==================== circuit_sequencer
==> circuit_sequencer/m2.png <==
Scale bar: 100 µm.
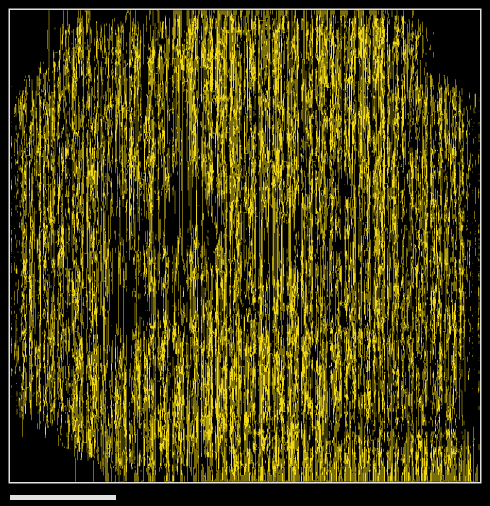

$ cat src/rtl/qc_pkg.sv
// +----------------------------------------------------------------------+
// | qc_pkg: shared complex-number type, fixed-point defaults, FSM states |
// | Revision: 1.0                                                        |
// +----------------------------------------------------------------------+
`default_nettype none

package qc_pkg;

  localparam int Q   = 6;
  localparam int WID = 8;

  // +1.0 in sign-magnitude with Q fractional bits
  localparam logic [WID-1:0] QONE = WID'(1 << Q);

  typedef struct packed {
    logic [WID-1:0] a;
    logic [WID-1:0] b;
  } complexNum;

  typedef enum logic [1:0] {
    IDLE    = 2'd0,
    APPLY   = 2'd1,
    CAPTURE = 2'd2,
    DONE    = 2'd3
  } seq_state_t;

endpackage

`default_nettype wire

$ cat src/rtl/circuit_sequencer_gate_mem.sv
// +----------------------------------------------------------------------+
// | gate_mem: DEPTH-entry gate matrix file, sync write, registered read  |
// | Revision: 1.0                                                        |
// +----------------------------------------------------------------------+
`default_nettype none

module gate_mem
  import qc_pkg::*;
#(
  parameter int DIM   = 4,
  parameter int DEPTH = 8,
  localparam int AW   = $clog2(DEPTH)
) (
  input  logic                            clk,
  input  logic                            reset,
  input  logic                            wr_en,
  input  logic [AW-1:0]                   wr_addr,
  input  complexNum [DIM-1:0][DIM-1:0]    wr_data,
  input  logic                            rd_en,
  input  logic [AW-1:0]                   rd_addr,
  output complexNum [DIM-1:0][DIM-1:0]    rd_data
);

  complexNum [DIM-1:0][DIM-1:0] mem [DEPTH];

  // Contents are deliberately not reset; only the read register is.
  always_ff @(posedge clk) begin
    if (wr_en) mem[wr_addr] <= wr_data;
  end

  always_ff @(posedge clk) begin
    if (reset)      rd_data <= '0;
    else if (rd_en) rd_data <= mem[rd_addr];
  end

endmodule

`default_nettype wire

$ cat src/rtl/circuit_sequencer.sv
// +----------------------------------------------------------------------+
// | circuit_sequencer: steps a gate program through an external          |
// | gate-state multiplier. Optional macro: SEQ_PRELOAD_EN (init_state).  |
// | Revision: 1.0                                                        |
// +----------------------------------------------------------------------+
`default_nettype none

module circuit_sequencer
  import qc_pkg::*;
#(
  parameter int N     = 2,
  parameter int DEPTH = 8,
  parameter int Q     = qc_pkg::Q,
  parameter int WID   = qc_pkg::WID,
  localparam int DIM  = 1 << N,
  localparam int AW   = $clog2(DEPTH)
) (
  input  logic                            clk,
  input  logic                            reset,
  input  logic                            start,
  input  logic [AW:0]                     num_gates,
  input  logic                            gate_wr_en,
  input  logic [AW-1:0]                   gate_wr_addr,
  input  complexNum [DIM-1:0][DIM-1:0]    gate_wr_data,
`ifdef SEQ_PRELOAD_EN
  input  complexNum [DIM-1:0]             init_state,
`endif
  output complexNum [DIM-1:0][DIM-1:0]    mult_gate,
  output complexNum [DIM-1:0]             mult_state,
  input  complexNum [DIM-1:0]             mult_out,
  output complexNum [DIM-1:0]             state_out,
  output logic [AW-1:0]                   gate_idx,
  output logic                            busy,
  output logic                            done
);

  localparam complexNum        ONE  = '{a: WID'(1 << Q), b: '0};
  localparam complexNum [DIM-1:0] KET0 = {{((DIM-1)*2*WID){1'b0}}, ONE};

  seq_state_t           state, next_state;
  complexNum [DIM-1:0]  state_reg;
  complexNum [DIM-1:0]  start_vec;
  logic [AW:0]          gate_cnt;
  logic [AW:0]          clamped;
  logic                 last;

`ifdef SEQ_PRELOAD_EN
  assign start_vec = init_state;
`else
  assign start_vec = KET0;
`endif

  assign clamped = (num_gates > (AW+1)'(DEPTH)) ? (AW+1)'(DEPTH) : num_gates;
  assign last    = ({1'b0, gate_idx} == gate_cnt - 1'b1);

  always_ff @(posedge clk) begin
    if (reset) state <= IDLE;
    else       state <= next_state;
  end

  always_comb begin
    next_state = state;
    case (state)
      IDLE:    if (start) next_state = (clamped == '0) ? DONE : APPLY;
      APPLY:   next_state = CAPTURE;
      CAPTURE: next_state = last ? DONE : APPLY;
      DONE:    next_state = IDLE;
      default: next_state = IDLE;
    endcase
  end

  always_ff @(posedge clk) begin
    if (reset) begin
      state_reg <= KET0;
      gate_idx  <= '0;
      gate_cnt  <= '0;
    end else begin
      case (state)
        IDLE: if (start) begin
          state_reg <= start_vec;
          gate_idx  <= '0;
          gate_cnt  <= clamped;
        end
        CAPTURE: begin
          state_reg <= mult_out;
          if (!last) gate_idx <= gate_idx + 1'b1;
        end
        default: ;
      endcase
    end
  end

  gate_mem #(
    .DIM   (DIM),
    .DEPTH (DEPTH)
  ) u_gate_mem (
    .clk     (clk),
    .reset   (reset),
    .wr_en   (gate_wr_en && !busy),
    .wr_addr (gate_wr_addr),
    .wr_data (gate_wr_data),
    .rd_en   (state == APPLY),
    .rd_addr (gate_idx),
    .rd_data (mult_gate)
  );

  assign state_out  = state_reg;
  assign mult_state = state_reg;
  assign busy       = (state != IDLE);
  assign done       = (state == DONE);

endmodule

`default_nettype wire

$ cat config.mk
export PLATFORM = sky130hd
export DESIGN_NAME = circuit_sequencer
export DESIGN_NICKNAME = d
export VERILOG_FILES = /design/src/rtl/qc_pkg.sv /design/src/rtl/circuit_sequencer_gate_mem.sv /design/src/rtl/circuit_sequencer.sv
export SDC_FILE = /design/constraint.sdc
export NUM_CORES = 2
export LEC_CHECK = 0
export CAP_MARGIN = 20
export CELL_PAD_IN_SITES_DETAIL_PLACEMENT = 1
export CELL_PAD_IN_SITES_GLOBAL_PLACEMENT = 1
export CORE_AREA = 3 3 442 444
export CTS_BUF_LIST = sky130_fd_sc_hd__clkbuf_4
export DETAILED_ROUTE_END_ITERATION = 10
export DIE_AREA = 0 0 445 447
export GPL_TIMING_DRIVEN = 0
export HOLD_SLACK_MARGIN = 0.12
export PLACE_DENSITY_LB_ADDON = 0.2
export SLEW_MARGIN = 20
export SYNTH_ARGS = -nofsm -noshare
export SYNTH_HDL_FRONTEND = slang
export SYNTH_HIERARCHICAL = 1
export SYNTH_SLANG_ARGS = --single-unit
$ cat constraint.sdc
create_clock -name clk -period 26.9 [get_ports clk]
set_input_delay 6.725 -clock clk [delete_from_list [all_inputs] [get_ports clk]]
set_output_delay 6.725 -clock clk [all_outputs]
set_load 0.1 [all_outputs]
==================== ifetch_unit
===== src/rtl/ifetch_unit.sv =====
// ifetch_unit: per-core instruction fetch over a one-cycle registered IM read,
// presenting one- or two-word instructions through a valid/ready handshake.
// Optional feature macro IFU_FETCH_CNT_EN adds a 32-bit accepted-instruction counter port.
module ifetch_unit #(
  parameter logic [15:0] RESET_PC  = 16'd0,
  parameter logic [15:0] OPC_LDAC  = 16'd5,
  parameter logic [15:0] OPC_JPNZ  = 16'd28,
  parameter logic [15:0] OPC_JPPZ  = 16'd30,
  parameter logic [15:0] OPC_ENDOP = 16'd42
) (
  input  logic        clk,
  input  logic        rst,
  output logic [15:0] im_addr,
  input  logic [15:0] im_data,
  output logic        ir_valid,
  input  logic        ir_ready,
  output logic [15:0] ir_opcode,
  output logic [15:0] ir_operand,
  output logic        ir_has_operand,
  output logic [15:0] ir_pc,
  input  logic        jump_en,
  input  logic [15:0] jump_target,
  output logic        halted
`ifdef IFU_FETCH_CNT_EN
  ,
  output logic [31:0] fetch_count
`endif
);

  typedef enum logic [2:0] {
    FETCH = 3'd0,
    OPC   = 3'd1,
    OPR   = 3'd2,
    VALID = 3'd3,
    HALT  = 3'd4
  } state_t;

  state_t      state_q, state_d;
  logic [15:0] pc_q, pc_d;
  logic [15:0] pc_next_q, pc_next_d;
  logic [15:0] addr_q, addr_d;
  logic [15:0] opc_q, opc_d;
  logic [15:0] opr_q, opr_d;
  logic [15:0] irpc_q, irpc_d;
  logic        has_q, has_d;
  logic        accept;

  function automatic logic is_operand_opcode(input logic [15:0] opc);
    return (opc == OPC_LDAC) || (opc == OPC_JPNZ) || (opc == OPC_JPPZ);
  endfunction

  assign accept = (state_q == VALID) && ir_ready;

  always_comb begin
    state_d   = state_q;
    pc_d      = pc_q;
    pc_next_d = pc_next_q;
    addr_d    = addr_q;
    opc_d     = opc_q;
    opr_d     = opr_q;
    irpc_d    = irpc_q;
    has_d     = has_q;
    case (state_q)
      FETCH: begin
        addr_d  = pc_q;
        state_d = OPC;
      end
      OPC: begin
        // im_data here answers the FETCH address; the operand word is requested now
        addr_d = pc_q + 16'd1;
        opc_d  = im_data;
        irpc_d = pc_q;
        if (is_operand_opcode(im_data)) begin
          has_d   = 1'b1;
          state_d = OPR;
        end else begin
          has_d     = 1'b0;
          opr_d     = 16'd0;
          pc_next_d = pc_q + 16'd1;
          state_d   = VALID;
        end
      end
      OPR: begin
        opr_d     = im_data;
        pc_next_d = pc_q + 16'd2;
        state_d   = VALID;
      end
      VALID: begin
        if (accept) begin
          if (opc_q == OPC_ENDOP) begin
            // a halting instruction never redirects, even with jump_en set
            pc_d    = pc_next_q;
            state_d = HALT;
          end else begin
            pc_d    = jump_en ? jump_target : pc_next_q;
            state_d = FETCH;
          end
        end
      end
      HALT: begin
        state_d = HALT;
      end
      default: begin
        state_d = FETCH;
      end
    endcase
  end

  always_ff @(posedge clk) begin
    if (rst) begin
      state_q   <= FETCH;
      pc_q      <= RESET_PC;
      pc_next_q <= RESET_PC;
      addr_q    <= RESET_PC;
      opc_q     <= 16'd0;
      opr_q     <= 16'd0;
      irpc_q    <= 16'd0;
      has_q     <= 1'b0;
    end else begin
      state_q   <= state_d;
      pc_q      <= pc_d;
      pc_next_q <= pc_next_d;
      addr_q    <= addr_d;
      opc_q     <= opc_d;
      opr_q     <= opr_d;
      irpc_q    <= irpc_d;
      has_q     <= has_d;
    end
  end

  assign im_addr        = addr_d;
  assign ir_valid       = (state_q == VALID);
  assign halted         = (state_q == HALT);
  assign ir_opcode      = opc_q;
  assign ir_operand     = opr_q;
  assign ir_has_operand = has_q;
  assign ir_pc          = irpc_q;

`ifdef IFU_FETCH_CNT_EN
  logic [31:0] cnt_q;

  always_ff @(posedge clk) begin
    if (rst) begin
      cnt_q <= 32'd0;
    end else if (accept) begin
      cnt_q <= cnt_q + 32'd1;
    end
  end

  assign fetch_count = cnt_q;
`endif

endmodule


===== config.mk =====
export PLATFORM = sky130hd
export DESIGN_NAME = ifetch_unit
export DESIGN_NICKNAME = d
export VERILOG_FILES = /design/src/rtl/ifetch_unit.sv
export SDC_FILE = /design/constraint.sdc
export NUM_CORES = 1
export LEC_CHECK = 0
export CAP_MARGIN = 20
export CORE_UTILIZATION = 50
export DETAILED_ROUTE_END_ITERATION = 7
export GPL_ROUTABILITY_DRIVEN = 0
export HOLD_SLACK_MARGIN = 0.06
export PLACE_DENSITY = 0.79
export REMOVE_ABC_BUFFERS = 1
export SETUP_SLACK_MARGIN = 0.3
export SLEW_MARGIN = 20
export SYNTH_ARGS = -nofsm -noshare
export SYNTH_HDL_FRONTEND = slang
export SYNTH_SLANG_ARGS = --single-unit

===== constraint.sdc =====
create_clock -name clk -period 2.35 [get_ports clk]
set_input_delay 0.3525 -clock clk [delete_from_list [all_inputs] [get_ports clk]]
set_output_delay 0.3525 -clock clk [all_outputs]
set_load 0.01 [all_outputs]

==================== redmule_tcdm_splitter
==> src/rtl/redmule_tcdm_splitter.sv <==
// Wide-to-narrow TCDM splitter for RedMulE.
// One wide request is fanned out to MP 32-bit bank ports. Each lane is granted
// on its own schedule and the wide grant fires only once every lane is done.
// Lane responses are buffered per lane and re-assembled into one aligned
// wide response.

// Per-lane response buffer with an empty-bypass path.
module redmule_tcdm_splitter_lane #(
  parameter int unsigned MEMDW  = 32,
  parameter int unsigned RDEPTH = 2
) (
  input  logic             clk_i,
  input  logic             rst_i,
  input  logic             r_valid_i,
  input  logic [MEMDW-1:0] r_data_i,
  input  logic             pop_i,
  output logic             avail_o,
  output logic [MEMDW-1:0] head_o,
  output logic             nempty_o,
  output logic             ovf_o
);
  localparam int unsigned PW = (RDEPTH > 1) ? $clog2(RDEPTH) : 1;
  localparam int unsigned CW = $clog2(RDEPTH + 1);

  logic [RDEPTH-1:0][MEMDW-1:0] mem;
  logic [PW-1:0]                rptr, wptr;
  logic [CW-1:0]                cnt;
  logic                         empty, full, pop_q, push, wr;

  function automatic logic [PW-1:0] nxt(input logic [PW-1:0] p);
    return (p == PW'(RDEPTH - 1)) ? '0 : p + 1'b1;
  endfunction

  assign empty    = (cnt == '0);
  assign full     = (cnt == CW'(RDEPTH));
  assign nempty_o = ~empty;
  assign avail_o  = ~empty | r_valid_i;
  // With an empty buffer the incoming beat goes straight to the aligner.
  assign head_o   = empty ? r_data_i : mem[rptr];
  assign pop_q    = pop_i & ~empty;
  // A beat consumed through the bypass is never stored.
  assign push     = r_valid_i & ~(empty & pop_i);
  // Full and not draining this cycle: the beat has nowhere to go.
  assign ovf_o    = push & full & ~pop_i;
  assign wr       = push & ~ovf_o;

  // Buffer storage; contents are don't-care until counted valid.
  always_ff @(posedge clk_i) begin
    if (wr) mem[wptr] <= r_data_i;
  end

  // Pointer and occupancy bookkeeping; reset flushes the buffer.
  always_ff @(posedge clk_i or posedge rst_i) begin
    if (rst_i) begin
      rptr <= '0;
      wptr <= '0;
      cnt  <= '0;
    end else begin
      if (wr)    wptr <= nxt(wptr);
      if (pop_q) rptr <= nxt(rptr);
      case ({wr, pop_q})
        2'b10:   cnt <= cnt + 1'b1;
        2'b01:   cnt <= cnt - 1'b1;
        default: cnt <= cnt;
      endcase
    end
  end
endmodule

module redmule_tcdm_splitter #(
  parameter int unsigned MP     = 8,
  parameter int unsigned MEMDW  = 32,
  parameter int unsigned AW     = 32,
  parameter int unsigned RDEPTH = 2
) (
  input  logic                clk_i,
  input  logic                rst_i,
  input  logic                req_i,
  output logic                gnt_o,
  input  logic [AW-1:0]       add_i,
  input  logic                wen_i,
  input  logic [MP*4-1:0]     be_i,
  input  logic [MP*MEMDW-1:0] data_i,
  output logic [MP*MEMDW-1:0] r_data_o,
  output logic                r_valid_o,
  output logic [MP-1:0]       tcdm_req_o,
  input  logic [MP-1:0]       tcdm_gnt_i,
  output logic [MP*AW-1:0]    tcdm_add_o,
  output logic [MP-1:0]       tcdm_wen_o,
  output logic [MP*4-1:0]     tcdm_be_o,
  output logic [MP*MEMDW-1:0] tcdm_data_o,
  input  logic [MP*MEMDW-1:0] tcdm_r_data_i,
  input  logic [MP-1:0]       tcdm_r_valid_i,
  output logic                busy_o,
  output logic                err_o
);
  logic                         req_g, all_avail;
  logic [MP-1:0]                done, avail, nempty, ovf;
  logic [MP-1:0][MEMDW-1:0]     head;

  // Requests are masked while reset is held so nothing leaks to the banks.
  assign req_g      = req_i & ~rst_i;
  assign tcdm_req_o = {MP{req_g}} & ~done;
  assign gnt_o      = req_g & (&(done | tcdm_gnt_i));
  assign all_avail  = &avail;
  assign busy_o     = req_g | (|done) | (|nempty) | r_valid_o;

  for (genvar i = 0; i < MP; i++) begin : g_lane
    // Lane address wraps modulo 2^AW.
    assign tcdm_add_o[AW*i +: AW]       = add_i + AW'(4 * i);
    assign tcdm_wen_o[i]                = wen_i;
    assign tcdm_be_o[4*i +: 4]          = be_i[4*i +: 4];
    assign tcdm_data_o[MEMDW*i +: MEMDW] = data_i[MEMDW*i +: MEMDW];

    redmule_tcdm_splitter_lane #(
      .MEMDW  (MEMDW),
      .RDEPTH (RDEPTH)
    ) i_lane (
      .clk_i     (clk_i),
      .rst_i     (rst_i),
      .r_valid_i (tcdm_r_valid_i[i]),
      .r_data_i  (tcdm_r_data_i[MEMDW*i +: MEMDW]),
      .pop_i     (all_avail),
      .avail_o   (avail[i]),
      .head_o    (head[i]),
      .nempty_o  (nempty[i]),
      .ovf_o     (ovf[i])
    );
  end

  // Track which lanes have already been granted in the current wide request.
  always_ff @(posedge clk_i or posedge rst_i) begin
    if (rst_i)      done <= '0;
    else if (gnt_o) done <= '0;
    else            done <= done | (tcdm_req_o & tcdm_gnt_i);
  end

  // Aligned response register plus sticky overflow flag.
  always_ff @(posedge clk_i or posedge rst_i) begin
    if (rst_i) begin
      r_data_o  <= '0;
      r_valid_o <= 1'b0;
      err_o     <= 1'b0;
    end else begin
      r_valid_o <= all_avail;
      if (all_avail) r_data_o <= head;
      if (|ovf)      err_o    <= 1'b1;
    end
  end
endmodule
==> config.mk <==
export PLATFORM = sky130hd
export DESIGN_NAME = redmule_tcdm_splitter
export DESIGN_NICKNAME = d
export VERILOG_FILES = /design/src/rtl/redmule_tcdm_splitter.sv
export SDC_FILE = /design/constraint.sdc
export NUM_CORES = 1
export LEC_CHECK = 0
export ABC_AREA = 1
export CAP_MARGIN = 20
export CORE_AREA = 2 2 552 554
export DETAILED_ROUTE_END_ITERATION = 10
export DIE_AREA = 0 0 554 556
export GPL_TIMING_DRIVEN = 0
export MAX_ROUTING_LAYER = met4
export SLEW_MARGIN = 10
export SYNTH_ARGS = -nofsm -noshare
export SYNTH_HDL_FRONTEND = slang
export SYNTH_SLANG_ARGS = --single-unit
==> constraint.sdc <==
create_clock -name clk_i -period 18.9 [get_ports clk_i]
set_input_delay 2.835 -clock clk_i [delete_from_list [all_inputs] [get_ports clk_i]]
set_output_delay 2.835 -clock clk_i [all_outputs]
set_load 0.05 [all_outputs]
==================== marie_control_unit
--- config.mk ---
export PLATFORM = sky130hd
export DESIGN_NAME = marie_control_unit
export DESIGN_NICKNAME = d
export VERILOG_FILES = /design/src/rtl/marie_control_unit.sv
export SDC_FILE = /design/constraint.sdc
export NUM_CORES = 1
export LEC_CHECK = 0
export CAP_MARGIN = 15
export CORE_MARGIN = 5
export CORE_UTILIZATION = 38
export DETAILED_ROUTE_END_ITERATION = 6
export HOLD_SLACK_MARGIN = 0.03
export PLACE_DENSITY = 0.8
export SYNTH_ARGS = -nofsm -noshare
export SYNTH_HDL_FRONTEND = slang
export SYNTH_SLANG_ARGS = --single-unit
--- constraint.sdc ---
create_clock -name clk -period 2.65 [get_ports clk]
set_input_delay 0.53 -clock clk [delete_from_list [all_inputs] [get_ports clk]]
set_output_delay 0.53 -clock clk [all_outputs]
set_load 0.005 [all_outputs]
--- src/rtl/marie_control_unit.sv ---
// Multi-cycle fetch/decode/execute sequencer for the MARIE accumulator CPU.
// Strobes are decoded from the state register plus ir_in/ac_in.
module marie_control_unit #(
    parameter int DATA_W = 16,
    parameter int OPND_W = 12
) (
    input  logic              clk,
    input  logic              reset,
    input  logic              run,
    input  logic [DATA_W-1:0] ir_in,
    input  logic [DATA_W-1:0] ac_in,
    output logic              mar_load,
    output logic              mar_src,
    output logic              mem_we,
    output logic              mbr_load,
    output logic              mbr_src,
    output logic              ir_load,
    output logic              pc_inc,
    output logic              pc_load,
    output logic [DATA_W-1:0] pc_load_addr,
    output logic [3:0]        alu_op,
    output logic              ac_load,
    output logic [1:0]        ac_src,
    output logic              halted,
    output logic              illegal,
    output logic [3:0]        state_out,
    output logic [DATA_W-1:0] instr_count
);

    typedef enum logic [3:0] {
        IDLE      = 4'd0,
        FETCH_MAR = 4'd1,
        FETCH_MEM = 4'd2,
        FETCH_IR  = 4'd3,
        DECODE    = 4'd4,
        EXEC_MEM  = 4'd5,
        EXEC_MBR  = 4'd6,
        EXEC_AC   = 4'd7,
        STORE_MBR = 4'd8,
        STORE_WR  = 4'd9,
        HALT      = 4'd10
    } state_t;

    state_t      state;
    logic [3:0]  opcode;
    logic [1:0]  skip_cond;
    logic        ac_neg;
    logic        ac_zero;
    logic        skip;
    logic        instr_done;

    assign opcode       = ir_in[DATA_W-1 -: 4];
    assign skip_cond    = ir_in[OPND_W-1 -: 2];
    assign ac_neg       = ac_in[DATA_W-1];
    assign ac_zero      = (ac_in == '0);
    assign pc_load_addr = {{(DATA_W-OPND_W){1'b0}}, ir_in[OPND_W-1:0]};
    assign state_out    = state;

    always_comb begin
        skip = 1'b0;
        case (skip_cond)
            2'b00:   skip = ac_neg;
            2'b01:   skip = ac_zero;
            2'b10:   skip = !ac_neg && !ac_zero;
            default: skip = 1'b0;
        endcase
    end

    // The "END" pseudo-state: last cycle of any counted instruction.
    always_comb begin
        instr_done = 1'b0;
        case (state)
            DECODE:   instr_done = (opcode == 4'h8) || (opcode == 4'h9) || (opcode == 4'hA);
            EXEC_AC:  instr_done = 1'b1;
            STORE_WR: instr_done = 1'b1;
            default:  instr_done = 1'b0;
        endcase
    end

    always_ff @(posedge clk or posedge reset) begin
        if (reset) begin
            state       <= IDLE;
            instr_count <= '0;
            illegal     <= 1'b0;
            halted      <= 1'b0;
        end else if (instr_done) begin
            instr_count <= instr_count + 1'b1;
            state       <= run ? FETCH_MAR : IDLE;
        end else begin
            case (state)
                IDLE:      if (run) state <= FETCH_MAR;
                FETCH_MAR: state <= FETCH_MEM;
                FETCH_MEM: state <= FETCH_IR;
                FETCH_IR:  state <= DECODE;
                DECODE: begin
                    case (opcode)
                        4'h1, 4'h3, 4'h4: state <= EXEC_MEM;
                        4'h2:             state <= STORE_MBR;
                        4'h7: begin
                            halted <= 1'b1;
                            state  <= HALT;
                        end
                        default: begin
                            illegal <= 1'b1;
                            halted  <= 1'b1;
                            state   <= HALT;
                        end
                    endcase
                end
                EXEC_MEM:  state <= EXEC_MBR;
                EXEC_MBR:  state <= EXEC_AC;
                STORE_MBR: state <= STORE_WR;
                HALT:      state <= HALT;
                default:   state <= IDLE;
            endcase
        end
    end

    always_comb begin
        mar_load = 1'b0;
        mar_src  = 1'b0;
        mem_we   = 1'b0;
        mbr_load = 1'b0;
        mbr_src  = 1'b0;
        ir_load  = 1'b0;
        pc_inc   = 1'b0;
        pc_load  = 1'b0;
        alu_op   = 4'b0000;
        ac_load  = 1'b0;
        ac_src   = 2'd0;
        case (state)
            FETCH_MAR: mar_load = 1'b1;
            FETCH_IR: begin
                ir_load = 1'b1;
                pc_inc  = 1'b1;
            end
            DECODE: begin
                case (opcode)
                    4'h1, 4'h2, 4'h3, 4'h4: begin
                        mar_load = 1'b1;
                        mar_src  = 1'b1;
                    end
                    4'h8: pc_inc  = skip;
                    4'h9: pc_load = 1'b1;
                    4'hA: begin
                        ac_load = 1'b1;
                        ac_src  = 2'd2;
                    end
                    default: ;
                endcase
            end
            EXEC_MBR: mbr_load = 1'b1;
            EXEC_AC: begin
                ac_load = 1'b1;
                if (opcode == 4'h1) ac_src = 2'd1;
                if (opcode == 4'h4) alu_op = 4'b0001;
            end
            STORE_MBR: begin
                mbr_load = 1'b1;
                mbr_src  = 1'b1;
            end
            STORE_WR: mem_we = 1'b1;
            default: ;
        endcase
    end

endmodule

==================== asrm_bus_arbiter
File: config.mk
export PLATFORM = sky130hd
export DESIGN_NAME = asrm_bus_arbiter
export DESIGN_NICKNAME = d
export VERILOG_FILES = /design/src/rtl/asrm_bus_arbiter.sv
export SDC_FILE = /design/constraint.sdc
export NUM_CORES = 1
export LEC_CHECK = 0
export ABC_AREA = 1
export CELL_PAD_IN_SITES_DETAIL_PLACEMENT = 1
export CELL_PAD_IN_SITES_GLOBAL_PLACEMENT = 1
export CORE_MARGIN = 2
export CORE_UTILIZATION = 18
export CTS_CLUSTER_SIZE = 40
export DETAILED_ROUTE_END_ITERATION = 10
export GPL_TIMING_DRIVEN = 0
export PLACE_DENSITY_LB_ADDON = 0.12
export SYNTH_ARGS = -nofsm -noshare
export SYNTH_HDL_FRONTEND = slang
export SYNTH_SLANG_ARGS = --single-unit
export TNS_END_PERCENT = 10
File: constraint.sdc
create_clock -name clk -period 2.1 [get_ports clk]
set_input_delay 0.42 -clock clk [delete_from_list [all_inputs] [get_ports clk]]
set_output_delay 0.42 -clock clk [all_outputs]
set_load 0.005 [all_outputs]
File: src/rtl/asrm_bus_arbiter.sv
`default_nettype none
// ============================================================================
// Module   : asrm_bus_arbiter
// Purpose  : Two-master round-robin arbiter for the asrm system bus.
//            Grants follow registered state only. A tenure is bounded while
//            the other master waits. The granted master is muxed onto the bus,
//            and read data is fanned back to both masters.
// Revision : 1.0  initial release
// ============================================================================
module asrm_bus_arbiter #(
  parameter int WORDSIZE = 8,
  parameter int MAX_HOLD = 8
) (
  input  logic                clk,
  input  logic                reset,
  input  logic                req0,
  input  logic [WORDSIZE-1:0] addr0,
  input  logic                we0,
  input  logic [WORDSIZE-1:0] wdata0,
  output logic                gnt0,
  input  logic                req1,
  input  logic [WORDSIZE-1:0] addr1,
  input  logic                we1,
  input  logic [WORDSIZE-1:0] wdata1,
  output logic                gnt1,
  output logic [WORDSIZE-1:0] bus_addr,
  output logic                bus_we,
  output logic [WORDSIZE-1:0] bus_wdata,
  input  logic [WORDSIZE-1:0] bus_rdata,
  output logic [WORDSIZE-1:0] rdata
);

  typedef enum logic [1:0] {
    ST_IDLE = 2'd0,
    ST_GNT0 = 2'd1,
    ST_GNT1 = 2'd2
  } state_t;

  // A single-cycle tenure limit still needs a 1-bit counter.
  localparam int            CW        = (MAX_HOLD > 1) ? $clog2(MAX_HOLD) : 1;
  localparam logic [CW-1:0] HOLD_LAST = CW'(MAX_HOLD - 1);

  state_t        state_q, state_d;
  logic [CW-1:0] hold_cnt_q, hold_cnt_d;
  logic          last_q, last_d;
  logic          other_waiting;

  // Next-state selection, tenure counter and round-robin pointer update.
  always_comb begin
    state_d       = state_q;
    hold_cnt_d    = hold_cnt_q;
    last_d        = last_q;
    other_waiting = 1'b0;

    case (state_q)
      ST_IDLE: begin
        if (req0 && req1) begin
          state_d = last_q ? ST_GNT0 : ST_GNT1;
        end else if (req0) begin
          state_d = ST_GNT0;
        end else if (req1) begin
          state_d = ST_GNT1;
        end
      end
      ST_GNT0: begin
        other_waiting = req1;
        if (!req0) begin
          state_d = req1 ? ST_GNT1 : ST_IDLE;
        end else if (req1 && (hold_cnt_q == HOLD_LAST)) begin
          state_d = ST_GNT1;
        end
      end
      ST_GNT1: begin
        other_waiting = req0;
        if (!req1) begin
          state_d = req0 ? ST_GNT0 : ST_IDLE;
        end else if (req0 && (hold_cnt_q == HOLD_LAST)) begin
          state_d = ST_GNT0;
        end
      end
      default: begin
        state_d = ST_IDLE;
      end
    endcase

    // The counter only measures how long the other master has been kept waiting.
    if (state_d != state_q) begin
      hold_cnt_d = '0;
    end else if (other_waiting) begin
      hold_cnt_d = (hold_cnt_q == HOLD_LAST) ? hold_cnt_q : hold_cnt_q + CW'(1);
    end else begin
      hold_cnt_d = '0;
    end

    if ((state_d != state_q) && (state_d == ST_GNT0)) begin
      last_d = 1'b0;
    end else if ((state_d != state_q) && (state_d == ST_GNT1)) begin
      last_d = 1'b1;
    end
  end

  // State registers. Reset leaves last=1 so master 0 wins the first tie.
  always_ff @(posedge clk) begin
    if (!reset) begin
      state_q    <= ST_IDLE;
      hold_cnt_q <= '0;
      last_q     <= 1'b1;
    end else begin
      state_q    <= state_d;
      hold_cnt_q <= hold_cnt_d;
      last_q     <= last_d;
    end
  end

  assign gnt0  = (state_q == ST_GNT0);
  assign gnt1  = (state_q == ST_GNT1);
  assign rdata = bus_rdata;

  // Bus mux. Write enable is also qualified by req, so a master that drops
  // out mid-cycle cannot issue a stray write.
  always_comb begin
    bus_addr  = '0;
    bus_we    = 1'b0;
    bus_wdata = '0;
    case (state_q)
      ST_GNT0: begin
        bus_addr  = addr0;
        bus_we    = we0 & req0;
        bus_wdata = wdata0;
      end
      ST_GNT1: begin
        bus_addr  = addr1;
        bus_we    = we1 & req1;
        bus_wdata = wdata1;
      end
      default: begin
        bus_addr  = '0;
        bus_we    = 1'b0;
        bus_wdata = '0;
      end
    endcase
  end

endmodule
`default_nettype wire

==> asrm_bus_arbiter/m3.png <==
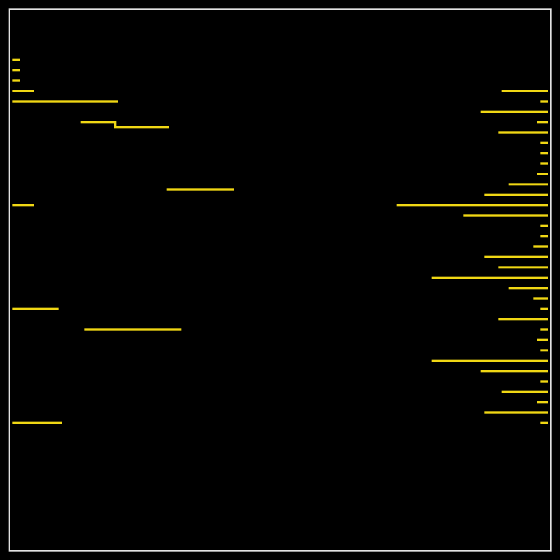
nets with wire on the layer: 43
longest straight run: 19.6 µm
main direction: horizontal
share of all routed wire: 6.8%
via total after detailed routing: 1,103
global-route met3 utilization: 2.71%
final wirelength: 3260 µm

==> flow_summary_export.csv, asrm_bus_arbiter <==
group,metric,value,unit
synthesis,synth.yosys.num_cells,135,
clock_network,clock.latency.late_pin,0.22,ns
setup_path,critical-path-max-stage-delay,0.42,ns
pwr,sw_frac_of_total,38.5,%
outcome,run_status,"finished, final reports clean",
sta,setup_viol_count_final,0,
floorplanning,core.rowCount,24,
synthesis,yosys.stat.seqShare,15.0,%
cells_and_area,final_core_utilization,37.8,%
route,remaining_drc_errors,0,
route,via_per_inst,4.36,
global_routing,grt_usage,13.0,%
clock_network,clock_sinks,6,
setup_path,worst_r2r_startpoint,"hold_cnt_q[0]$_SDFFE_PP0P_",
floorplanning,pin_count,73,
synthesis,synth.cells.most_frequent,"sky130_fd_sc_hd__nand2_1, sky130_fd_sc_hd__a21oi_1, sky130_fd_sc_hd__nor2_1",
sta,layout_worst_path_cycle_share,95.4,%
synthesis,post_synth_and_or_nand_nor_area_fraction,38.2,%
global_routing,overflow,0,
synthesis,postSynth.asyncResetShare,0,%
clock_network,cts_tree,"done",
clock_network,clock_tree.htree_level_count,1,
synthesis,synth.distinct_cells,23,
synthesis,post_synth_mux_area_share,2.49,%
pwr,powerDensity,521,nW/µm²
synthesis,ys_top_logic_family,"simple AND/OR/NAND/NOR gates",
global_routing,grt_first_pass_wirelength,5410,µm
pwr,power.switching,327,µW
worst_hold_path,hold_path.startpoint,"last_q$_SDFFE_PN1P_",
synthesis,post_synth_tally_of_flip_flops_with_integrated_enable,0,
==> asrm_bus_arbiter: layer usage <==
| metal | up-vias | share of wire (%) | wire, µm | global-route usage, % |
|---|---|---|---|---|
| li1 | 554 | - | - | - |
| met1 | 500 | 40 | 1310 | 14.3 |
| met2 | 47 | 53 | 1730 | 26.2 |
| met3 | 2 | 6.8 | 222 | 2.71 |
| met4 | 0 | 0.25 | 8 | 1.26 |
| met5 | - | 0 | 0 | 0 |
==> asrm_bus_arbiter: flip-flops by register name, indices dropped and copies added (netlist names) <==
name	count
state_q	2
hold_cnt_q	3
last_q	1
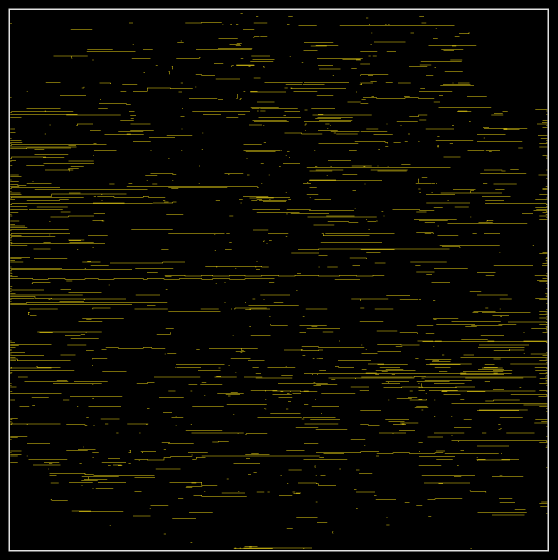
(circuit_sequencer/m3.png)
wire length on this layer: 16,200 µm
share of all routed wire: 5.9%
main direction: horizontal
global-route met3 utilization: 5.79%
via total after detailed routing: 54,600
final wirelength: 274,000 µm

==> circuit_sequencer/congestion_map.png <==
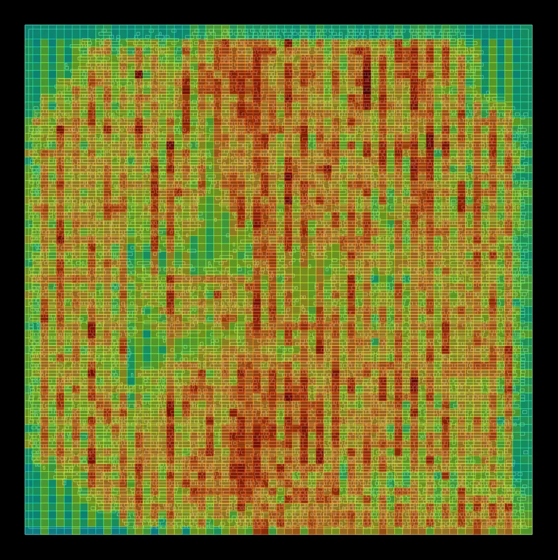
core occupancy in the finished layout: 58.1%
met2 Usage GRT: 46.5%
total global routing track utilization: 27.1%
GRT Max-Usage Layer: met2
detail-routed net length per standard cell: 27.9 µm

Notes on circuit_sequencer/m2.png above:
longest straight run: 197 µm
nets with wire on the layer: 6,461
main direction: vertical
share of all routed wire: 51%
wire length on this layer: 140 mm

==> flow_summary_export.csv, circuit_sequencer <==
group,metric,value,unit
outcome,run_status,"finished, final reports clean",
synthesis,xor_share,0.0777,%
clock_network,cts.hold.buffers_added,0,
cells_and_area,layout.cells.most_common,"sky130_fd_sc_hd__edfxtp_1",
setup_path,crit_arrival,3.42,ns
clock_network,cts_tree,"done",
synthesis,synth.cells.most_frequent,"sky130_fd_sc_hd__edfxtp_1, sky130_fd_sc_hd__mux2i_1, sky130_fd_sc_hd__nor2_1",
route,remaining_drc_errors,0,
cells_and_area,num_antenna_cells,43,
sta,final_worst_hold_slack,0.478,ns
cells_and_area,final_layout_size_suffix_gt1_share,26.1,%
sta,slew_at_the_pin_with_the_worst_max_slew_slack,1.18,ns
floorplanning,design.die.area,199000,µm²
route,via_per_inst,5.57,
cells_and_area,synthToLayoutAreaGrowth,23.8,%
cells_and_area,number_of_flip_flops_under_the_largest_register_name,2048,
cells_and_area,fin_area,112000,µm²
cells_and_area,inverters_excl_clock,4,
clock_network,clock_tree.root_cell,"sky130_fd_sc_hd__clkbuf_4",
setup_path,critical-path-slowest-cell,"sky130_fd_sc_hd__clkdlybuf4s50_1",
cells_and_area,buffers_excl_clock,1298,
[circuit_sequencer: stage by stage]
stage          total power, µW  worst slack, ns  utilization [%]
2_1_floorplan             4700             1.41                -
3_3_place_gp              4990           -18.63             52.3
3_5_place_dp              4970            16.60             53.9
4_1_cts                   8160            16.49             58.1
5_1_grt                   8400            16.50             58.1
6_report                  8070            16.75             58.1
[circuit_sequencer: power groups by stage]
stage                     registers, µW  logic [µW]  clock network, µW
final                              4130         759               3170
after global routing               4140         793               3470
after CTS                          4130         765               3270
after detailed placement           4210         761                  0
after global placement             4270         721                  0
after floorplan                    4470         226                  0
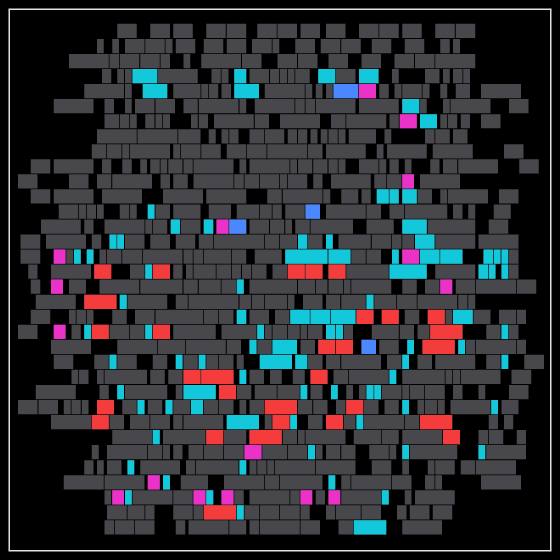
(ifetch_unit/gates.png)
| colour | family | cells | most used |
|---|---|---|---|
| magenta | and/or cells | 16 | and2_1 |
| cyan | nor cells | 89 | nor2_1 |
| red | xor and xnor cells | 30 | xor2_1 |
| blue | non-inverting ao/oa cells | 4 | o21a_1 |
Non-Filler Instances: 788
dominant logic cell type in the layout: sky130_fd_sc_hd__nand2_1
logic share of the area: 40.5%

==> flow_summary_export.csv, ifetch_unit <==
group,metric,value,unit
outcome,run_status,"finished with violations",
outcome,failing_checks,"DRC",
route,remaining_drc_errors,4,
run,cap_viol_max_count,0,
sta,layout_worst_path_cycle_share,98.0,%
floorplanning,fp_util,51.9,%
cells_and_area,final-comb-area,2580,µm²
clock_network,cts_resized,93,
clock_network,clock.latency.late_pin,0.38,ns
sta,timing.clock.skew,0.0109,ns
clock_network,clock_sinks,100,
synthesis,synth.cells.most_frequent,"sky130_fd_sc_hd__dfxtp_1, sky130_fd_sc_hd__nand2_1, sky130_fd_sc_hd__a21oi_1",
synthesis,synthFlopType,"sky130_fd_sc_hd__dfxtp_1",
synthesis,syn_inst,553,
synthesis,post_synth_mux_area_share,4.68,%
sta,setup_repair_after_global_routing_missed_its_margin,"true",
pwr,static-leakage-power,0.00235,µW
synthesis,compound_share_synth,17.3,%
sta,setup_viol_count_final,0,
cells_and_area,design.final.nets,714,
## ifetch_unit: routing by layer
metal,up-vias,track usage [%]
li1,2151,-
met1,2202,34.7
met2,193,46.6
met3,36,4.10
met4,0,13.9
met5,-,0
## ifetch_unit: worst min-delay path, delay by kind of cell, from the launching register on
| family | cells | cell delay, ns |
|---|---|---|
| and+or+nand+nor | 1 | 0.05 |
| DFF | 1 | 0.32 |
| AOI/OAI and AO/OA | 1 | 0.05 |
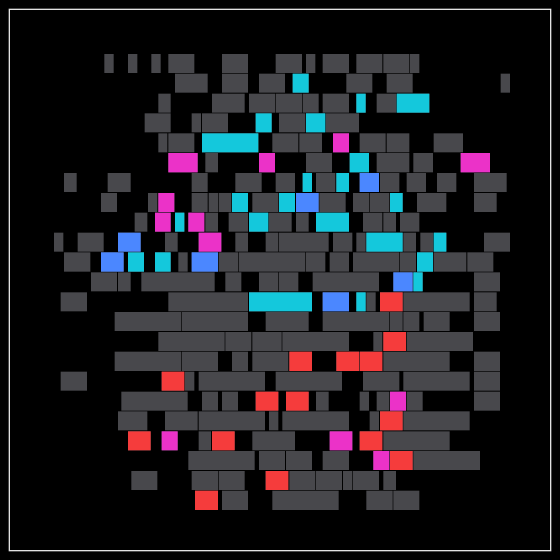
(marie_control_unit/gates.png)
| colour | family | cells | most used |
|---|---|---|---|
| cyan | nor cells | 23 | nor2_1 |
| red | xor and xnor cells | 15 | xnor2_1 |
| blue | non-inverting ao/oa cells | 7 | a21o_1 |
| magenta | and/or cells | 12 | and3_1 |
logic share of the area: 38.3%
Non-Filler Instances: 272
dominant logic cell type in the layout: sky130_fd_sc_hd__clkdlybuf4s50_1

==> flow_summary_export.csv, marie_control_unit <==
group,metric,value,unit
outcome,run_status,"finished, final reports clean",
cells_and_area,regMostFlops,"instr_count",
pwr,internal-power,1070,µW
global_routing,grt_usage,14.2,%
sta,slew_at_the_pin_with_the_worst_max_slew_slack,0.827,ns
cells_and_area,n_sequential_cell,22,
sta,shortest_clock_period_the_worst_path_allows_after_layout,2.53,ns
cells_and_area,seq_area,551,µm²
pwr,static-leakage-power,0.000981,µW
route,detail_route.iter0.violations,52,
sta,setup_viol_count_final,0,
setup_path,worstRegToRegCells,7,
run,cap_viol_max_count,0,
synthesis,syn_inst,163,
cells_and_area,top_layout_cells,"sky130_fd_sc_hd__clkdlybuf4s50_1, sky130_fd_sc_hd__dfrtp_1, sky130_fd_sc_hd__buf_4",
## marie_control_unit: critical path: stages
cell and delay [ns]:
sky130_fd_sc_hd__dlygate4sd2_1 0.23, sky130_fd_sc_hd__or3b_4 0.39, sky130_fd_sc_hd__a21o_1 0.21, sky130_fd_sc_hd__or3b_4 0.40, sky130_fd_sc_hd__a21oi_2 0.13, sky130_fd_sc_hd__buf_2 0.12
## marie_control_unit: power by group through the flow
stage	registers [µW]	clock network [µW]	logic, µW
global placement	488	0	821
CTS	489	308	837
floorplan	498	0	478
global route	500	322	915
finish	488	309	831
detailed placement	494	0	837
==> redmule_tcdm_splitter/m3.png <==
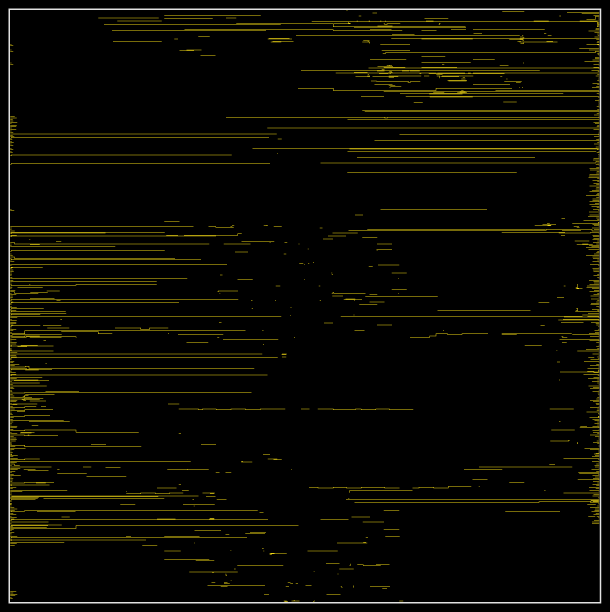
longest straight run: 325 µm
share of all routed wire: 10%
wire length on this layer: 23.6 mm
global-route met3 utilization: 6.03%
final wirelength: 225,000 µm

==> flow_summary_export.csv, redmule_tcdm_splitter <==
group,metric,value,unit
outcome,run_status,"finished, final reports clean",
sta,timing.setup.tns,0,ns
setup_path,critical_path.startpoint,"add_i[2]",
pwr,power_leader,"combinational cells",
cells_and_area,n_fill_cell,33000,
pwr,comb_power,4850,µW
setup_path,cp_cell_instances,"clkdlybuf4s50_1, clkbuf_1, inv_1, ha_1, clkbuf_1, o21ai_0, nand2_1, nor2_1, nand2_1, xor2_1, clkdlybuf4s50_1",
route,drtPass1Iterations,5,
synthesis,biggest_area_consumer_among_synthesized_cells,"sky130_fd_sc_hd__edfxtp_1",
synthesis,synthesis.nets,3958,
setup_path,cp.buffers_inverters,5,
cells_and_area,largest_registers,"g_lane.i_lane.mem: 512 flops, r_data_o: 256 flops, g_lane.i_lane.cnt: 16 flops",
cells_and_area,buffers_excl_clock,1613,
synthesis,xor_share,4.59,%
run,cap_viol_max_count,0,
synthesis,synthesis.yosys.warnings,0,
cells_and_area,non_filler_instances,8666,
clock_network,number_of_buffers_inserted_during_clock_tree_synthesis,83,
-- redmule_tcdm_splitter: through the flow --
step / util, % / setup WS [ns] / cell area [µm²] / hold WS [ns]
floorplan: - / 5.17 / 37600 / 0.442
global placement: 17.8 / -0.402 / 53700 / 0.454
detailed placement: 17.9 / 7.71 / 54200 / 0.459
CTS: 18.8 / 7.71 / 56900 / 0.476
global route: 18.9 / 7.43 / 57000 / 0.496
finish: 18.9 / 7.59 / 57000 / 0.476

==> notes/layouts.md <==
Pictures saved along the way, in no particular order.

Where the registers sit.
image #1
Scale bar: 20 µm. Other sequential cells in the stronger grey, the rest of the logic in the fainter grey.
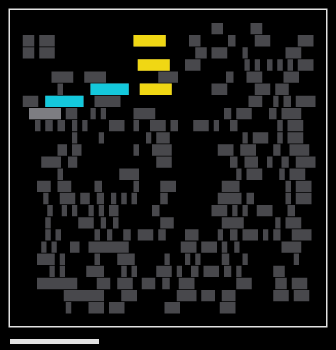
image #2
Scale bar: 200 µm. Other sequential cells in the stronger grey, the rest of the logic in the fainter grey.
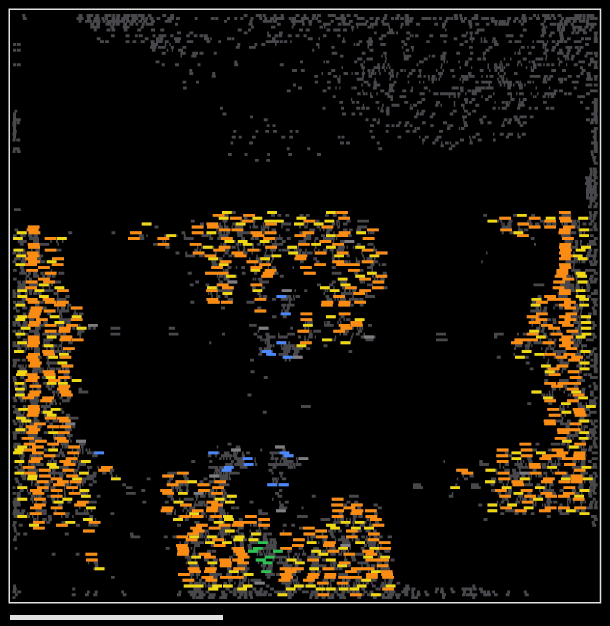
image #3
Scale bar: 20 µm. Other sequential cells in the stronger grey, the rest of the logic in the fainter grey.
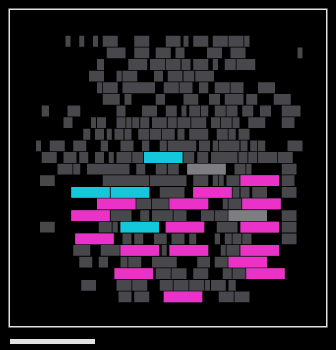
image #4
Scale bar: 100 µm. Other sequential cells in the stronger grey, the rest of the logic in the fainter grey.
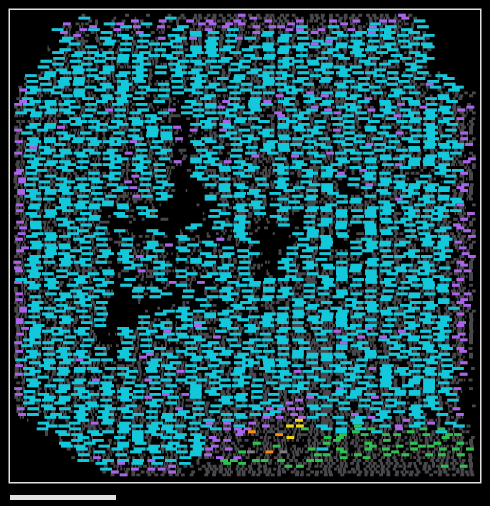
The one with the most sequential cells is image #4.
redmule_tcdm_splitter -> image #2
asrm_bus_arbiter -> image #1
marie_control_unit -> image #3
circuit_sequencer -> image #4


==================== imem_boot_loader
==> imem_boot_loader/m2.png <==
Scale bar: 20 µm.
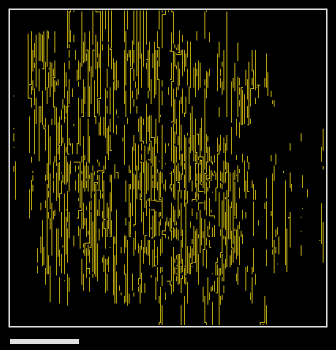

==> src/rtl/kgp_boot_pkg.sv <==
// Shared types and constants for the instruction-memory boot loader.
// The CKSUM state exists only when BOOT_CKSUM_EN is defined.
package kgp_boot_pkg;

  localparam int unsigned BYTES_PER_WORD = 4;
  localparam int unsigned LEN_W          = 16;

  typedef enum logic [2:0] {
    StIdle,
    StLenHi,
    StLenLo,
    StData,
    StWrite,
`ifdef BOOT_CKSUM_EN
    StCksum,
`endif
    StDone,
    StErr
  } boot_state_e;

  // States in which the loader is willing to take a stream byte.
  function automatic logic accepts_byte(boot_state_e s);
`ifdef BOOT_CKSUM_EN
    return (s == StLenHi) || (s == StLenLo) || (s == StData) || (s == StCksum);
`else
    return (s == StLenHi) || (s == StLenLo) || (s == StData);
`endif
  endfunction

endpackage

==> src/rtl/boot_word_packer.sv <==
// Packs accepted stream bytes MSB-first into a 32-bit word and pulses
// word_ready the cycle after the last byte of a word is taken.
module boot_word_packer
  import kgp_boot_pkg::*;
(
  input  logic        clk,
  input  logic        reset,
  input  logic        clear,
  input  logic        accept,
  input  logic [7:0]  din,
  output logic [31:0] word,
  output logic [1:0]  byte_cnt,
  output logic        word_ready
);

  localparam logic [1:0] LastByte = 2'(BYTES_PER_WORD - 1);

  logic [31:0] word_q;
  logic [1:0]  cnt_q;
  logic        ready_q;

  always_ff @(posedge clk) begin
    if (reset || clear) begin
      word_q  <= '0;
      cnt_q   <= '0;
      ready_q <= 1'b0;
    end else begin
      ready_q <= accept && (cnt_q == LastByte);
      if (accept) begin
        word_q <= {word_q[23:0], din};
        cnt_q  <= cnt_q + 2'd1;
      end
    end
  end

  assign word       = word_q;
  assign byte_cnt   = cnt_q;
  assign word_ready = ready_q;

endmodule

==> src/rtl/imem_boot_loader.sv <==
// Streams a length-prefixed big-endian program into instruction memory and
// holds the core in reset until it lands. Optional trailing XOR check: BOOT_CKSUM_EN.
module imem_boot_loader
  import kgp_boot_pkg::*;
#(
  parameter int unsigned ADDR_W      = 8,
  parameter int unsigned TIMEOUT_CYC = 1024
) (
  input  logic              clk,
  input  logic              reset,
  input  logic              start,
  input  logic              rx_valid,
  input  logic [7:0]        rx_data,
  output logic              rx_ready,
  output logic              imem_we,
  output logic [ADDR_W-1:0] imem_addr,
  output logic [31:0]       imem_wdata,
  output logic              core_reset,
  output logic              busy,
  output logic              done,
  output logic              error,
  output logic [ADDR_W:0]   words_loaded
);

  localparam int unsigned    TmoW     = $clog2(TIMEOUT_CYC + 1);
  localparam logic [TmoW-1:0] TmoLast = TmoW'(TIMEOUT_CYC - 1);
  localparam logic [LEN_W:0] MaxWords = (LEN_W + 1)'(2 ** ADDR_W);
  localparam logic [1:0]     LastByte = 2'(BYTES_PER_WORD - 1);

  boot_state_e       state_q, state_d;
  logic [LEN_W-1:0]  len_q, len_d;
  logic [ADDR_W:0]   wl_q, wl_d;
  logic [TmoW-1:0]   tmo_q, tmo_d;
  logic [ADDR_W-1:0] addr_q;
  logic              rx_ready_q, core_reset_q, busy_q, done_q, error_q;
`ifdef BOOT_CKSUM_EN
  logic [7:0]        cksum_q, cksum_d;
`endif

  logic             accept;
  logic             pack_clear;
  logic [1:0]       byte_cnt;
  logic [LEN_W-1:0] len_full;
  logic [LEN_W:0]   wl_next;

  assign accept   = rx_valid && rx_ready_q;
  assign len_full = {len_q[LEN_W-1:8], rx_data};
  assign wl_next  = (LEN_W + 1)'(wl_q) + (LEN_W + 1)'(1);

  boot_word_packer u_packer (
    .clk        (clk),
    .reset      (reset),
    .clear      (pack_clear),
    .accept     (accept && (state_q == StData)),
    .din        (rx_data),
    .word       (imem_wdata),
    .byte_cnt   (byte_cnt),
    .word_ready (imem_we)
  );

  always_comb begin
    state_d    = state_q;
    len_d      = len_q;
    wl_d       = wl_q;
    pack_clear = 1'b0;
`ifdef BOOT_CKSUM_EN
    cksum_d    = cksum_q;
`endif

    unique case (state_q)
      StIdle, StDone, StErr: begin
        if (start) begin
          state_d    = StLenHi;
          len_d      = '0;
          wl_d       = '0;
          pack_clear = 1'b1;
`ifdef BOOT_CKSUM_EN
          cksum_d    = '0;
`endif
        end
      end
      StLenHi: begin
        if (accept) begin
          len_d[LEN_W-1:8] = rx_data;
          state_d          = StLenLo;
        end
      end
      StLenLo: begin
        if (accept) begin
          len_d = len_full;
          if (len_full == '0) begin
`ifdef BOOT_CKSUM_EN
            state_d = StCksum;
`else
            state_d = StDone;
`endif
          end else if ({1'b0, len_full} > MaxWords) begin
            state_d = StErr;
          end else begin
            state_d = StData;
          end
        end
      end
      StData: begin
        if (accept) begin
`ifdef BOOT_CKSUM_EN
          cksum_d = cksum_q ^ rx_data;
`endif
          if (byte_cnt == LastByte) state_d = StWrite;
        end
      end
      StWrite: begin
        wl_d = wl_q + 1'b1;
        if (wl_next < {1'b0, len_q}) begin
          state_d = StData;
        end else begin
`ifdef BOOT_CKSUM_EN
          state_d = StCksum;
`else
          state_d = StDone;
`endif
        end
      end
`ifdef BOOT_CKSUM_EN
      StCksum: begin
        if (accept) state_d = (rx_data == cksum_q) ? StDone : StErr;
      end
`endif
      default: state_d = StErr;
    endcase

    // Stream stalled too long while waiting for a byte.
    if (accepts_byte(state_q) && !accept && (tmo_q == TmoLast)) state_d = StErr;

    if ((state_d != state_q) || accept || !accepts_byte(state_q)) begin
      tmo_d = '0;
    end else begin
      tmo_d = tmo_q + 1'b1;
    end
  end

  always_ff @(posedge clk) begin
    if (reset) begin
      state_q      <= StIdle;
      len_q        <= '0;
      wl_q         <= '0;
      tmo_q        <= '0;
      addr_q       <= '0;
      rx_ready_q   <= 1'b0;
      core_reset_q <= 1'b1;
      busy_q       <= 1'b0;
      done_q       <= 1'b0;
      error_q      <= 1'b0;
    end else begin
      state_q    <= state_d;
      len_q      <= len_d;
      wl_q       <= wl_d;
      tmo_q      <= tmo_d;
      rx_ready_q <= accepts_byte(state_d);
      busy_q     <= !((state_d == StIdle) || (state_d == StDone) || (state_d == StErr));
      done_q     <= (state_d == StDone);
      error_q    <= (state_d == StErr);
      // Release the core only once DONE has been held for a full cycle.
      core_reset_q <= !((state_d == StDone) && (state_q == StDone));
      if (state_d == StWrite) addr_q <= wl_q[ADDR_W-1:0];
    end
  end

`ifdef BOOT_CKSUM_EN
  always_ff @(posedge clk) begin
    if (reset) cksum_q <= '0;
    else       cksum_q <= cksum_d;
  end
`endif

  assign rx_ready     = rx_ready_q;
  assign imem_addr    = addr_q;
  assign core_reset   = core_reset_q;
  assign busy         = busy_q;
  assign done         = done_q;
  assign error        = error_q;
  assign words_loaded = wl_q;

endmodule

==> config.mk <==
export PLATFORM = sky130hd
export DESIGN_NAME = imem_boot_loader
export DESIGN_NICKNAME = d
export VERILOG_FILES = /design/src/rtl/kgp_boot_pkg.sv /design/src/rtl/boot_word_packer.sv /design/src/rtl/imem_boot_loader.sv
export SDC_FILE = /design/constraint.sdc
export NUM_CORES = 1
export LEC_CHECK = 0
export CAP_MARGIN = 30
export CORE_MARGIN = 5
export CORE_UTILIZATION = 59
export CTS_BUF_LIST = sky130_fd_sc_hd__clkbuf_8
export CTS_CLUSTER_DIAMETER = 40
export DETAILED_ROUTE_END_ITERATION = 16
export HOLD_SLACK_MARGIN = 0.06
export PLACE_DENSITY = 0.91
export SYNTH_ARGS = -nofsm -noshare
export SYNTH_HDL_FRONTEND = slang
export SYNTH_SLANG_ARGS = --single-unit
==> constraint.sdc <==
create_clock -name clk -period 5 [get_ports clk]
set_clock_uncertainty 0.1 [all_clocks]
set_input_delay 1 -clock clk [delete_from_list [all_inputs] [get_ports clk]]
set_output_delay 1 -clock clk [all_outputs]
set_load 0.02 [all_outputs]
==================== tag_phase_modulator
### src/rtl/tag_phase_modulator.sv
// Backscatter tag modulator: delays past the excitation preamble after a trigger edge,
// then phase-modulates a shift square wave with handshaked tag bits onto the RF switch.
module tag_phase_modulator #(
  parameter int DELAY_CYCLES   = 19200,
  parameter int CYCLES_PER_BIT = 400,
  parameter int SHIFT_HALF     = 2,
  parameter int HOLDOFF_CYCLES = 1000,
  parameter int CNT_W          = 16
) (
  input  logic       clock,
  input  logic       reset,
  input  logic       trigger_signal,
  input  logic [7:0] num_bits,
  input  logic       bit_data,
  input  logic       bit_valid,
  output logic       bit_ready,
  output logic       signal_into_switch,
  output logic       data_path_signal,
  output logic       busy,
  output logic       done,
  output logic       underrun
);

  typedef enum logic [1:0] {
    S_IDLE,
    S_DELAY,
    S_SEND,
    S_HOLDOFF
  } state_t;

  localparam logic [CNT_W-1:0] L_DELAY_LAST   = CNT_W'(DELAY_CYCLES - 1);
  localparam logic [CNT_W-1:0] L_SLOT_LAST    = CNT_W'(CYCLES_PER_BIT - 1);
  localparam logic [CNT_W-1:0] L_SHIFT_LAST   = CNT_W'(SHIFT_HALF - 1);
  localparam logic [CNT_W-1:0] L_HOLDOFF_LAST = CNT_W'(HOLDOFF_CYCLES - 1);

  logic             r_trig_meta;
  logic             r_trig_sync;
  logic             r_trig_prev;
  logic             w_trig_rise;

  state_t           r_state;
  state_t           w_state_next;
  logic [CNT_W-1:0] r_cnt;
  logic [CNT_W-1:0] w_cnt_next;
  logic [7:0]       r_bit_cnt;
  logic [7:0]       w_bit_cnt_next;
  logic [7:0]       r_num_bits;
  logic [7:0]       w_num_bits_next;
  logic [CNT_W-1:0] r_shift_cnt;
  logic [CNT_W-1:0] w_shift_cnt_next;
  logic             r_sq;
  logic             w_sq_next;
  logic             r_tag_bit;
  logic             w_tag_bit_next;
  logic             r_underrun;
  logic             w_underrun_next;

  logic             r_bit_ready;
  logic             w_bit_ready_next;
  logic             r_signal;
  logic             w_signal_next;
  logic             r_data_path;
  logic             w_data_path_next;
  logic             r_busy;
  logic             w_busy_next;
  logic             r_done;
  logic             w_done_next;
  logic             w_mod_next;

  assign w_trig_rise = r_trig_sync & ~r_trig_prev;

  always_ff @(posedge clock or posedge reset) begin
    if (reset) begin
      r_trig_meta <= 1'b0;
      r_trig_sync <= 1'b0;
      r_trig_prev <= 1'b0;
    end else begin
      r_trig_meta <= trigger_signal;
      r_trig_sync <= r_trig_meta;
      r_trig_prev <= r_trig_sync;
    end
  end

  always_ff @(posedge clock or posedge reset) begin
    if (reset) begin
      r_state     <= S_IDLE;
      r_cnt       <= '0;
      r_bit_cnt   <= '0;
      r_num_bits  <= '0;
      r_shift_cnt <= '0;
      r_sq        <= 1'b0;
      r_tag_bit   <= 1'b0;
      r_underrun  <= 1'b0;
      r_bit_ready <= 1'b0;
      r_signal    <= 1'b0;
      r_data_path <= 1'b0;
      r_busy      <= 1'b0;
      r_done      <= 1'b0;
    end else begin
      r_state     <= w_state_next;
      r_cnt       <= w_cnt_next;
      r_bit_cnt   <= w_bit_cnt_next;
      r_num_bits  <= w_num_bits_next;
      r_shift_cnt <= w_shift_cnt_next;
      r_sq        <= w_sq_next;
      r_tag_bit   <= w_tag_bit_next;
      r_underrun  <= w_underrun_next;
      r_bit_ready <= w_bit_ready_next;
      r_signal    <= w_signal_next;
      r_data_path <= w_data_path_next;
      r_busy      <= w_busy_next;
      r_done      <= w_done_next;
    end
  end

  always_comb begin
    w_state_next     = r_state;
    w_cnt_next       = r_cnt;
    w_bit_cnt_next   = r_bit_cnt;
    w_num_bits_next  = r_num_bits;
    w_shift_cnt_next = r_shift_cnt;
    w_sq_next        = r_sq;
    w_tag_bit_next   = r_tag_bit;
    w_underrun_next  = r_underrun;

    // A requested bit that is not offered is sent as 0 and flagged.
    if (r_bit_ready) begin
      if (bit_valid) begin
        w_tag_bit_next = bit_data;
      end else begin
        w_tag_bit_next  = 1'b0;
        w_underrun_next = 1'b1;
      end
    end

    case (r_state)
      S_IDLE: begin
        if (w_trig_rise) begin
          w_state_next     = S_DELAY;
          w_num_bits_next  = num_bits;
          w_underrun_next  = 1'b0;
          w_cnt_next       = '0;
          w_bit_cnt_next   = '0;
          w_shift_cnt_next = '0;
          w_sq_next        = 1'b0;
          w_tag_bit_next   = 1'b0;
        end
      end
      S_DELAY: begin
        if (r_cnt == L_DELAY_LAST) begin
          w_cnt_next     = '0;
          w_bit_cnt_next = '0;
          w_state_next   = (r_num_bits == 8'd0) ? S_HOLDOFF : S_SEND;
        end else begin
          w_cnt_next = r_cnt + CNT_W'(1);
        end
      end
      S_SEND: begin
        if (r_cnt == L_SLOT_LAST) begin
          w_cnt_next = '0;
          if (r_bit_cnt == r_num_bits - 8'd1) begin
            w_state_next = S_HOLDOFF;
          end else begin
            w_bit_cnt_next = r_bit_cnt + 8'd1;
          end
        end else begin
          w_cnt_next = r_cnt + CNT_W'(1);
        end
      end
      S_HOLDOFF: begin
        if (r_cnt == L_HOLDOFF_LAST) begin
          w_cnt_next   = '0;
          w_state_next = S_IDLE;
        end else begin
          w_cnt_next = r_cnt + CNT_W'(1);
        end
      end
      default: begin
        w_state_next = S_IDLE;
        w_cnt_next   = '0;
      end
    endcase

    // Square wave free-runs across slot boundaries; phase restarts only at DELAY entry.
    w_mod_next = (w_state_next == S_DELAY) || (w_state_next == S_SEND);
    if (w_mod_next) begin
      if (r_state != S_IDLE) begin
        if (r_shift_cnt == L_SHIFT_LAST) begin
          w_shift_cnt_next = '0;
          w_sq_next        = ~r_sq;
        end else begin
          w_shift_cnt_next = r_shift_cnt + CNT_W'(1);
        end
      end
    end else begin
      w_shift_cnt_next = '0;
      w_sq_next        = 1'b0;
    end

    w_bit_ready_next = ((w_state_next == S_DELAY) && (w_cnt_next == L_DELAY_LAST) &&
                        (w_num_bits_next != 8'd0)) ||
                       ((w_state_next == S_SEND) && (w_cnt_next == L_SLOT_LAST) &&
                        (w_bit_cnt_next != w_num_bits_next - 8'd1));
    w_signal_next    = (w_state_next == S_DELAY) ? w_sq_next :
                       (w_state_next == S_SEND)  ? (w_sq_next ^ w_tag_bit_next) : 1'b0;
    w_data_path_next = (w_state_next == S_SEND) & w_tag_bit_next;
    w_busy_next      = (w_state_next != S_IDLE);
    w_done_next      = (w_state_next == S_HOLDOFF) && (r_state != S_HOLDOFF);
  end

  assign bit_ready          = r_bit_ready;
  assign signal_into_switch = r_signal;
  assign data_path_signal   = r_data_path;
  assign busy               = r_busy;
  assign done               = r_done;
  assign underrun           = r_underrun;

endmodule

### config.mk
export PLATFORM = sky130hd
export DESIGN_NAME = tag_phase_modulator
export DESIGN_NICKNAME = d
export VERILOG_FILES = /design/src/rtl/tag_phase_modulator.sv
export SDC_FILE = /design/constraint.sdc
export NUM_CORES = 1
export LEC_CHECK = 0
export CORE_MARGIN = 2
export CORE_UTILIZATION = 50
export CTS_CLUSTER_DIAMETER = 120
export CTS_CLUSTER_SIZE = 14
export DETAILED_ROUTE_END_ITERATION = 7
export PLACE_DENSITY_LB_ADDON = 0.08
export SYNTH_ARGS = -nofsm -noshare
export SYNTH_HDL_FRONTEND = slang
export SYNTH_SLANG_ARGS = --single-unit
### constraint.sdc
create_clock -name clock -period 6.5 [get_ports clock]
set_clock_uncertainty 0.15 [all_clocks]
set_input_delay 1.3 -clock clock [delete_from_list [all_inputs] [get_ports clock]]
set_output_delay 1.3 -clock clock [all_outputs]
set_load 0.02 [all_outputs]
==================== prng_lfsr
==> src/rtl/prng_lfsr_pkg.sv <==
// Shared constants and the feedback helper for the XNOR-form Fibonacci LFSR.
package prng_lfsr_pkg;

    // Widest state the helper accepts; narrower states are zero-extended,
    // which leaves the parity of (state & taps) unchanged.
    localparam int unsigned LFSR_MAX_BITS = 64;

    localparam int unsigned DEF_STATE_BITS  = 4;
    localparam int unsigned DEF_OUTPUT_BITS = 2;

    function automatic logic tap_xnor(
        input logic [LFSR_MAX_BITS-1:0] step_in,
        input logic [LFSR_MAX_BITS-1:0] taps
    );
        return ~^(step_in & taps);
    endfunction

endpackage

==> src/rtl/prng_lfsr.sv <==
// XNOR-form LFSR producing OUTPUT_BITS random bits per clock, entropy mixed into step 0.
// Latency: one register; no handshake, a fresh value every clock.
module prng_lfsr
    import prng_lfsr_pkg::*;
#(
    parameter int unsigned           STATE_BITS  = DEF_STATE_BITS,
    parameter logic [STATE_BITS-1:0] POLYNOMIAL  = 4'b1100,
    parameter logic [STATE_BITS-1:0] STATE_INIT  = 4'b0000,
    parameter int unsigned           OUTPUT_BITS = DEF_OUTPUT_BITS
) (
    input  logic                   clk,
    input  logic                   rst_n,
    input  logic                   entropy,
    output logic [OUTPUT_BITS-1:0] random
);

    logic [STATE_BITS-1:0] state;
    logic [STATE_BITS-1:0] state_next;

    for (genvar i = 0; i < OUTPUT_BITS; i++) begin : g_shift
        logic [STATE_BITS-1:0] step_in;
        logic                  fb;
        logic [STATE_BITS-1:0] new_state;

        // Only the first step of each clock sees the external entropy bit.
        if (i == 0) begin : g_first
            assign step_in = state;
            assign fb      = tap_xnor(LFSR_MAX_BITS'(step_in),
                                      LFSR_MAX_BITS'(POLYNOMIAL)) ^ entropy;
        end else begin : g_next
            assign step_in = g_shift[i-1].new_state;
            assign fb      = tap_xnor(LFSR_MAX_BITS'(step_in),
                                      LFSR_MAX_BITS'(POLYNOMIAL));
        end

        assign new_state = {step_in[STATE_BITS-2:0], fb};
    end

    assign state_next = g_shift[OUTPUT_BITS-1].new_state;

    always_ff @(posedge clk) begin
        if (!rst_n) begin
            state <= STATE_INIT;
        end else begin
            state <= state_next;
        end
    end

    // Low bits hold the newest feedback bits, bit 0 being the most recent.
    assign random = state[OUTPUT_BITS-1:0];

endmodule

==> config.mk <==
export PLATFORM = sky130hd
export DESIGN_NAME = prng_lfsr
export DESIGN_NICKNAME = d
export VERILOG_FILES = /design/src/rtl/prng_lfsr_pkg.sv /design/src/rtl/prng_lfsr.sv
export SDC_FILE = /design/constraint.sdc
export NUM_CORES = 1
export LEC_CHECK = 0
export ABC_CLOCK_PERIOD_IN_PS = 1800
export CAP_MARGIN = 25
export CORE_AREA = 10 10 47 49
export DETAILED_ROUTE_END_ITERATION = 8
export DIE_AREA = 0 0 57 59
export GPL_ROUTABILITY_DRIVEN = 1
export MAX_ROUTING_LAYER = met4
export PLACE_DENSITY = 0.38
export SLEW_MARGIN = 20
export SYNTH_ARGS = -nofsm -noshare
export SYNTH_HDL_FRONTEND = slang
export SYNTH_SLANG_ARGS = --single-unit
==> constraint.sdc <==
create_clock -name clk -period 1.8 [get_ports clk]
set_clock_uncertainty 0.1 [all_clocks]
set_input_delay 0.36 -clock clk [delete_from_list [all_inputs] [get_ports clk]]
set_output_delay 0.36 -clock clk [all_outputs]
set_load 0.02 [all_outputs]
==================== trace_dump_engine_flat
File: config.mk
export PLATFORM = sky130hd
export DESIGN_NAME = trace_dump_engine_flat
export DESIGN_NICKNAME = d
export VERILOG_FILES = /design/src/rtl/scope_pkg.sv /design/src/rtl/trace_dump_engine_if.sv /design/src/rtl/og_correct.sv /design/src/rtl/trace_dump_engine.sv /design/src/flat_wrapper.sv
export SDC_FILE = /design/constraint.sdc
export NUM_CORES = 1
export LEC_CHECK = 0
export ABC_AREA = 1
export ABC_CLOCK_PERIOD_IN_PS = 6700
export CAP_MARGIN = 20
export CORE_ASPECT_RATIO = 1.4
export CORE_MARGIN = 2
export CORE_UTILIZATION = 65
export DETAILED_ROUTE_END_ITERATION = 16
export DONT_BUFFER_PORTS = 1
export PLACE_DENSITY = 0.81
export SYNTH_ARGS = -nofsm -noshare
export SYNTH_HDL_FRONTEND = slang
export SYNTH_SLANG_ARGS = --single-unit
File: constraint.sdc
create_clock -name clk -period 6.7 [get_ports clk]
set_input_delay 1.005 -clock clk [delete_from_list [all_inputs] [get_ports clk]]
set_output_delay 1.005 -clock clk [all_outputs]
set_load 0.05 [all_outputs]
File: src/rtl/scope_pkg.sv
// Shared types and constants for the trace dump engine: FSM state encoding,
// calibration select codes and the channel-index width helper.
package scope_pkg;

    typedef enum logic [2:0] {
        IDLE,
        GET_OFF,
        GET_GAIN,
        RD,
        WAIT_RD,
        XMIT,
        WAIT_TX
    } dump_state_t;

    localparam logic CAL_OFFSET = 1'b0;
    localparam logic CAL_GAIN   = 1'b1;

    // Channel index width; never narrower than one bit.
    function automatic int ch_width(input int n);
        return (n > 1) ? $clog2(n) : 1;
    endfunction

endpackage

File: src/rtl/trace_dump_engine_if.sv
// Calibration, trace RAM and transmitter signals of the dump engine.
// master = engine side, slave = the calibration store / RAM / UART side.
interface trace_dump_engine_if
    import scope_pkg::*;
#(
    parameter int NUM_CH = 3,
    parameter int DATA_W = 8,
    parameter int ADDR_W = 9
);
    localparam int CH_W = ch_width(NUM_CH);

    logic                     cal_req;
    logic                     cal_sel;
    logic [CH_W-1:0]          cal_chan;
    logic                     cal_valid;
    logic [DATA_W-1:0]        cal_data;
    logic                     ram_en;
    logic [ADDR_W-1:0]        ram_addr;
    logic [NUM_CH*DATA_W-1:0] ram_rdata;
    logic                     tx_trmt;
    logic [DATA_W-1:0]        tx_data;
    logic                     tx_done;

    modport master (
        output cal_req, cal_sel, cal_chan,
        input  cal_valid, cal_data,
        output ram_en, ram_addr,
        input  ram_rdata,
        output tx_trmt, tx_data,
        input  tx_done
    );

    modport slave (
        input  cal_req, cal_sel, cal_chan,
        output cal_valid, cal_data,
        input  ram_en, ram_addr,
        output ram_rdata,
        input  tx_trmt, tx_data,
        output tx_done
    );

endinterface

File: src/rtl/og_correct.sv
// Offset/gain correction: saturating signed-offset add, then unsigned gain
// multiply where gain 2^(DATA_W-1) is unity. Purely combinational.
module og_correct #(
    parameter int DATA_W = 8
) (
    input  logic [DATA_W-1:0] sample,
    input  logic [DATA_W-1:0] offset,
    input  logic [DATA_W-1:0] gain,
    output logic [DATA_W-1:0] result
);
    logic [DATA_W+1:0]   sum_ext;
    logic [DATA_W-1:0]   sum_sat;
    logic [2*DATA_W-1:0] prod;

    always_comb begin
        // Two guard bits: top bit flags a negative sum, next one an overflow.
        sum_ext = {2'b00, sample} + {{2{offset[DATA_W-1]}}, offset};
        if (sum_ext[DATA_W+1]) begin
            sum_sat = '0;
        end else if (sum_ext[DATA_W]) begin
            sum_sat = '1;
        end else begin
            sum_sat = sum_ext[DATA_W-1:0];
        end
        prod   = {{DATA_W{1'b0}}, sum_sat} * {{DATA_W{1'b0}}, gain};
        result = prod[2*DATA_W-1] ? '1 : prod[2*DATA_W-2:DATA_W-1];
    end

endmodule

File: src/rtl/trace_dump_engine.sv
// Dumps one channel of the circular trace RAM, oldest sample first, through
// the byte transmitter, optionally applying the channel's offset/gain calibration.
module trace_dump_engine
    import scope_pkg::*;
#(
    parameter int NUM_CH = 3,
    parameter int DATA_W = 8,
    parameter int ADDR_W = 9,
    parameter int RD_LAT = 1
) (
    input  logic                          clk,
    input  logic                          rst_n,
    input  logic                          dump_req,
    input  logic [ch_width(NUM_CH)-1:0]   dump_chan,
    input  logic [ADDR_W-1:0]             trace_end,
    input  logic                          corr_bypass,
    input  logic                          abort,
    output logic                          busy,
    output logic                          dump_done,
    trace_dump_engine_if.master           bus
);
    localparam int CH_W  = ch_width(NUM_CH);
    localparam int CNT_W = 3;

    dump_state_t         state_reg, state_next;
    logic [ADDR_W-1:0]   ram_addr_reg;
    logic [ADDR_W-1:0]   end_reg;
    logic [CH_W-1:0]     chan_reg;
    logic [CH_W-1:0]     chan_next;
    logic                bypass_reg;
    logic [DATA_W-1:0]   off_reg;
    logic [DATA_W-1:0]   gain_reg;
    logic [DATA_W-1:0]   sample_reg;
    logic [DATA_W-1:0]   tx_data_reg;
    logic                tx_trmt_reg;
    logic                dump_done_reg;
    logic [CNT_W-1:0]    lat_cnt_reg;
    logic [DATA_W-1:0]   corr_result;
    logic [DATA_W-1:0]   ch_slice [NUM_CH];

    logic start, take_off, take_gain, capture, fire, advance, finish;

    for (genvar gi = 0; gi < NUM_CH; gi++) begin : g_slice
        assign ch_slice[gi] = bus.ram_rdata[gi*DATA_W +: DATA_W];
    end

    // Out-of-range channel requests fall back to the last channel.
    always_comb begin
        chan_next = dump_chan;
        if (int'(dump_chan) >= NUM_CH) begin
            chan_next = CH_W'(NUM_CH - 1);
        end
    end

    always_comb begin
        state_next = state_reg;
        start      = 1'b0;
        take_off   = 1'b0;
        take_gain  = 1'b0;
        capture    = 1'b0;
        fire       = 1'b0;
        advance    = 1'b0;
        finish     = 1'b0;
        case (state_reg)
            IDLE: begin
                if (dump_req) begin
                    start      = 1'b1;
                    state_next = corr_bypass ? RD : GET_OFF;
                end
            end
            GET_OFF: begin
                if (bus.cal_valid) begin
                    take_off   = 1'b1;
                    state_next = GET_GAIN;
                end
            end
            GET_GAIN: begin
                if (bus.cal_valid) begin
                    take_gain  = 1'b1;
                    state_next = RD;
                end
            end
            RD: state_next = WAIT_RD;
            WAIT_RD: begin
                if (lat_cnt_reg == CNT_W'(RD_LAT - 1)) begin
                    capture    = 1'b1;
                    state_next = XMIT;
                end
            end
            XMIT: begin
                fire       = 1'b1;
                state_next = WAIT_TX;
            end
            WAIT_TX: begin
                if (bus.tx_done) begin
                    if (ram_addr_reg == end_reg) begin
                        finish     = 1'b1;
                        state_next = IDLE;
                    end else begin
                        advance    = 1'b1;
                        state_next = RD;
                    end
                end
            end
            default: state_next = IDLE;
        endcase
        // Abort overrides every other event, including a completing tx_done.
        if (abort) begin
            state_next = IDLE;
            start      = 1'b0;
            take_off   = 1'b0;
            take_gain  = 1'b0;
            capture    = 1'b0;
            fire       = 1'b0;
            advance    = 1'b0;
            finish     = 1'b0;
        end
    end

    always_ff @(posedge clk) begin
        if (!rst_n) begin
            state_reg <= IDLE;
        end else begin
            state_reg <= state_next;
        end
    end

    always_ff @(posedge clk) begin
        if (!rst_n) begin
            ram_addr_reg  <= '0;
            end_reg       <= '0;
            chan_reg      <= '0;
            bypass_reg    <= 1'b0;
            off_reg       <= '0;
            gain_reg      <= DATA_W'(1) << (DATA_W - 1);
            sample_reg    <= '0;
            tx_data_reg   <= '0;
            tx_trmt_reg   <= 1'b0;
            dump_done_reg <= 1'b0;
            lat_cnt_reg   <= '0;
        end else begin
            tx_trmt_reg   <= fire;
            dump_done_reg <= finish;
            if (start) begin
                ram_addr_reg <= trace_end + ADDR_W'(1);
                end_reg      <= trace_end;
                chan_reg     <= chan_next;
                bypass_reg   <= corr_bypass;
            end
            if (take_off) begin
                off_reg <= bus.cal_data;
            end
            if (take_gain) begin
                gain_reg <= bus.cal_data;
            end
            if (state_reg == WAIT_RD && state_next == WAIT_RD) begin
                lat_cnt_reg <= lat_cnt_reg + CNT_W'(1);
            end else begin
                lat_cnt_reg <= '0;
            end
            if (capture) begin
                sample_reg <= ch_slice[chan_reg];
            end
            if (fire) begin
                tx_data_reg <= bypass_reg ? sample_reg : corr_result;
            end
            if (advance) begin
                ram_addr_reg <= ram_addr_reg + ADDR_W'(1);
            end
        end
    end

    og_correct #(.DATA_W(DATA_W)) u_og_correct (
        .sample (sample_reg),
        .offset (off_reg),
        .gain   (gain_reg),
        .result (corr_result)
    );

    assign bus.cal_req  = (state_reg == GET_OFF) || (state_reg == GET_GAIN);
    assign bus.cal_sel  = (state_reg == GET_GAIN) ? CAL_GAIN : CAL_OFFSET;
    assign bus.cal_chan = chan_reg;
    assign bus.ram_en   = (state_reg == RD);
    assign bus.ram_addr = ram_addr_reg;
    assign bus.tx_trmt  = tx_trmt_reg;
    assign bus.tx_data  = tx_data_reg;
    assign busy         = (state_reg != IDLE);
    assign dump_done    = dump_done_reg;

endmodule

File: src/flat_wrapper.sv
// flat-port wrapper written by rule: the top's interface ports become plain ports
module trace_dump_engine_flat import scope_pkg::*;
#(
    parameter int NUM_CH = 3,
    parameter int DATA_W = 8,
    parameter int ADDR_W = 9,
    parameter int RD_LAT = 1
)
  (clk, rst_n, dump_req, dump_chan, trace_end, corr_bypass, abort, busy, dump_done, bus_cal_req, bus_cal_sel, bus_cal_chan, bus_cal_valid, bus_cal_data, bus_ram_en, bus_ram_addr, bus_ram_rdata, bus_tx_trmt, bus_tx_data, bus_tx_done);
  trace_dump_engine_if #(.NUM_CH(NUM_CH), .DATA_W(DATA_W), .ADDR_W(ADDR_W)) bus_i ();
  input  logic clk;
  input  logic rst_n;
  input  logic dump_req;
  input  logic [ch_width(NUM_CH)-1:0] dump_chan;
  input  logic [ADDR_W-1:0] trace_end;
  input  logic corr_bypass;
  input  logic abort;
  output logic busy;
  output logic dump_done;
  output wire logic [$bits(bus_i.cal_req)-1:0] bus_cal_req;
  output wire logic [$bits(bus_i.cal_sel)-1:0] bus_cal_sel;
  output wire logic [$bits(bus_i.cal_chan)-1:0] bus_cal_chan;
  input wire logic [$bits(bus_i.cal_valid)-1:0] bus_cal_valid;
  input wire logic [$bits(bus_i.cal_data)-1:0] bus_cal_data;
  output wire logic [$bits(bus_i.ram_en)-1:0] bus_ram_en;
  output wire logic [$bits(bus_i.ram_addr)-1:0] bus_ram_addr;
  input wire logic [$bits(bus_i.ram_rdata)-1:0] bus_ram_rdata;
  output wire logic [$bits(bus_i.tx_trmt)-1:0] bus_tx_trmt;
  output wire logic [$bits(bus_i.tx_data)-1:0] bus_tx_data;
  input wire logic [$bits(bus_i.tx_done)-1:0] bus_tx_done;
  assign bus_cal_req = bus_i.cal_req;
  assign bus_cal_sel = bus_i.cal_sel;
  assign bus_cal_chan = bus_i.cal_chan;
  assign bus_i.cal_valid = bus_cal_valid;
  assign bus_i.cal_data = bus_cal_data;
  assign bus_ram_en = bus_i.ram_en;
  assign bus_ram_addr = bus_i.ram_addr;
  assign bus_i.ram_rdata = bus_ram_rdata;
  assign bus_tx_trmt = bus_i.tx_trmt;
  assign bus_tx_data = bus_i.tx_data;
  assign bus_i.tx_done = bus_tx_done;
  trace_dump_engine #(.NUM_CH(NUM_CH), .DATA_W(DATA_W), .ADDR_W(ADDR_W), .RD_LAT(RD_LAT)) u_core (.clk(clk), .rst_n(rst_n), .dump_req(dump_req), .dump_chan(dump_chan), .trace_end(trace_end), .corr_bypass(corr_bypass), .abort(abort), .busy(busy), .dump_done(dump_done), .bus(bus_i));
endmodule
==> prng_lfsr/port_trees.png <==
Scale bar: 20 µm.
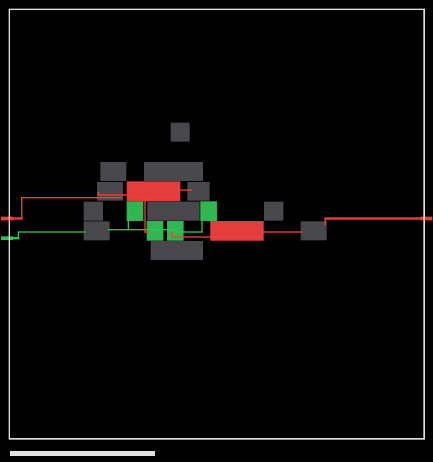
| colour | port | direction | end cells | buffers | wire |
|---|---|---|---|---|---|
| red | random | output | 2 | 2 | 70.9 µm |
| green | rst_n | input | 4 | 1 | 29.4 µm |
number of placed I/O pins: 5
count of port buffers added during placement: 4

==> prng_lfsr/layers.png <==
Scale bar: 20 µm. Only two layers are drawn.
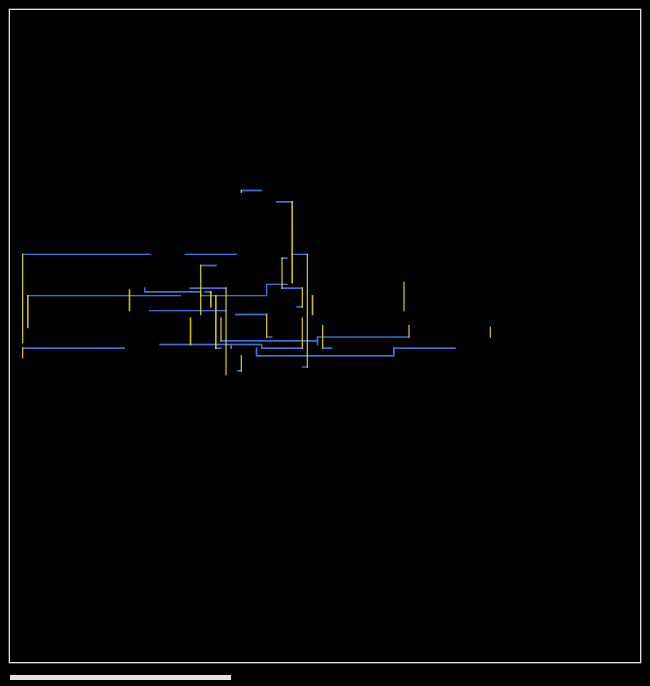
| colour | layer | wire length |
|---|---|---|
| yellow | M2 | 72.8 µm |
| blue | M1 | 129 µm |
final wirelength: 273 µm
detail-routed net length per standard cell: 8.27 µm
via total after detailed routing: 94
total global routing track utilization: 2.39%

==> flow_summary_export.csv, prng_lfsr <==
group,metric,value,unit
cells_and_area,layout.nonclk_buf_share,18.3,%
setup_path,crit_path_end_kind,"primary output",
pwr,internal-power,204,µW
pwr,sw_frac_of_total,23.4,%
pwr,power_leader,"clock",
global_routing,pin_count_of_the_biggest_net_entering_global_routing,5,
synthesis,synthesis.nets,15,
cells_and_area,design.final.nets,22,
setup_path,path_class,"reg -> out",
outcome,run_status,"finished, final reports clean",
synthesis,ys.flops,4,
sta,max_clk_rate,595,MHz
synthesis,yosys.stat.chipArea,151,µm²
pwr,design_power_total,267,µW
global_routing,first_global_vias,91,
placement,placement.cell_area,196,µm²
pwr,static-leakage-power,0.0000870,µW
route,via_per_inst,2.85,
clock_network,clock_tree.root_cell,"sky130_fd_sc_hd__clkbuf_4",
route,detail_route.iter0.violations,2,
cells_and_area,n_fill_cell,166,
synthesis,synth.avg_cell_area,12.6,µm²
floorplanning,fp_util,10.8,%
cells_and_area,non_filler_instances,33,
setup_path,crit_arrival,1.22,ns
-- prng_lfsr: Yosys cell counts (all sizes together) --
library cell,n
and2,4
dfxtp,4
buf,2
xnor2,1
xnor3,1
-- prng_lfsr: per-layer routing --
| layer | part of all wire (%) | global-route usage (%) |
|---|---|---|
| met5 | 0 | - |
| met4 | 3.7 | 3.02 |
| met3 | 22 | 4.72 |
| met2 | 26 | 1.24 |
| met1 | 47 | 1.77 |
-- prng_lfsr: cells by family after synthesis --
family / share of synthesized area (%)
xor+xnor: 20.7
simple gates: 16.5
flops: 52.9
buf+inv: 9.91
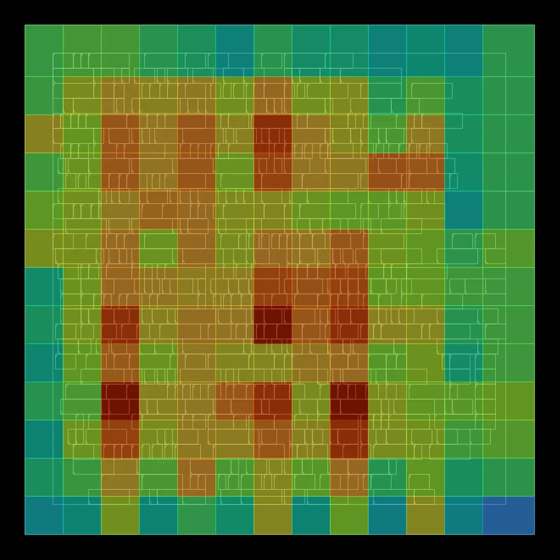
(imem_boot_loader/congestion_map.png)
detail-routed net length per standard cell: 14.8 µm
core occupancy in the finished layout: 74.4%
met2 Usage GRT: 37.9%
total global routing track utilization: 22.6%
GR Layer Usage met1: 27.8%

Notes on imem_boot_loader/m2.png above:
share of all routed wire: 48%
nets with wire on the layer: 489
wire length on this layer: 4,460 µm
final wirelength: 9280 µm
via total after detailed routing: 3,549

==> flow_summary_export.csv, imem_boot_loader <==
group,metric,value,unit
placement,placement.cell_area,4670,µm²
synthesis,synth.yosys.num_cells,484,
pwr,design_power_total,1420,µW
floorplanning,design.die.area,8490,µm²
worst_hold_path,timing.hold.worst_path_depth,1,
setup_path,critical_path.startpoint,"words_loaded[0]$_SDFFE_PP0P_",
floorplanning,dieHeight,92.1,µm
outcome,run_status,"finished, final reports clean",
setup_path,critPathCapture,"core_reset$_SDFF_PP1_",
worst_hold_path,hold_path.startpoint,"tmo_q[0]$_SDFF_PP0_",
floorplanning,fp_util,59.6,%
cells_and_area,non_filler_instances,625,
sta,setup_repair_after_global_routing_missed_its_margin,"false",
route,via_per_inst,5.68,
cells_and_area,final-clk-cell-share,5.01,%
cells_and_area,final-comb-area,2080,µm²
clock_network,clock.latency.late_pin,0.36,ns
## imem_boot_loader: state kept, by name, indices dropped and copies added (netlist names)
signal and flops:
u_packer.byte_cnt 2, state_q 3, u_packer.word_ready 1, imem_addr 8
done 1, error 1, core_reset 1, u_packer.word 32
busy 1, len_q 16, words_loaded 9, rx_ready 1
tmo_q 11
## imem_boot_loader: routing by layer
layer	global-route usage, %	part of all wire [%]
met2	37.9	48
met4	9.03	1.8
met5	0	0
met1	27.8	44
met3	5.74	6.0
## imem_boot_loader: where the power goes
part           switching [µW]  internal [µW]
logic                    62.9           47.3
clock network             262            338
registers                9.65            699
==> trace_dump_engine_flat/m3.png <==
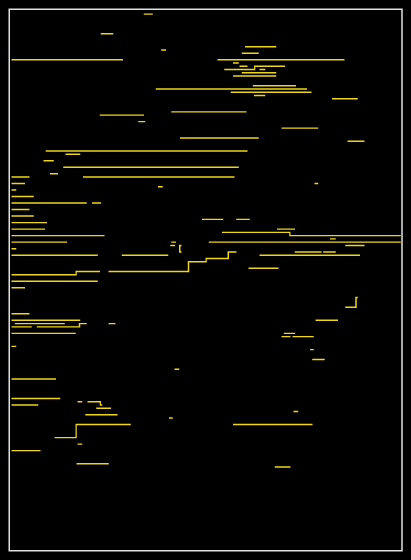
nets with wire on the layer: 70
longest straight run: 41.9 µm
main direction: horizontal
wire length on this layer: 801 µm
share of all routed wire: 5.9%
global-route met3 utilization: 6.38%
final wirelength: 13,500 µm
via total after detailed routing: 4,921

==> flow_summary_export.csv, trace_dump_engine_flat <==
group,metric,value,unit
setup_path,startpoint_class,"flip-flop",
cells_and_area,clockBufferCount,11,
cells_and_area,multi_input_comb_cells,562,
clock_network,cts.hold.buffers_added,0,
synthesis,yosysMostFrequentCell,"sky130_fd_sc_hd__inv_1",
setup_path,critical-path-slowest-cell,"sky130_fd_sc_hd__fa_1",
cells_and_area,inverters_excl_clock,121,
synthesis,synth.yosys.num_cells,763,
floorplanning,tap-cell-count,102,
pwr,worst_ir_drop_vdd,0.207,mV
synthesis,biggest_area_consumer_among_synthesized_cells,"sky130_fd_sc_hd__dfxtp_1",
cells_and_area,area_dominant_class,"combinational gates",
synthesis,syn_area,5490,µm²
outcome,run_status,"finished, final reports clean",
route,drtPass1Iterations,5,
pwr,power_sequential,405,µW
global_routing,grt_first_pass_wirelength,22100,µm
sta,timing.final.max_slew_violations,0,
sta,final_worst_hold_slack,0.450,ns
synthesis,ys.flops,61,
floorplanning,core.rowCount,39,
-- trace_dump_engine_flat: stage by stage --
| step | total power (µW) | area [µm²] | setup slack (ns) | TNS, ns | instances |
|---|---|---|---|---|---|
| floorplan | 496 | 5490 | 0.625 | 0 | 763 |
| global route | 1050 | 5900 | -0.00404 | -0.00404 | 863 |
| finish | 1020 | 5900 | 0.398 | 0 | 863 |
| CTS | 1020 | 5870 | 0.275 | 0 | 863 |
| global placement | 514 | 5550 | 0.611 | 0 | 847 |
| detailed placement | 516 | 5550 | 0.304 | 0 | 847 |
==> tag_phase_modulator/gates.png <==
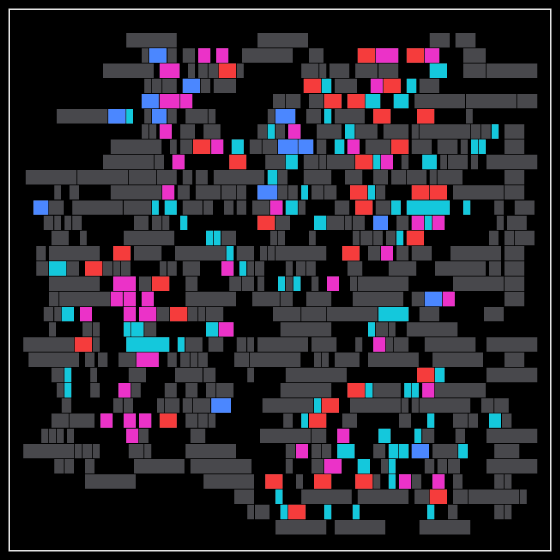
| colour | family | cells | most used |
|---|---|---|---|
| blue | non-inverting ao/oa cells | 14 | a22o_1 |
| red | xor and xnor cells | 35 | xor2_1 |
| magenta | and/or cells | 43 | and3_1 |
| cyan | nor cells | 69 | nor2_1 |
Non-Filler Instances: 619
logic share of the area: 54.4%
dominant logic cell type in the layout: sky130_fd_sc_hd__dfrtp_1

==> flow_summary_export.csv, tag_phase_modulator <==
group,metric,value,unit
outcome,run_status,"finished, final reports clean",
synthesis,syn_inst,502,
clock_network,number_of_buffers_inserted_during_clock_tree_synthesis,9,
cells_and_area,top_layout_cells,"sky130_fd_sc_hd__dfrtp_1, sky130_fd_sc_hd__nand2_1, sky130_fd_sc_hd__nor2_1",
pwr,clock_power,384,µW
setup_path,critical-path-slowest-cell,"sky130_fd_sc_hd__dfrtp_1",
clock_network,cts.hold.buffers_added,0,
synthesis,synth.yosys.num_cells,502,
global_routing,first_global_vias,3401,
sta,layout_worst_path_cycle_share,66.7,%
synthesis,synth.distinct_cells,61,
run,cap_viol_max_count,0,
cells_and_area,design.final.nets,533,
route,routed-via-count,3758,
route,postRouteAntennaNets,0,
floorplanning,fp.coreArea,8260,µm²
placement,dp_cells,603,
floorplanning,fp_util,51.8,%
route,remaining_drc_errors,0,
synthesis,synth.cells.most_frequent,"sky130_fd_sc_hd__dfrtp_1, sky130_fd_sc_hd__nand2_1, sky130_fd_sc_hd__nor2_1",
clock_network,cts_tree,"done",
sta,shortest_clock_period_the_worst_path_allows_after_layout,4.34,ns
clock_network,clock_tree.root_cell,"sky130_fd_sc_hd__clkbuf_8",
[tag_phase_modulator: state kept, by name, indices dropped and copies added (netlist names)]
name	cells
r_tag_bit	1
done	1
r_sq	1
r_bit_cnt	8
data_path_signal	1
r_shift_cnt	16
underrun	1
r_num_bits	8
busy	1
r_trig_meta	1
r_cnt	16
r_trig_sync	1
signal_into_switch	1
r_trig_prev	1
r_state	2
bit_ready	1
[tag_phase_modulator: area by class of cell]
class	instances	area, µm²
tap	105	131
multi-input combinational	397	2570
fill	754	3530
timing repair buffer	21	203
clock inverter	5	83.8
sequential	61	1530
inverter	19	71.3
clock buffer	11	141

==> notes/layouts.md <==
Pictures saved along the way, in no particular order.

Met2 routing.
Scale bar: 20 µm.
panel A
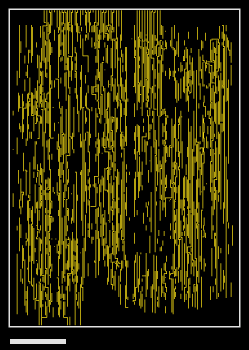
panel B
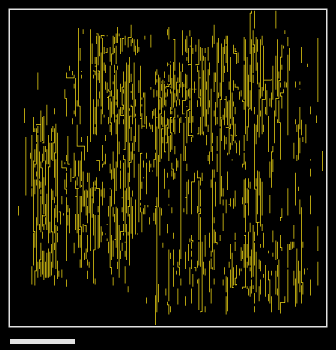
panel C
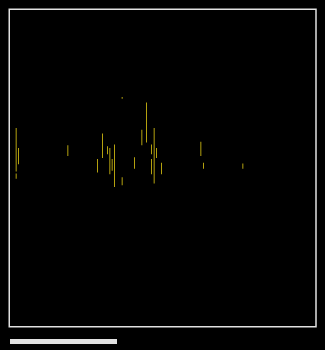
- panel B = tag_phase_modulator
- panel C = prng_lfsr
- panel A = trace_dump_engine_flat
The one with the smallest die is panel C.


==================== io_checkpoint_monitor
==> io_checkpoint_monitor/ff_map.png <==
Scale bar: 50 µm. Other sequential cells in the stronger grey, the rest of the logic in the fainter grey.
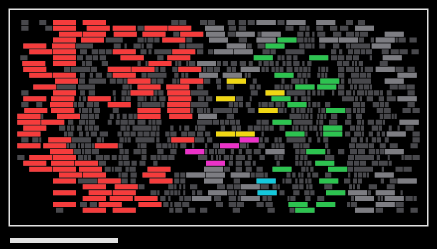

<file path="config.mk">
export PLATFORM = sky130hd
export DESIGN_NAME = io_checkpoint_monitor
export DESIGN_NICKNAME = d
export VERILOG_FILES = /design/src/rtl/io_checkpoint_pkg.sv /design/src/rtl/io_checkpoint_sync.sv /design/src/rtl/io_checkpoint_monitor.sv
export SDC_FILE = /design/constraint.sdc
export NUM_CORES = 1
export LEC_CHECK = 0
export CAP_MARGIN = 20
export CORE_ASPECT_RATIO = 0.5
export CORE_MARGIN = 3
export CORE_UTILIZATION = 54
export DETAILED_ROUTE_END_ITERATION = 16
export GPL_ROUTABILITY_DRIVEN = 0
export MAX_ROUTING_LAYER = met4
export PLACE_DENSITY_LB_ADDON = 0.08
export REMOVE_ABC_BUFFERS = 1
export SLEW_MARGIN = 20
export SYNTH_ARGS = -nofsm -noshare
export SYNTH_HDL_FRONTEND = slang
export SYNTH_SLANG_ARGS = --single-unit
</file>
<file path="constraint.sdc">
create_clock -name wb_clk_i -period 4 [get_ports wb_clk_i]
set_input_delay 0.4 -clock wb_clk_i [delete_from_list [all_inputs] [get_ports wb_clk_i]]
set_output_delay 0.4 -clock wb_clk_i [all_outputs]
set_load 0.05 [all_outputs]
</file>
<file path="src/rtl/io_checkpoint_pkg.sv">
// Shared types for the checkpoint-sequence monitor: FSM state encoding,
// step table entry layout and the masked compare used against each entry.
package io_checkpoint_pkg;

  // Width of the code/mask fields in a step entry; the monitor's CODE_W
  // parameter is expected to match it.
  localparam int unsigned CP_CODE_W = 6;

  typedef enum logic [1:0] {
    ST_IDLE = 2'd0,
    ST_RUN  = 2'd1,
    ST_PASS = 2'd2,
    ST_FAIL = 2'd3
  } cp_state_t;

  typedef struct packed {
    logic [CP_CODE_W-1:0] code;
    logic [CP_CODE_W-1:0] mask;
  } step_entry_t;

  // A sample hits an entry when every masked-in bit equals the expected code.
  function automatic logic code_hit(input logic [CP_CODE_W-1:0] obs,
                                    input step_entry_t          ent);
    return ((obs ^ ent.code) & ent.mask) == '0;
  endfunction

endpackage

</file>
<file path="src/rtl/io_checkpoint_sync.sv">
// Two-flop synchronizer for a bus sampled from the pads. Bits are
// synchronized independently; the consumer deglitches multi-bit changes.
module io_checkpoint_sync #(
  parameter int unsigned W = 1
) (
  input  logic         wb_clk_i,
  input  logic         wb_rst_i,
  input  logic [W-1:0] d,
  output logic [W-1:0] q
);

  logic [W-1:0] meta_q;

  // two-stage capture of the asynchronous input
  always_ff @(posedge wb_clk_i or posedge wb_rst_i) begin
    if (wb_rst_i) begin
      meta_q <= '0;
      q      <= '0;
    end else begin
      meta_q <= d;
      q      <= meta_q;
    end
  end

endmodule

</file>
<file path="src/rtl/io_checkpoint_monitor.sv">
// Checkpoint-sequence monitor: steps through a programmed list of expected
// codes on a synchronized pad field and reports pass/fail in hardware.
//
//   state   | meaning
//   --------+-----------------------------------------------------------
//   ST_IDLE | after reset, nothing started
//   ST_RUN  | waiting for a stable match on the current step
//   ST_PASS | all len steps matched (sticky until start/reset)
//   ST_FAIL | timeout or strict-order violation (sticky until start/reset)
module io_checkpoint_monitor
  import io_checkpoint_pkg::*;
#(
  parameter int unsigned CODE_W        = CP_CODE_W,
  parameter int unsigned DEPTH         = 8,
  parameter int unsigned STABLE_CYCLES = 2,
  parameter int unsigned TIMEOUT_W     = 24
) (
  input  logic                     wb_clk_i,
  input  logic                     wb_rst_i,
  input  logic [CODE_W-1:0]        obs_i,
  input  logic                     cfg_we_i,
  input  logic [$clog2(DEPTH)-1:0] cfg_addr_i,
  input  logic [CODE_W-1:0]        cfg_code_i,
  input  logic [CODE_W-1:0]        cfg_mask_i,
  input  logic [$clog2(DEPTH):0]   cfg_len_i,
  input  logic [TIMEOUT_W-1:0]     cfg_timeout_i,
  input  logic                     cfg_strict_i,
  input  logic                     start_i,
  output logic                     busy_o,
  output logic                     pass_o,
  output logic                     fail_o,
  output logic                     timeout_o,
  output logic [$clog2(DEPTH):0]   step_o,
  output logic [CODE_W-1:0]        fail_code_o
);

  localparam int unsigned AW = $clog2(DEPTH);
  localparam int unsigned SW = AW + 1;
  localparam int unsigned HW = (STABLE_CYCLES > 1) ? $clog2(STABLE_CYCLES) : 1;
  localparam logic [HW-1:0] STABLE_TC = HW'(STABLE_CYCLES - 1);

  logic [CODE_W-1:0]    obs_s;
  logic [CODE_W-1:0]    obs_prev_q;
  logic [HW-1:0]        run_q, run_nxt;
  logic                 stable;

  step_entry_t          step_tbl [DEPTH];

  cp_state_t            state_q;
  logic [SW-1:0]        len_q, step_q, step_nxt, len_in;
  logic [TIMEOUT_W-1:0] tmo_lim_q, tmo_cnt_q;
  logic                 strict_q;
  logic [HW-1:0]        hit_cnt_q;
  logic                 timeout_q;
  logic [CODE_W-1:0]    fail_code_q;

  logic [AW-1:0]        step_idx, prev_idx;
  logic                 cur_hit, prev_hit, advance, tmo_hit, strict_hit;

  io_checkpoint_sync #(.W(CODE_W)) u_sync (
    .wb_clk_i (wb_clk_i),
    .wb_rst_i (wb_rst_i),
    .d        (obs_i),
    .q        (obs_s)
  );

  // Length of the current run of identical samples (minus one), saturating;
  // strict mode only trusts a wrong code once it has settled.
  assign run_nxt = (obs_s != obs_prev_q) ? '0 :
                   (run_q == STABLE_TC)  ? STABLE_TC : run_q + HW'(1);
  assign stable  = (run_nxt == STABLE_TC);

  // free-running stability tracker on the synchronized field
  always_ff @(posedge wb_clk_i or posedge wb_rst_i) begin
    if (wb_rst_i) begin
      obs_prev_q <= '0;
      run_q      <= '0;
    end else begin
      obs_prev_q <= obs_s;
      run_q      <= run_nxt;
    end
  end

  // step table; frozen while a run is in progress, not cleared by reset
  always_ff @(posedge wb_clk_i) begin
    if (cfg_we_i && (state_q != ST_RUN))
      step_tbl[cfg_addr_i] <= '{code: cfg_code_i, mask: cfg_mask_i};
  end

  assign step_idx   = step_q[AW-1:0];
  assign prev_idx   = step_idx - AW'(1);
  assign step_nxt   = step_q + SW'(1);
  assign len_in     = (cfg_len_i > SW'(DEPTH)) ? SW'(DEPTH) : cfg_len_i;

  assign cur_hit    = code_hit(obs_s, step_tbl[step_idx]);
  assign prev_hit   = (step_q != '0) && code_hit(obs_s, step_tbl[prev_idx]);
  assign advance    = cur_hit && (hit_cnt_q == STABLE_TC);
  assign tmo_hit    = (tmo_lim_q != '0) && (tmo_cnt_q == tmo_lim_q - TIMEOUT_W'(1));
  assign strict_hit = strict_q && !cur_hit && stable && !prev_hit;

  // run control: start/restart, step acceptance, timeout and strict failure
  always_ff @(posedge wb_clk_i or posedge wb_rst_i) begin
    if (wb_rst_i) begin
      state_q     <= ST_IDLE;
      len_q       <= '0;
      step_q      <= '0;
      tmo_lim_q   <= '0;
      tmo_cnt_q   <= '0;
      strict_q    <= 1'b0;
      hit_cnt_q   <= '0;
      timeout_q   <= 1'b0;
      fail_code_q <= '0;
    end else if (start_i) begin
      step_q      <= '0;
      hit_cnt_q   <= '0;
      tmo_cnt_q   <= '0;
      timeout_q   <= 1'b0;
      fail_code_q <= '0;
      len_q       <= len_in;
      tmo_lim_q   <= cfg_timeout_i;
      strict_q    <= cfg_strict_i;
      state_q     <= (len_in == '0) ? ST_PASS : ST_RUN;
    end else if (state_q == ST_RUN) begin
      tmo_cnt_q <= tmo_cnt_q + TIMEOUT_W'(1);
      if (advance) begin
        step_q    <= step_nxt;
        hit_cnt_q <= '0;
        tmo_cnt_q <= '0;
        if (step_nxt == len_q)
          state_q <= ST_PASS;
      end else if (tmo_hit) begin
        state_q     <= ST_FAIL;
        timeout_q   <= 1'b1;
        fail_code_q <= obs_s;
      end else if (strict_hit) begin
        state_q     <= ST_FAIL;
        fail_code_q <= obs_s;
      end else if (cur_hit) begin
        hit_cnt_q <= hit_cnt_q + HW'(1);
      end else begin
        hit_cnt_q <= '0;
      end
    end
  end

  assign busy_o      = (state_q == ST_RUN);
  assign pass_o      = (state_q == ST_PASS);
  assign fail_o      = (state_q == ST_FAIL);
  assign timeout_o   = timeout_q;
  assign step_o      = step_q;
  assign fail_code_o = fail_code_q;

endmodule

</file>
==================== uart_rx_cmd_decoder
$ cat src/rtl/uart_cmd_pkg.sv
// Shared opcodes, parser states and fixed operand addresses for the UART command decoder.
package uart_cmd_pkg;

  localparam logic [7:0] CMD_WR      = 8'hAA;
  localparam logic [7:0] CMD_RD      = 8'hBB;
  localparam logic [7:0] CMD_ALU_OP  = 8'hCC;
  localparam logic [7:0] CMD_ALU_NOP = 8'hDD;

  localparam int OPA_ADDR = 0;
  localparam int OPB_ADDR = 1;

  typedef enum logic [2:0] {
    ST_IDLE,
    ST_WR_ADDR,
    ST_WR_DATA,
    ST_RD_ADDR,
    ST_OPA,
    ST_OPB,
    ST_FUN
  } state_t;

endpackage

$ cat src/rtl/frame_timeout_cnt.sv
// Inter-byte idle counter; flags expiry while a frame is open and the limit has been reached.
module frame_timeout_cnt #(
  parameter int TIMEOUT_CYC = 4096
) (
  input  logic clk,
  input  logic rst_n,
  input  logic run,
  input  logic clear,
  output logic expired
);

  localparam int CNT_W = (TIMEOUT_CYC > 0) ? $clog2(TIMEOUT_CYC + 1) : 1;
  localparam logic [CNT_W-1:0] LIMIT = CNT_W'(TIMEOUT_CYC);

  logic [CNT_W-1:0] cnt;

  // Saturates at LIMIT so a stalled frame can never wrap back below expiry.
  always_ff @(posedge clk) begin
    if (!rst_n) begin
      cnt <= '0;
    end else if (clear) begin
      cnt <= '0;
    end else if (run && (cnt != LIMIT)) begin
      cnt <= cnt + 1'b1;
    end
  end

  assign expired = (TIMEOUT_CYC != 0) && run && (cnt == LIMIT);

endmodule

$ cat src/rtl/uart_rx_cmd_decoder.sv
// Parses host command frames from the UART RX byte stream into register-file and ALU strobes.
module uart_rx_cmd_decoder
  import uart_cmd_pkg::*;
#(
  parameter int DATA_W      = 8,
  parameter int ADDR_W      = 4,
  parameter int FUN_W       = 4,
  parameter int TIMEOUT_CYC = 4096
) (
  input  logic              rx_clk,
  input  logic              rst_n,
  input  logic [DATA_W-1:0] rx_data,
  input  logic              rx_data_valid,
  output logic              reg_wr_en,
  output logic              reg_rd_en,
  output logic [ADDR_W-1:0] reg_addr,
  output logic [DATA_W-1:0] reg_wr_data,
  output logic              alu_en,
  output logic [FUN_W-1:0]  alu_fun,
  output logic              cmd_busy,
  output logic              cmd_error,
  output logic              frame_error
);

  state_t state, state_nxt;

  logic [ADDR_W-1:0] wr_addr_lat, wr_addr_lat_nxt;
  logic              wr_en_nxt, rd_en_nxt, alu_en_nxt;
  logic              cmd_error_nxt, frame_error_nxt;
  logic [ADDR_W-1:0] addr_nxt;
  logic [DATA_W-1:0] wr_data_nxt;
  logic [FUN_W-1:0]  fun_nxt;
  logic              frame_open, expired;

  assign frame_open = (state != ST_IDLE);

  frame_timeout_cnt #(
    .TIMEOUT_CYC(TIMEOUT_CYC)
  ) u_timeout (
    .clk    (rx_clk),
    .rst_n  (rst_n),
    .run    (frame_open),
    .clear  (!frame_open || rx_data_valid),
    .expired(expired)
  );

  always_comb begin
    state_nxt       = state;
    wr_addr_lat_nxt = wr_addr_lat;
    wr_en_nxt       = 1'b0;
    rd_en_nxt       = 1'b0;
    alu_en_nxt      = 1'b0;
    cmd_error_nxt   = 1'b0;
    frame_error_nxt = 1'b0;
    addr_nxt        = reg_addr;
    wr_data_nxt     = reg_wr_data;
    fun_nxt         = alu_fun;

    // A byte arriving on the expiry cycle takes priority over the abort.
    if (rx_data_valid) begin
      unique case (state)
        ST_IDLE: begin
          case (rx_data)
            DATA_W'(CMD_WR):      state_nxt = ST_WR_ADDR;
            DATA_W'(CMD_RD):      state_nxt = ST_RD_ADDR;
            DATA_W'(CMD_ALU_OP):  state_nxt = ST_OPA;
            DATA_W'(CMD_ALU_NOP): state_nxt = ST_FUN;
            default:              cmd_error_nxt = 1'b1;
          endcase
        end
        ST_WR_ADDR: begin
          wr_addr_lat_nxt = rx_data[ADDR_W-1:0];
          state_nxt       = ST_WR_DATA;
        end
        ST_WR_DATA: begin
          wr_en_nxt   = 1'b1;
          addr_nxt    = wr_addr_lat;
          wr_data_nxt = rx_data;
          state_nxt   = ST_IDLE;
        end
        ST_RD_ADDR: begin
          rd_en_nxt = 1'b1;
          addr_nxt  = rx_data[ADDR_W-1:0];
          state_nxt = ST_IDLE;
        end
        ST_OPA: begin
          wr_en_nxt   = 1'b1;
          addr_nxt    = ADDR_W'(OPA_ADDR);
          wr_data_nxt = rx_data;
          state_nxt   = ST_OPB;
        end
        ST_OPB: begin
          wr_en_nxt   = 1'b1;
          addr_nxt    = ADDR_W'(OPB_ADDR);
          wr_data_nxt = rx_data;
          state_nxt   = ST_FUN;
        end
        ST_FUN: begin
          alu_en_nxt = 1'b1;
          fun_nxt    = rx_data[FUN_W-1:0];
          state_nxt  = ST_IDLE;
        end
        default: state_nxt = ST_IDLE;
      endcase
    end else if (expired) begin
      frame_error_nxt = 1'b1;
      state_nxt       = ST_IDLE;
    end
  end

  always_ff @(posedge rx_clk) begin
    if (!rst_n) begin
      state       <= ST_IDLE;
      reg_wr_en   <= 1'b0;
      reg_rd_en   <= 1'b0;
      reg_addr    <= '0;
      reg_wr_data <= '0;
      alu_en      <= 1'b0;
      alu_fun     <= '0;
      cmd_busy    <= 1'b0;
      cmd_error   <= 1'b0;
      frame_error <= 1'b0;
    end else begin
      state       <= state_nxt;
      reg_wr_en   <= wr_en_nxt;
      reg_rd_en   <= rd_en_nxt;
      reg_addr    <= addr_nxt;
      reg_wr_data <= wr_data_nxt;
      alu_en      <= alu_en_nxt;
      alu_fun     <= fun_nxt;
      cmd_busy    <= (state_nxt != ST_IDLE);
      cmd_error   <= cmd_error_nxt;
      frame_error <= frame_error_nxt;
    end
  end

  // The write-address latch is pure data and is always overwritten before use.
  always_ff @(posedge rx_clk) begin
    wr_addr_lat <= wr_addr_lat_nxt;
  end

endmodule

$ cat config.mk
export PLATFORM = sky130hd
export DESIGN_NAME = uart_rx_cmd_decoder
export DESIGN_NICKNAME = d
export VERILOG_FILES = /design/src/rtl/uart_cmd_pkg.sv /design/src/rtl/frame_timeout_cnt.sv /design/src/rtl/uart_rx_cmd_decoder.sv
export SDC_FILE = /design/constraint.sdc
export NUM_CORES = 1
export LEC_CHECK = 0
export ABC_AREA = 1
export CORE_MARGIN = 3
export CORE_UTILIZATION = 47
export CTS_CLUSTER_SIZE = 16
export DETAILED_ROUTE_END_ITERATION = 8
export PLACE_DENSITY_LB_ADDON = 0.08
export SLEW_MARGIN = 5
export SYNTH_ARGS = -nofsm -noshare
export SYNTH_HDL_FRONTEND = slang
export SYNTH_SLANG_ARGS = --single-unit
$ cat constraint.sdc
create_clock -name rx_clk -period 1.3 [get_ports rx_clk]
set_input_delay 0.26 -clock rx_clk [delete_from_list [all_inputs] [get_ports rx_clk]]
set_output_delay 0.26 -clock rx_clk [all_outputs]
set_load 0.03 [all_outputs]

==> screenshots <==
Gate families picked out.
picture 1
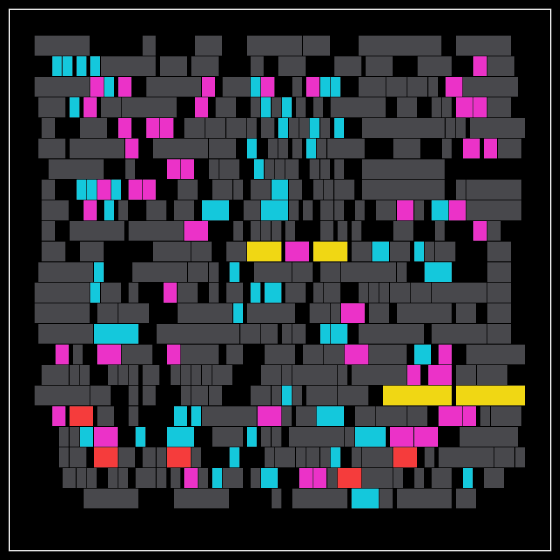
picture 2
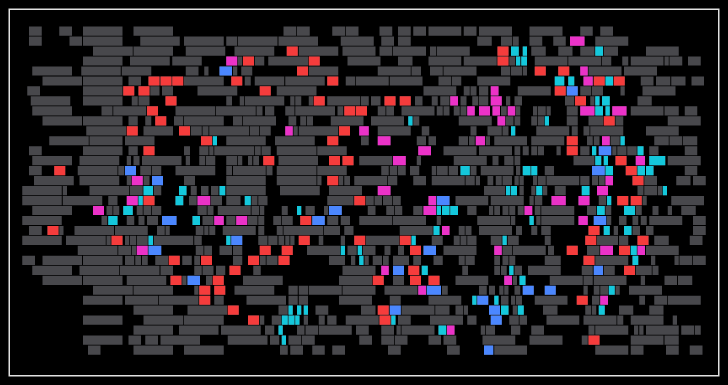
For uart_rx_cmd_decoder, see picture 1.
For io_checkpoint_monitor, see picture 2.
The one with the most cells is picture 2.

==> uart_rx_cmd_decoder/m3.png <==
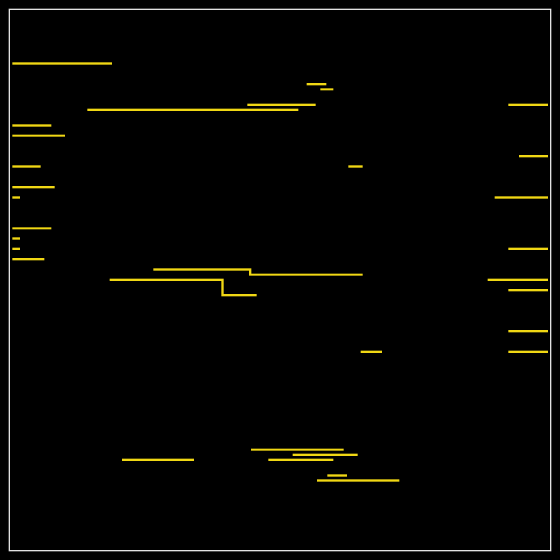
longest straight run: 27.6 µm
nets with wire on the layer: 29
main direction: horizontal
via total after detailed routing: 2,123
global-route met3 utilization: 4.63%
final wirelength: 5430 µm

==> uart_rx_cmd_decoder/m2.png <==
Scale bar: 20 µm.
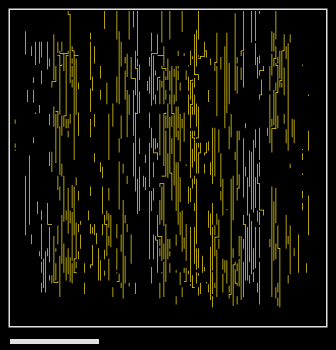
main direction: vertical
wire length on this layer: 2,390 µm
longest straight run: 26.0 µm
nets with wire on the layer: 324
share of all routed wire: 44%
met2 Usage GRT: 29.2%

==> flow_summary_export.csv, uart_rx_cmd_decoder <==
group,metric,value,unit
outcome,run_status,"finished with violations",
synthesis,yosys.stat.seqShare,43.9,%
sta,finalWorstSetupSlack,-0.0966,ns
route,wl_met1,2760,µm
global_routing,globalRoute.busiestLayer,"met1",
cells_and_area,area_dominant_class,"combinational gates",
route,wl_met2,2390,µm
sta,setup_viol_count_final,14,
synthesis,syn_inst,286,
synthesis,synth.distinct_cells,25,
sta,timing.setup.tns,-0.834,ns
setup_path,worst_ep_required,1.52,ns
cells_and_area,n_fill_cell,328,
worst_hold_path,hold_path.startpoint,"rx_data[1]",
outcome,failing_checks,"setup timing",
==> uart_rx_cmd_decoder: power groups by stage <==
stage	registers (µW)	logic [µW]	clock network, µW
2_1_floorplan	1350	51.2	0
3_3_place_gp	1340	153	0
3_5_place_dp	1340	154	0
4_1_cts	1310	156	1030
5_1_grt	1310	179	1070
6_report	1310	162	1000
==> uart_rx_cmd_decoder: repair_timing <==
| item | in CTS | in global routing |
|---|---|---|
| setup buffers | 2 | 3 |
| hold endpoints to repair | 0 | 0 |
| endpoints found under the setup margin | 50 | 51 |
| pin swaps | 10 | 15 |
| gates resized | 51 | 67 |
==> io_checkpoint_monitor/congestion_map.png <==
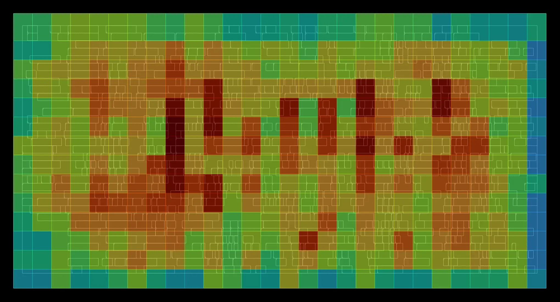
global-route met3 utilization: 5.92%
core occupancy in the finished layout: 65.5%
GR Layer Usage met1: 34.8%
met2 Usage GRT: 41.1%

==> io_checkpoint_monitor/m2.png <==
Scale bar: 50 µm.
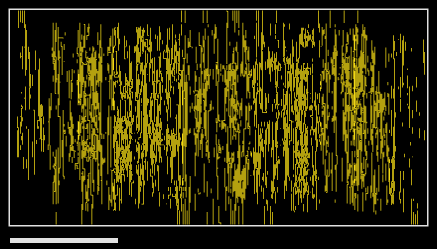
main direction: vertical
longest straight run: 53.4 µm
nets with wire on the layer: 836
share of all routed wire: 47%
wire length on this layer: 11,200 µm
final wirelength: 23,800 µm
via total after detailed routing: 7,302

## Picture notes: io_checkpoint_monitor/ff_map.png
| colour | netlist name | sequential cells |
|---|---|---|
| cyan | state_q | 2 |
| red | step_tbl | 96 |
| yellow | fail_code_o | 6 |
| green | tmo_cnt_q | 24 |
| magenta | step_o | 4 |
flip-flop and latch area: 5010 µm²
power attributed to sequential cells: 2120 µW
sequential cell area share: 45.6%

==> flow_summary_export.csv, io_checkpoint_monitor <==
group,metric,value,unit
outcome,run_status,"finished, final reports clean",
route,postRouteAntennaNets,0,
floorplanning,pin_count,68,
cells_and_area,final_layout_size_suffix_gt1_share,11.2,%
synthesis,synth.yosys.num_cells,849,
global_routing,globalRoute.busiestLayer,"met2",
synthesis,syn_area,9460,µm²
pwr,worst_ir_drop_vdd,0.315,mV
pwr,comb_pwr_share,10.7,%
setup_path,timing.critical_path.fanout_max,16,
floorplanning,fp.coreArea,16800,µm²
setup_path,critPathCapture,"fail_code_o[5]$_DFFE_PP0P_",
sta,timing.setup.tns,0,ns
route,remaining_drc_errors,0,
floorplanning,core.rowCount,33,
==> io_checkpoint_monitor: cell type report <==
| class | instances | area, µm² |
|---|---|---|
| inverter | 19 | 72.6 |
| tap | 227 | 284 |
| sequential | 181 | 5010 |
| clock inverter | 14 | 144 |
| fill | 1321 | 5780 |
| timing repair buffer | 93 | 873 |
| multi-input combinational | 598 | 4170 |
| clock buffer | 18 | 429 |
==> io_checkpoint_monitor: per-stage QoR <==
step                cell area (µm²)  hold WS (ns)
floorplan                      9250         0.331
global placement              10400         0.333
CTS                           11000         0.352
detailed placement            10400         0.335
global route                  11000         0.358
finish                        11000         0.351

==================== io_bin2bcd
[config.mk]
export PLATFORM = sky130hd
export DESIGN_NAME = io_bin2bcd
export DESIGN_NICKNAME = d
export VERILOG_FILES = /design/src/rtl/io_bin2bcd.sv
export SDC_FILE = /design/constraint.sdc
export NUM_CORES = 1
export LEC_CHECK = 0
export CAP_MARGIN = 20
export CORE_UTILIZATION = 40
export CTS_BUF_LIST = sky130_fd_sc_hd__clkbuf_4 sky130_fd_sc_hd__clkbuf_8
export CTS_CLUSTER_SIZE = 14
export DETAILED_ROUTE_END_ITERATION = 10
export PLACE_DENSITY_LB_ADDON = 0.3
export SKIP_LAST_GASP = 1
export SLEW_MARGIN = 20
export SYNTH_ARGS = -nofsm -noshare
export SYNTH_HDL_FRONTEND = slang
export SYNTH_SLANG_ARGS = --single-unit
[constraint.sdc]
create_clock -name clock -period 2.3 [get_ports clock]
set_input_delay 0.46 -clock clock [delete_from_list [all_inputs] [get_ports clock]]
set_output_delay 0.46 -clock clock [all_outputs]
set_load 0.02 [all_outputs]
[src/rtl/io_bin2bcd.sv]
// rtl/io_bin2bcd.sv - iterative double-dabble binary-to-BCD converter, one bit per clock
// Optional blank_mask output enabled by IO_BIN2BCD_BLANK_EN.
`timescale 1ns/1ps
module io_bin2bcd #(
    parameter int BIN_W = 20,
    parameter int NDIG  = 6
) (
    input  logic                clock,
    input  logic                reset,
    input  logic                start,
    input  logic [BIN_W-1:0]    bin_in,
    output logic                busy,
    output logic                done,
    output logic [4*NDIG-1:0]   bcd_out,
    output logic                ovf
`ifdef IO_BIN2BCD_BLANK_EN
    ,
    output logic [NDIG-1:0]     blank_mask
`endif
);

    localparam int BCD_W = 4 * NDIG;
    localparam int CNT_W = $clog2(BIN_W + 1);

    function automatic logic [63:0] max_dec(input int n);
        logic [63:0] p;
        p = 64'd1;
        for (int i = 0; i < n; i++) begin
            p = p * 64'd10;
        end
        return p - 64'd1;
    endfunction

    localparam logic [63:0] MAX_DEC = max_dec(NDIG);

    typedef enum logic [1:0] {
        S_IDLE,
        S_SHIFT,
        S_DONE
    } state_t;

    state_t             state;
    logic [CNT_W-1:0]   cnt;
    logic [BIN_W-1:0]   sh;
    logic [BCD_W-1:0]   acc;
    logic               ovf_pend;

    logic [BCD_W-1:0]   adj;
    logic [BCD_W-1:0]   acc_nxt;
    logic [BIN_W-1:0]   sh_nxt;

    // Add-3 correction per digit, then shift the combined register left by one.
    always_comb begin
        adj = acc;
        for (int i = 0; i < NDIG; i++) begin
            if (acc[4*i +: 4] >= 4'd5) begin
                adj[4*i +: 4] = acc[4*i +: 4] + 4'd3;
            end
        end
        acc_nxt = {adj[BCD_W-2:0], sh[BIN_W-1]};
        sh_nxt  = {sh[BIN_W-2:0], 1'b0};
    end

`ifdef IO_BIN2BCD_BLANK_EN
    logic [NDIG-1:0] mask_nxt;
    logic            zero_above;

    // Leading-zero digits are blanked; digit 0 always stays lit.
    always_comb begin
        mask_nxt   = '0;
        zero_above = 1'b1;
        for (int i = NDIG - 1; i >= 0; i--) begin
            zero_above  = zero_above & (acc_nxt[4*i +: 4] == 4'd0);
            mask_nxt[i] = zero_above;
        end
        mask_nxt[0] = 1'b0;
    end
`endif

    assign busy = (state != S_IDLE);

    always_ff @(posedge clock or posedge reset) begin
        if (reset) begin
            state    <= S_IDLE;
            cnt      <= '0;
            sh       <= '0;
            acc      <= '0;
            ovf_pend <= 1'b0;
            done     <= 1'b0;
            bcd_out  <= '0;
            ovf      <= 1'b0;
`ifdef IO_BIN2BCD_BLANK_EN
            blank_mask <= {{(NDIG-1){1'b1}}, 1'b0};
`endif
        end else begin
            done <= 1'b0;
            case (state)
                S_IDLE: begin
                    if (start) begin
                        sh       <= bin_in;
                        acc      <= '0;
                        cnt      <= '0;
                        ovf_pend <= (64'(bin_in) > MAX_DEC);
                        state    <= S_SHIFT;
                    end
                end
                S_SHIFT: begin
                    acc <= acc_nxt;
                    sh  <= sh_nxt;
                    cnt <= cnt + CNT_W'(1);
                    if (cnt == CNT_W'(BIN_W - 1)) begin
                        state <= S_DONE;
                        done  <= 1'b1;
                        if (ovf_pend) begin
                            bcd_out <= {NDIG{4'h9}};
                            ovf     <= 1'b1;
`ifdef IO_BIN2BCD_BLANK_EN
                            blank_mask <= '0;
`endif
                        end else begin
                            bcd_out <= acc_nxt;
                            ovf     <= 1'b0;
`ifdef IO_BIN2BCD_BLANK_EN
                            blank_mask <= mask_nxt;
`endif
                        end
                    end
                end
                S_DONE: begin
                    state <= S_IDLE;
                end
                default: begin
                    state <= S_IDLE;
                end
            endcase
        end
    end

endmodule

==> io_bin2bcd/gates.png <==
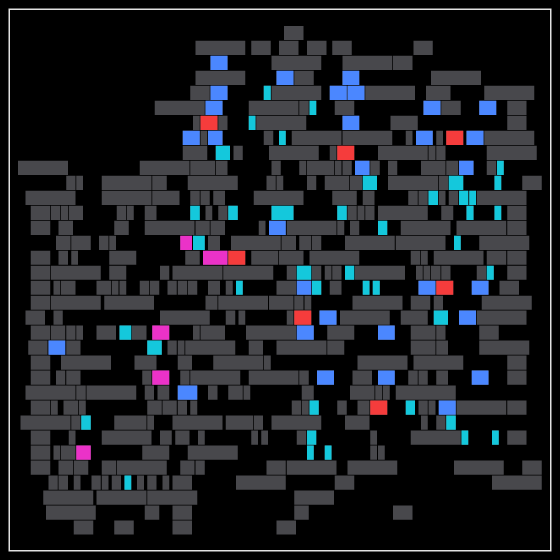
| colour | family | cells |
|---|---|---|
| red | xor and xnor cells | 7 |
| cyan | nor cells | 41 |
| magenta | and/or cells | 5 |
| blue | non-inverting ao/oa cells | 30 |
dominant logic cell type in the layout: sky130_fd_sc_hd__dfrtp_1
Non-Filler Instances: 526
logic share of the area: 35.2%

==> io_bin2bcd/congestion_map.png <==
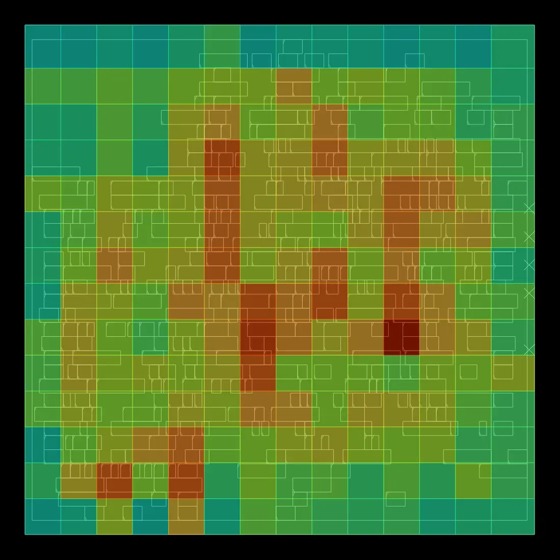
GRT Max-Usage Layer: met2
total global routing track utilization: 17.5%

==> io_bin2bcd/m3.png <==
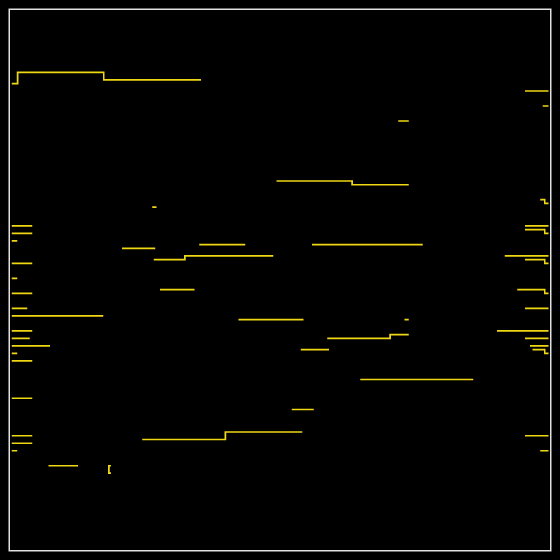
longest straight run: 20.2 µm
nets with wire on the layer: 40
share of all routed wire: 4.4%
global-route met3 utilization: 4.58%
via total after detailed routing: 2,859
final wirelength: 7820 µm

==> flow_summary_export.csv <==
group,metric,value,unit
outcome,run_status,"finished with violations",
outcome,failing_checks,"DRC",
pwr,internal-power,3820,µW
sta,shortest_clock_period_the_worst_path_allows_after_layout,2.06,ns
synthesis,compound_share_synth,20.2,%
floorplanning,core.rowCount,34,
worst_hold_path,hold_path.startpoint,"bcd_out[0]$_DFFE_PP0P_",
route,top_signal_layer_used,"met4",
synthesis,synthFlopType,"sky130_fd_sc_hd__dfrtp_1",
route,detail_route.wl_per_cell,14.9,µm
synthesis,yosysMostFrequentCell,"sky130_fd_sc_hd__dfrtp_1",
clock_network,number_of_buffers_inserted_during_clock_tree_synthesis,9,
global_routing,pin_count_of_the_biggest_net_entering_global_routing,79,
synthesis,synth.cellmix.adderShare,4.41,%
clock_network,ctsLongestPathBuffers,2,
route,remaining_drc_errors,5,
pwr,comb_pwr_share,45.5,%
## final cells by class
class	count	area, µm²	area share (%)
clock buffer	9	124	2.76
tap	108	135	3.01
sequential	78	1950	43.5
multi-input combinational	252	1580	35.2
timing repair buffer	57	563	12.6
clock inverter	7	72.6	1.62
inverter	15	60.1	1.34
## power by group through the flow
stage                     sequential [µW]  combinational (µW)  clock, µW
final                                2390                2870       1040
after floorplan                      2560                1810          0
after detailed placement             2410                2890          0
after CTS                            2390                2900       1070
after global routing                 2480                3190       1120
after global placement               2400                2800          0


## Gallery

Gate families picked out.
(a)
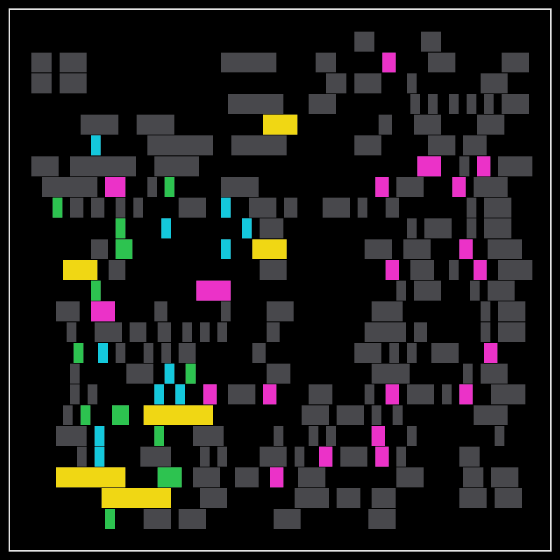
(b)
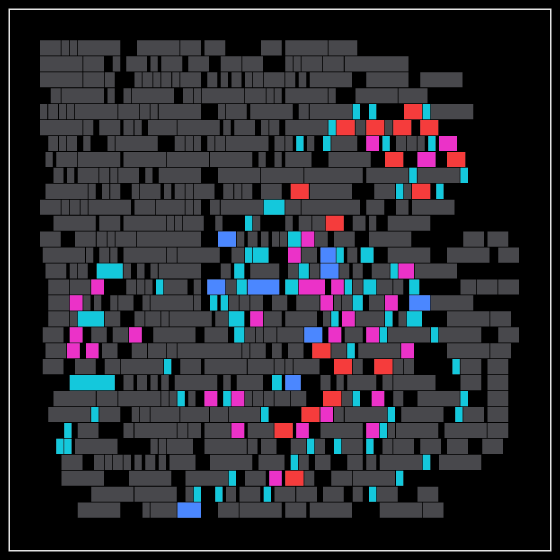
(c)
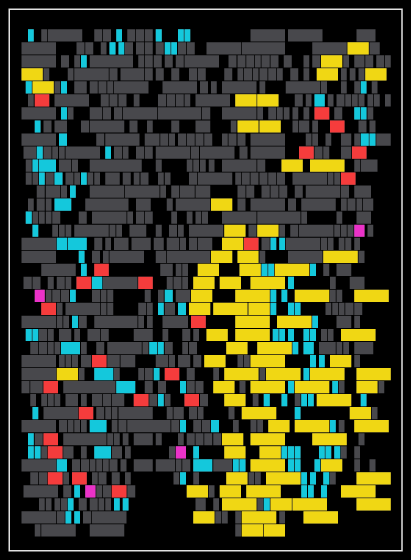
(b) -> imem_boot_loader
(c) -> trace_dump_engine_flat
(a) -> asrm_bus_arbiter
- most cells: (c)
- fewest cells: (a)

Key to (a):
| colour | family | cells |
|---|---|---|
| yellow | fa/ha/maj cells | 6 |
| green | inv cells | 12 |
| cyan | nor cells | 11 |
| magenta | aoi and oai cells | 20 |


## Gallery

Where the registers sit.
Scale bar: 20 µm. Other sequential cells in the stronger grey, the rest of the logic in the fainter grey.
shot_01.png
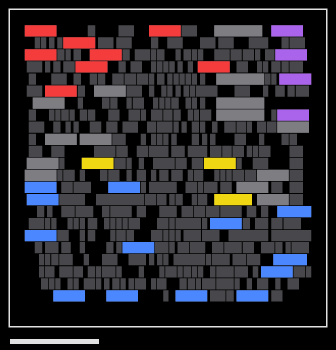
shot_02.png
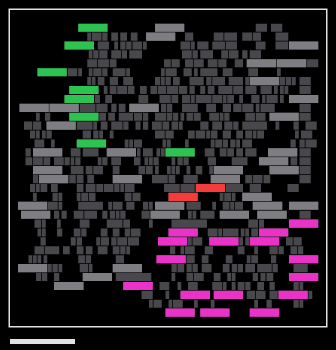
shot_03.png
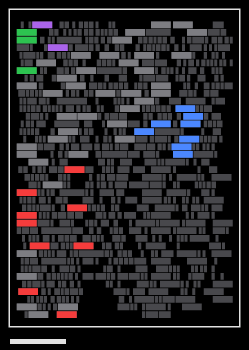
shot_04.png
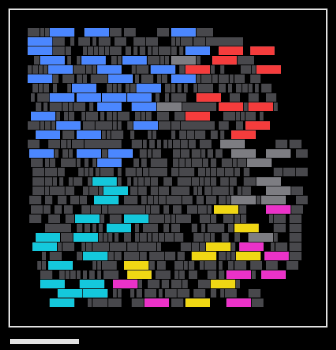
shot_05.png
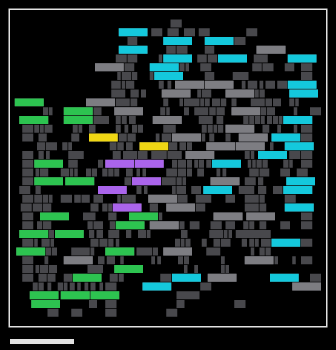
The one with the fewest sequential cells is shot_01.png.
The one with the most cells is shot_03.png.
shot_02.png: tag_phase_modulator
shot_01.png: uart_rx_cmd_decoder
shot_04.png: imem_boot_loader
shot_05.png: io_bin2bcd
shot_03.png: trace_dump_engine_flat

Power figures rest on the tool's default switching activity, not on a simulated workload.
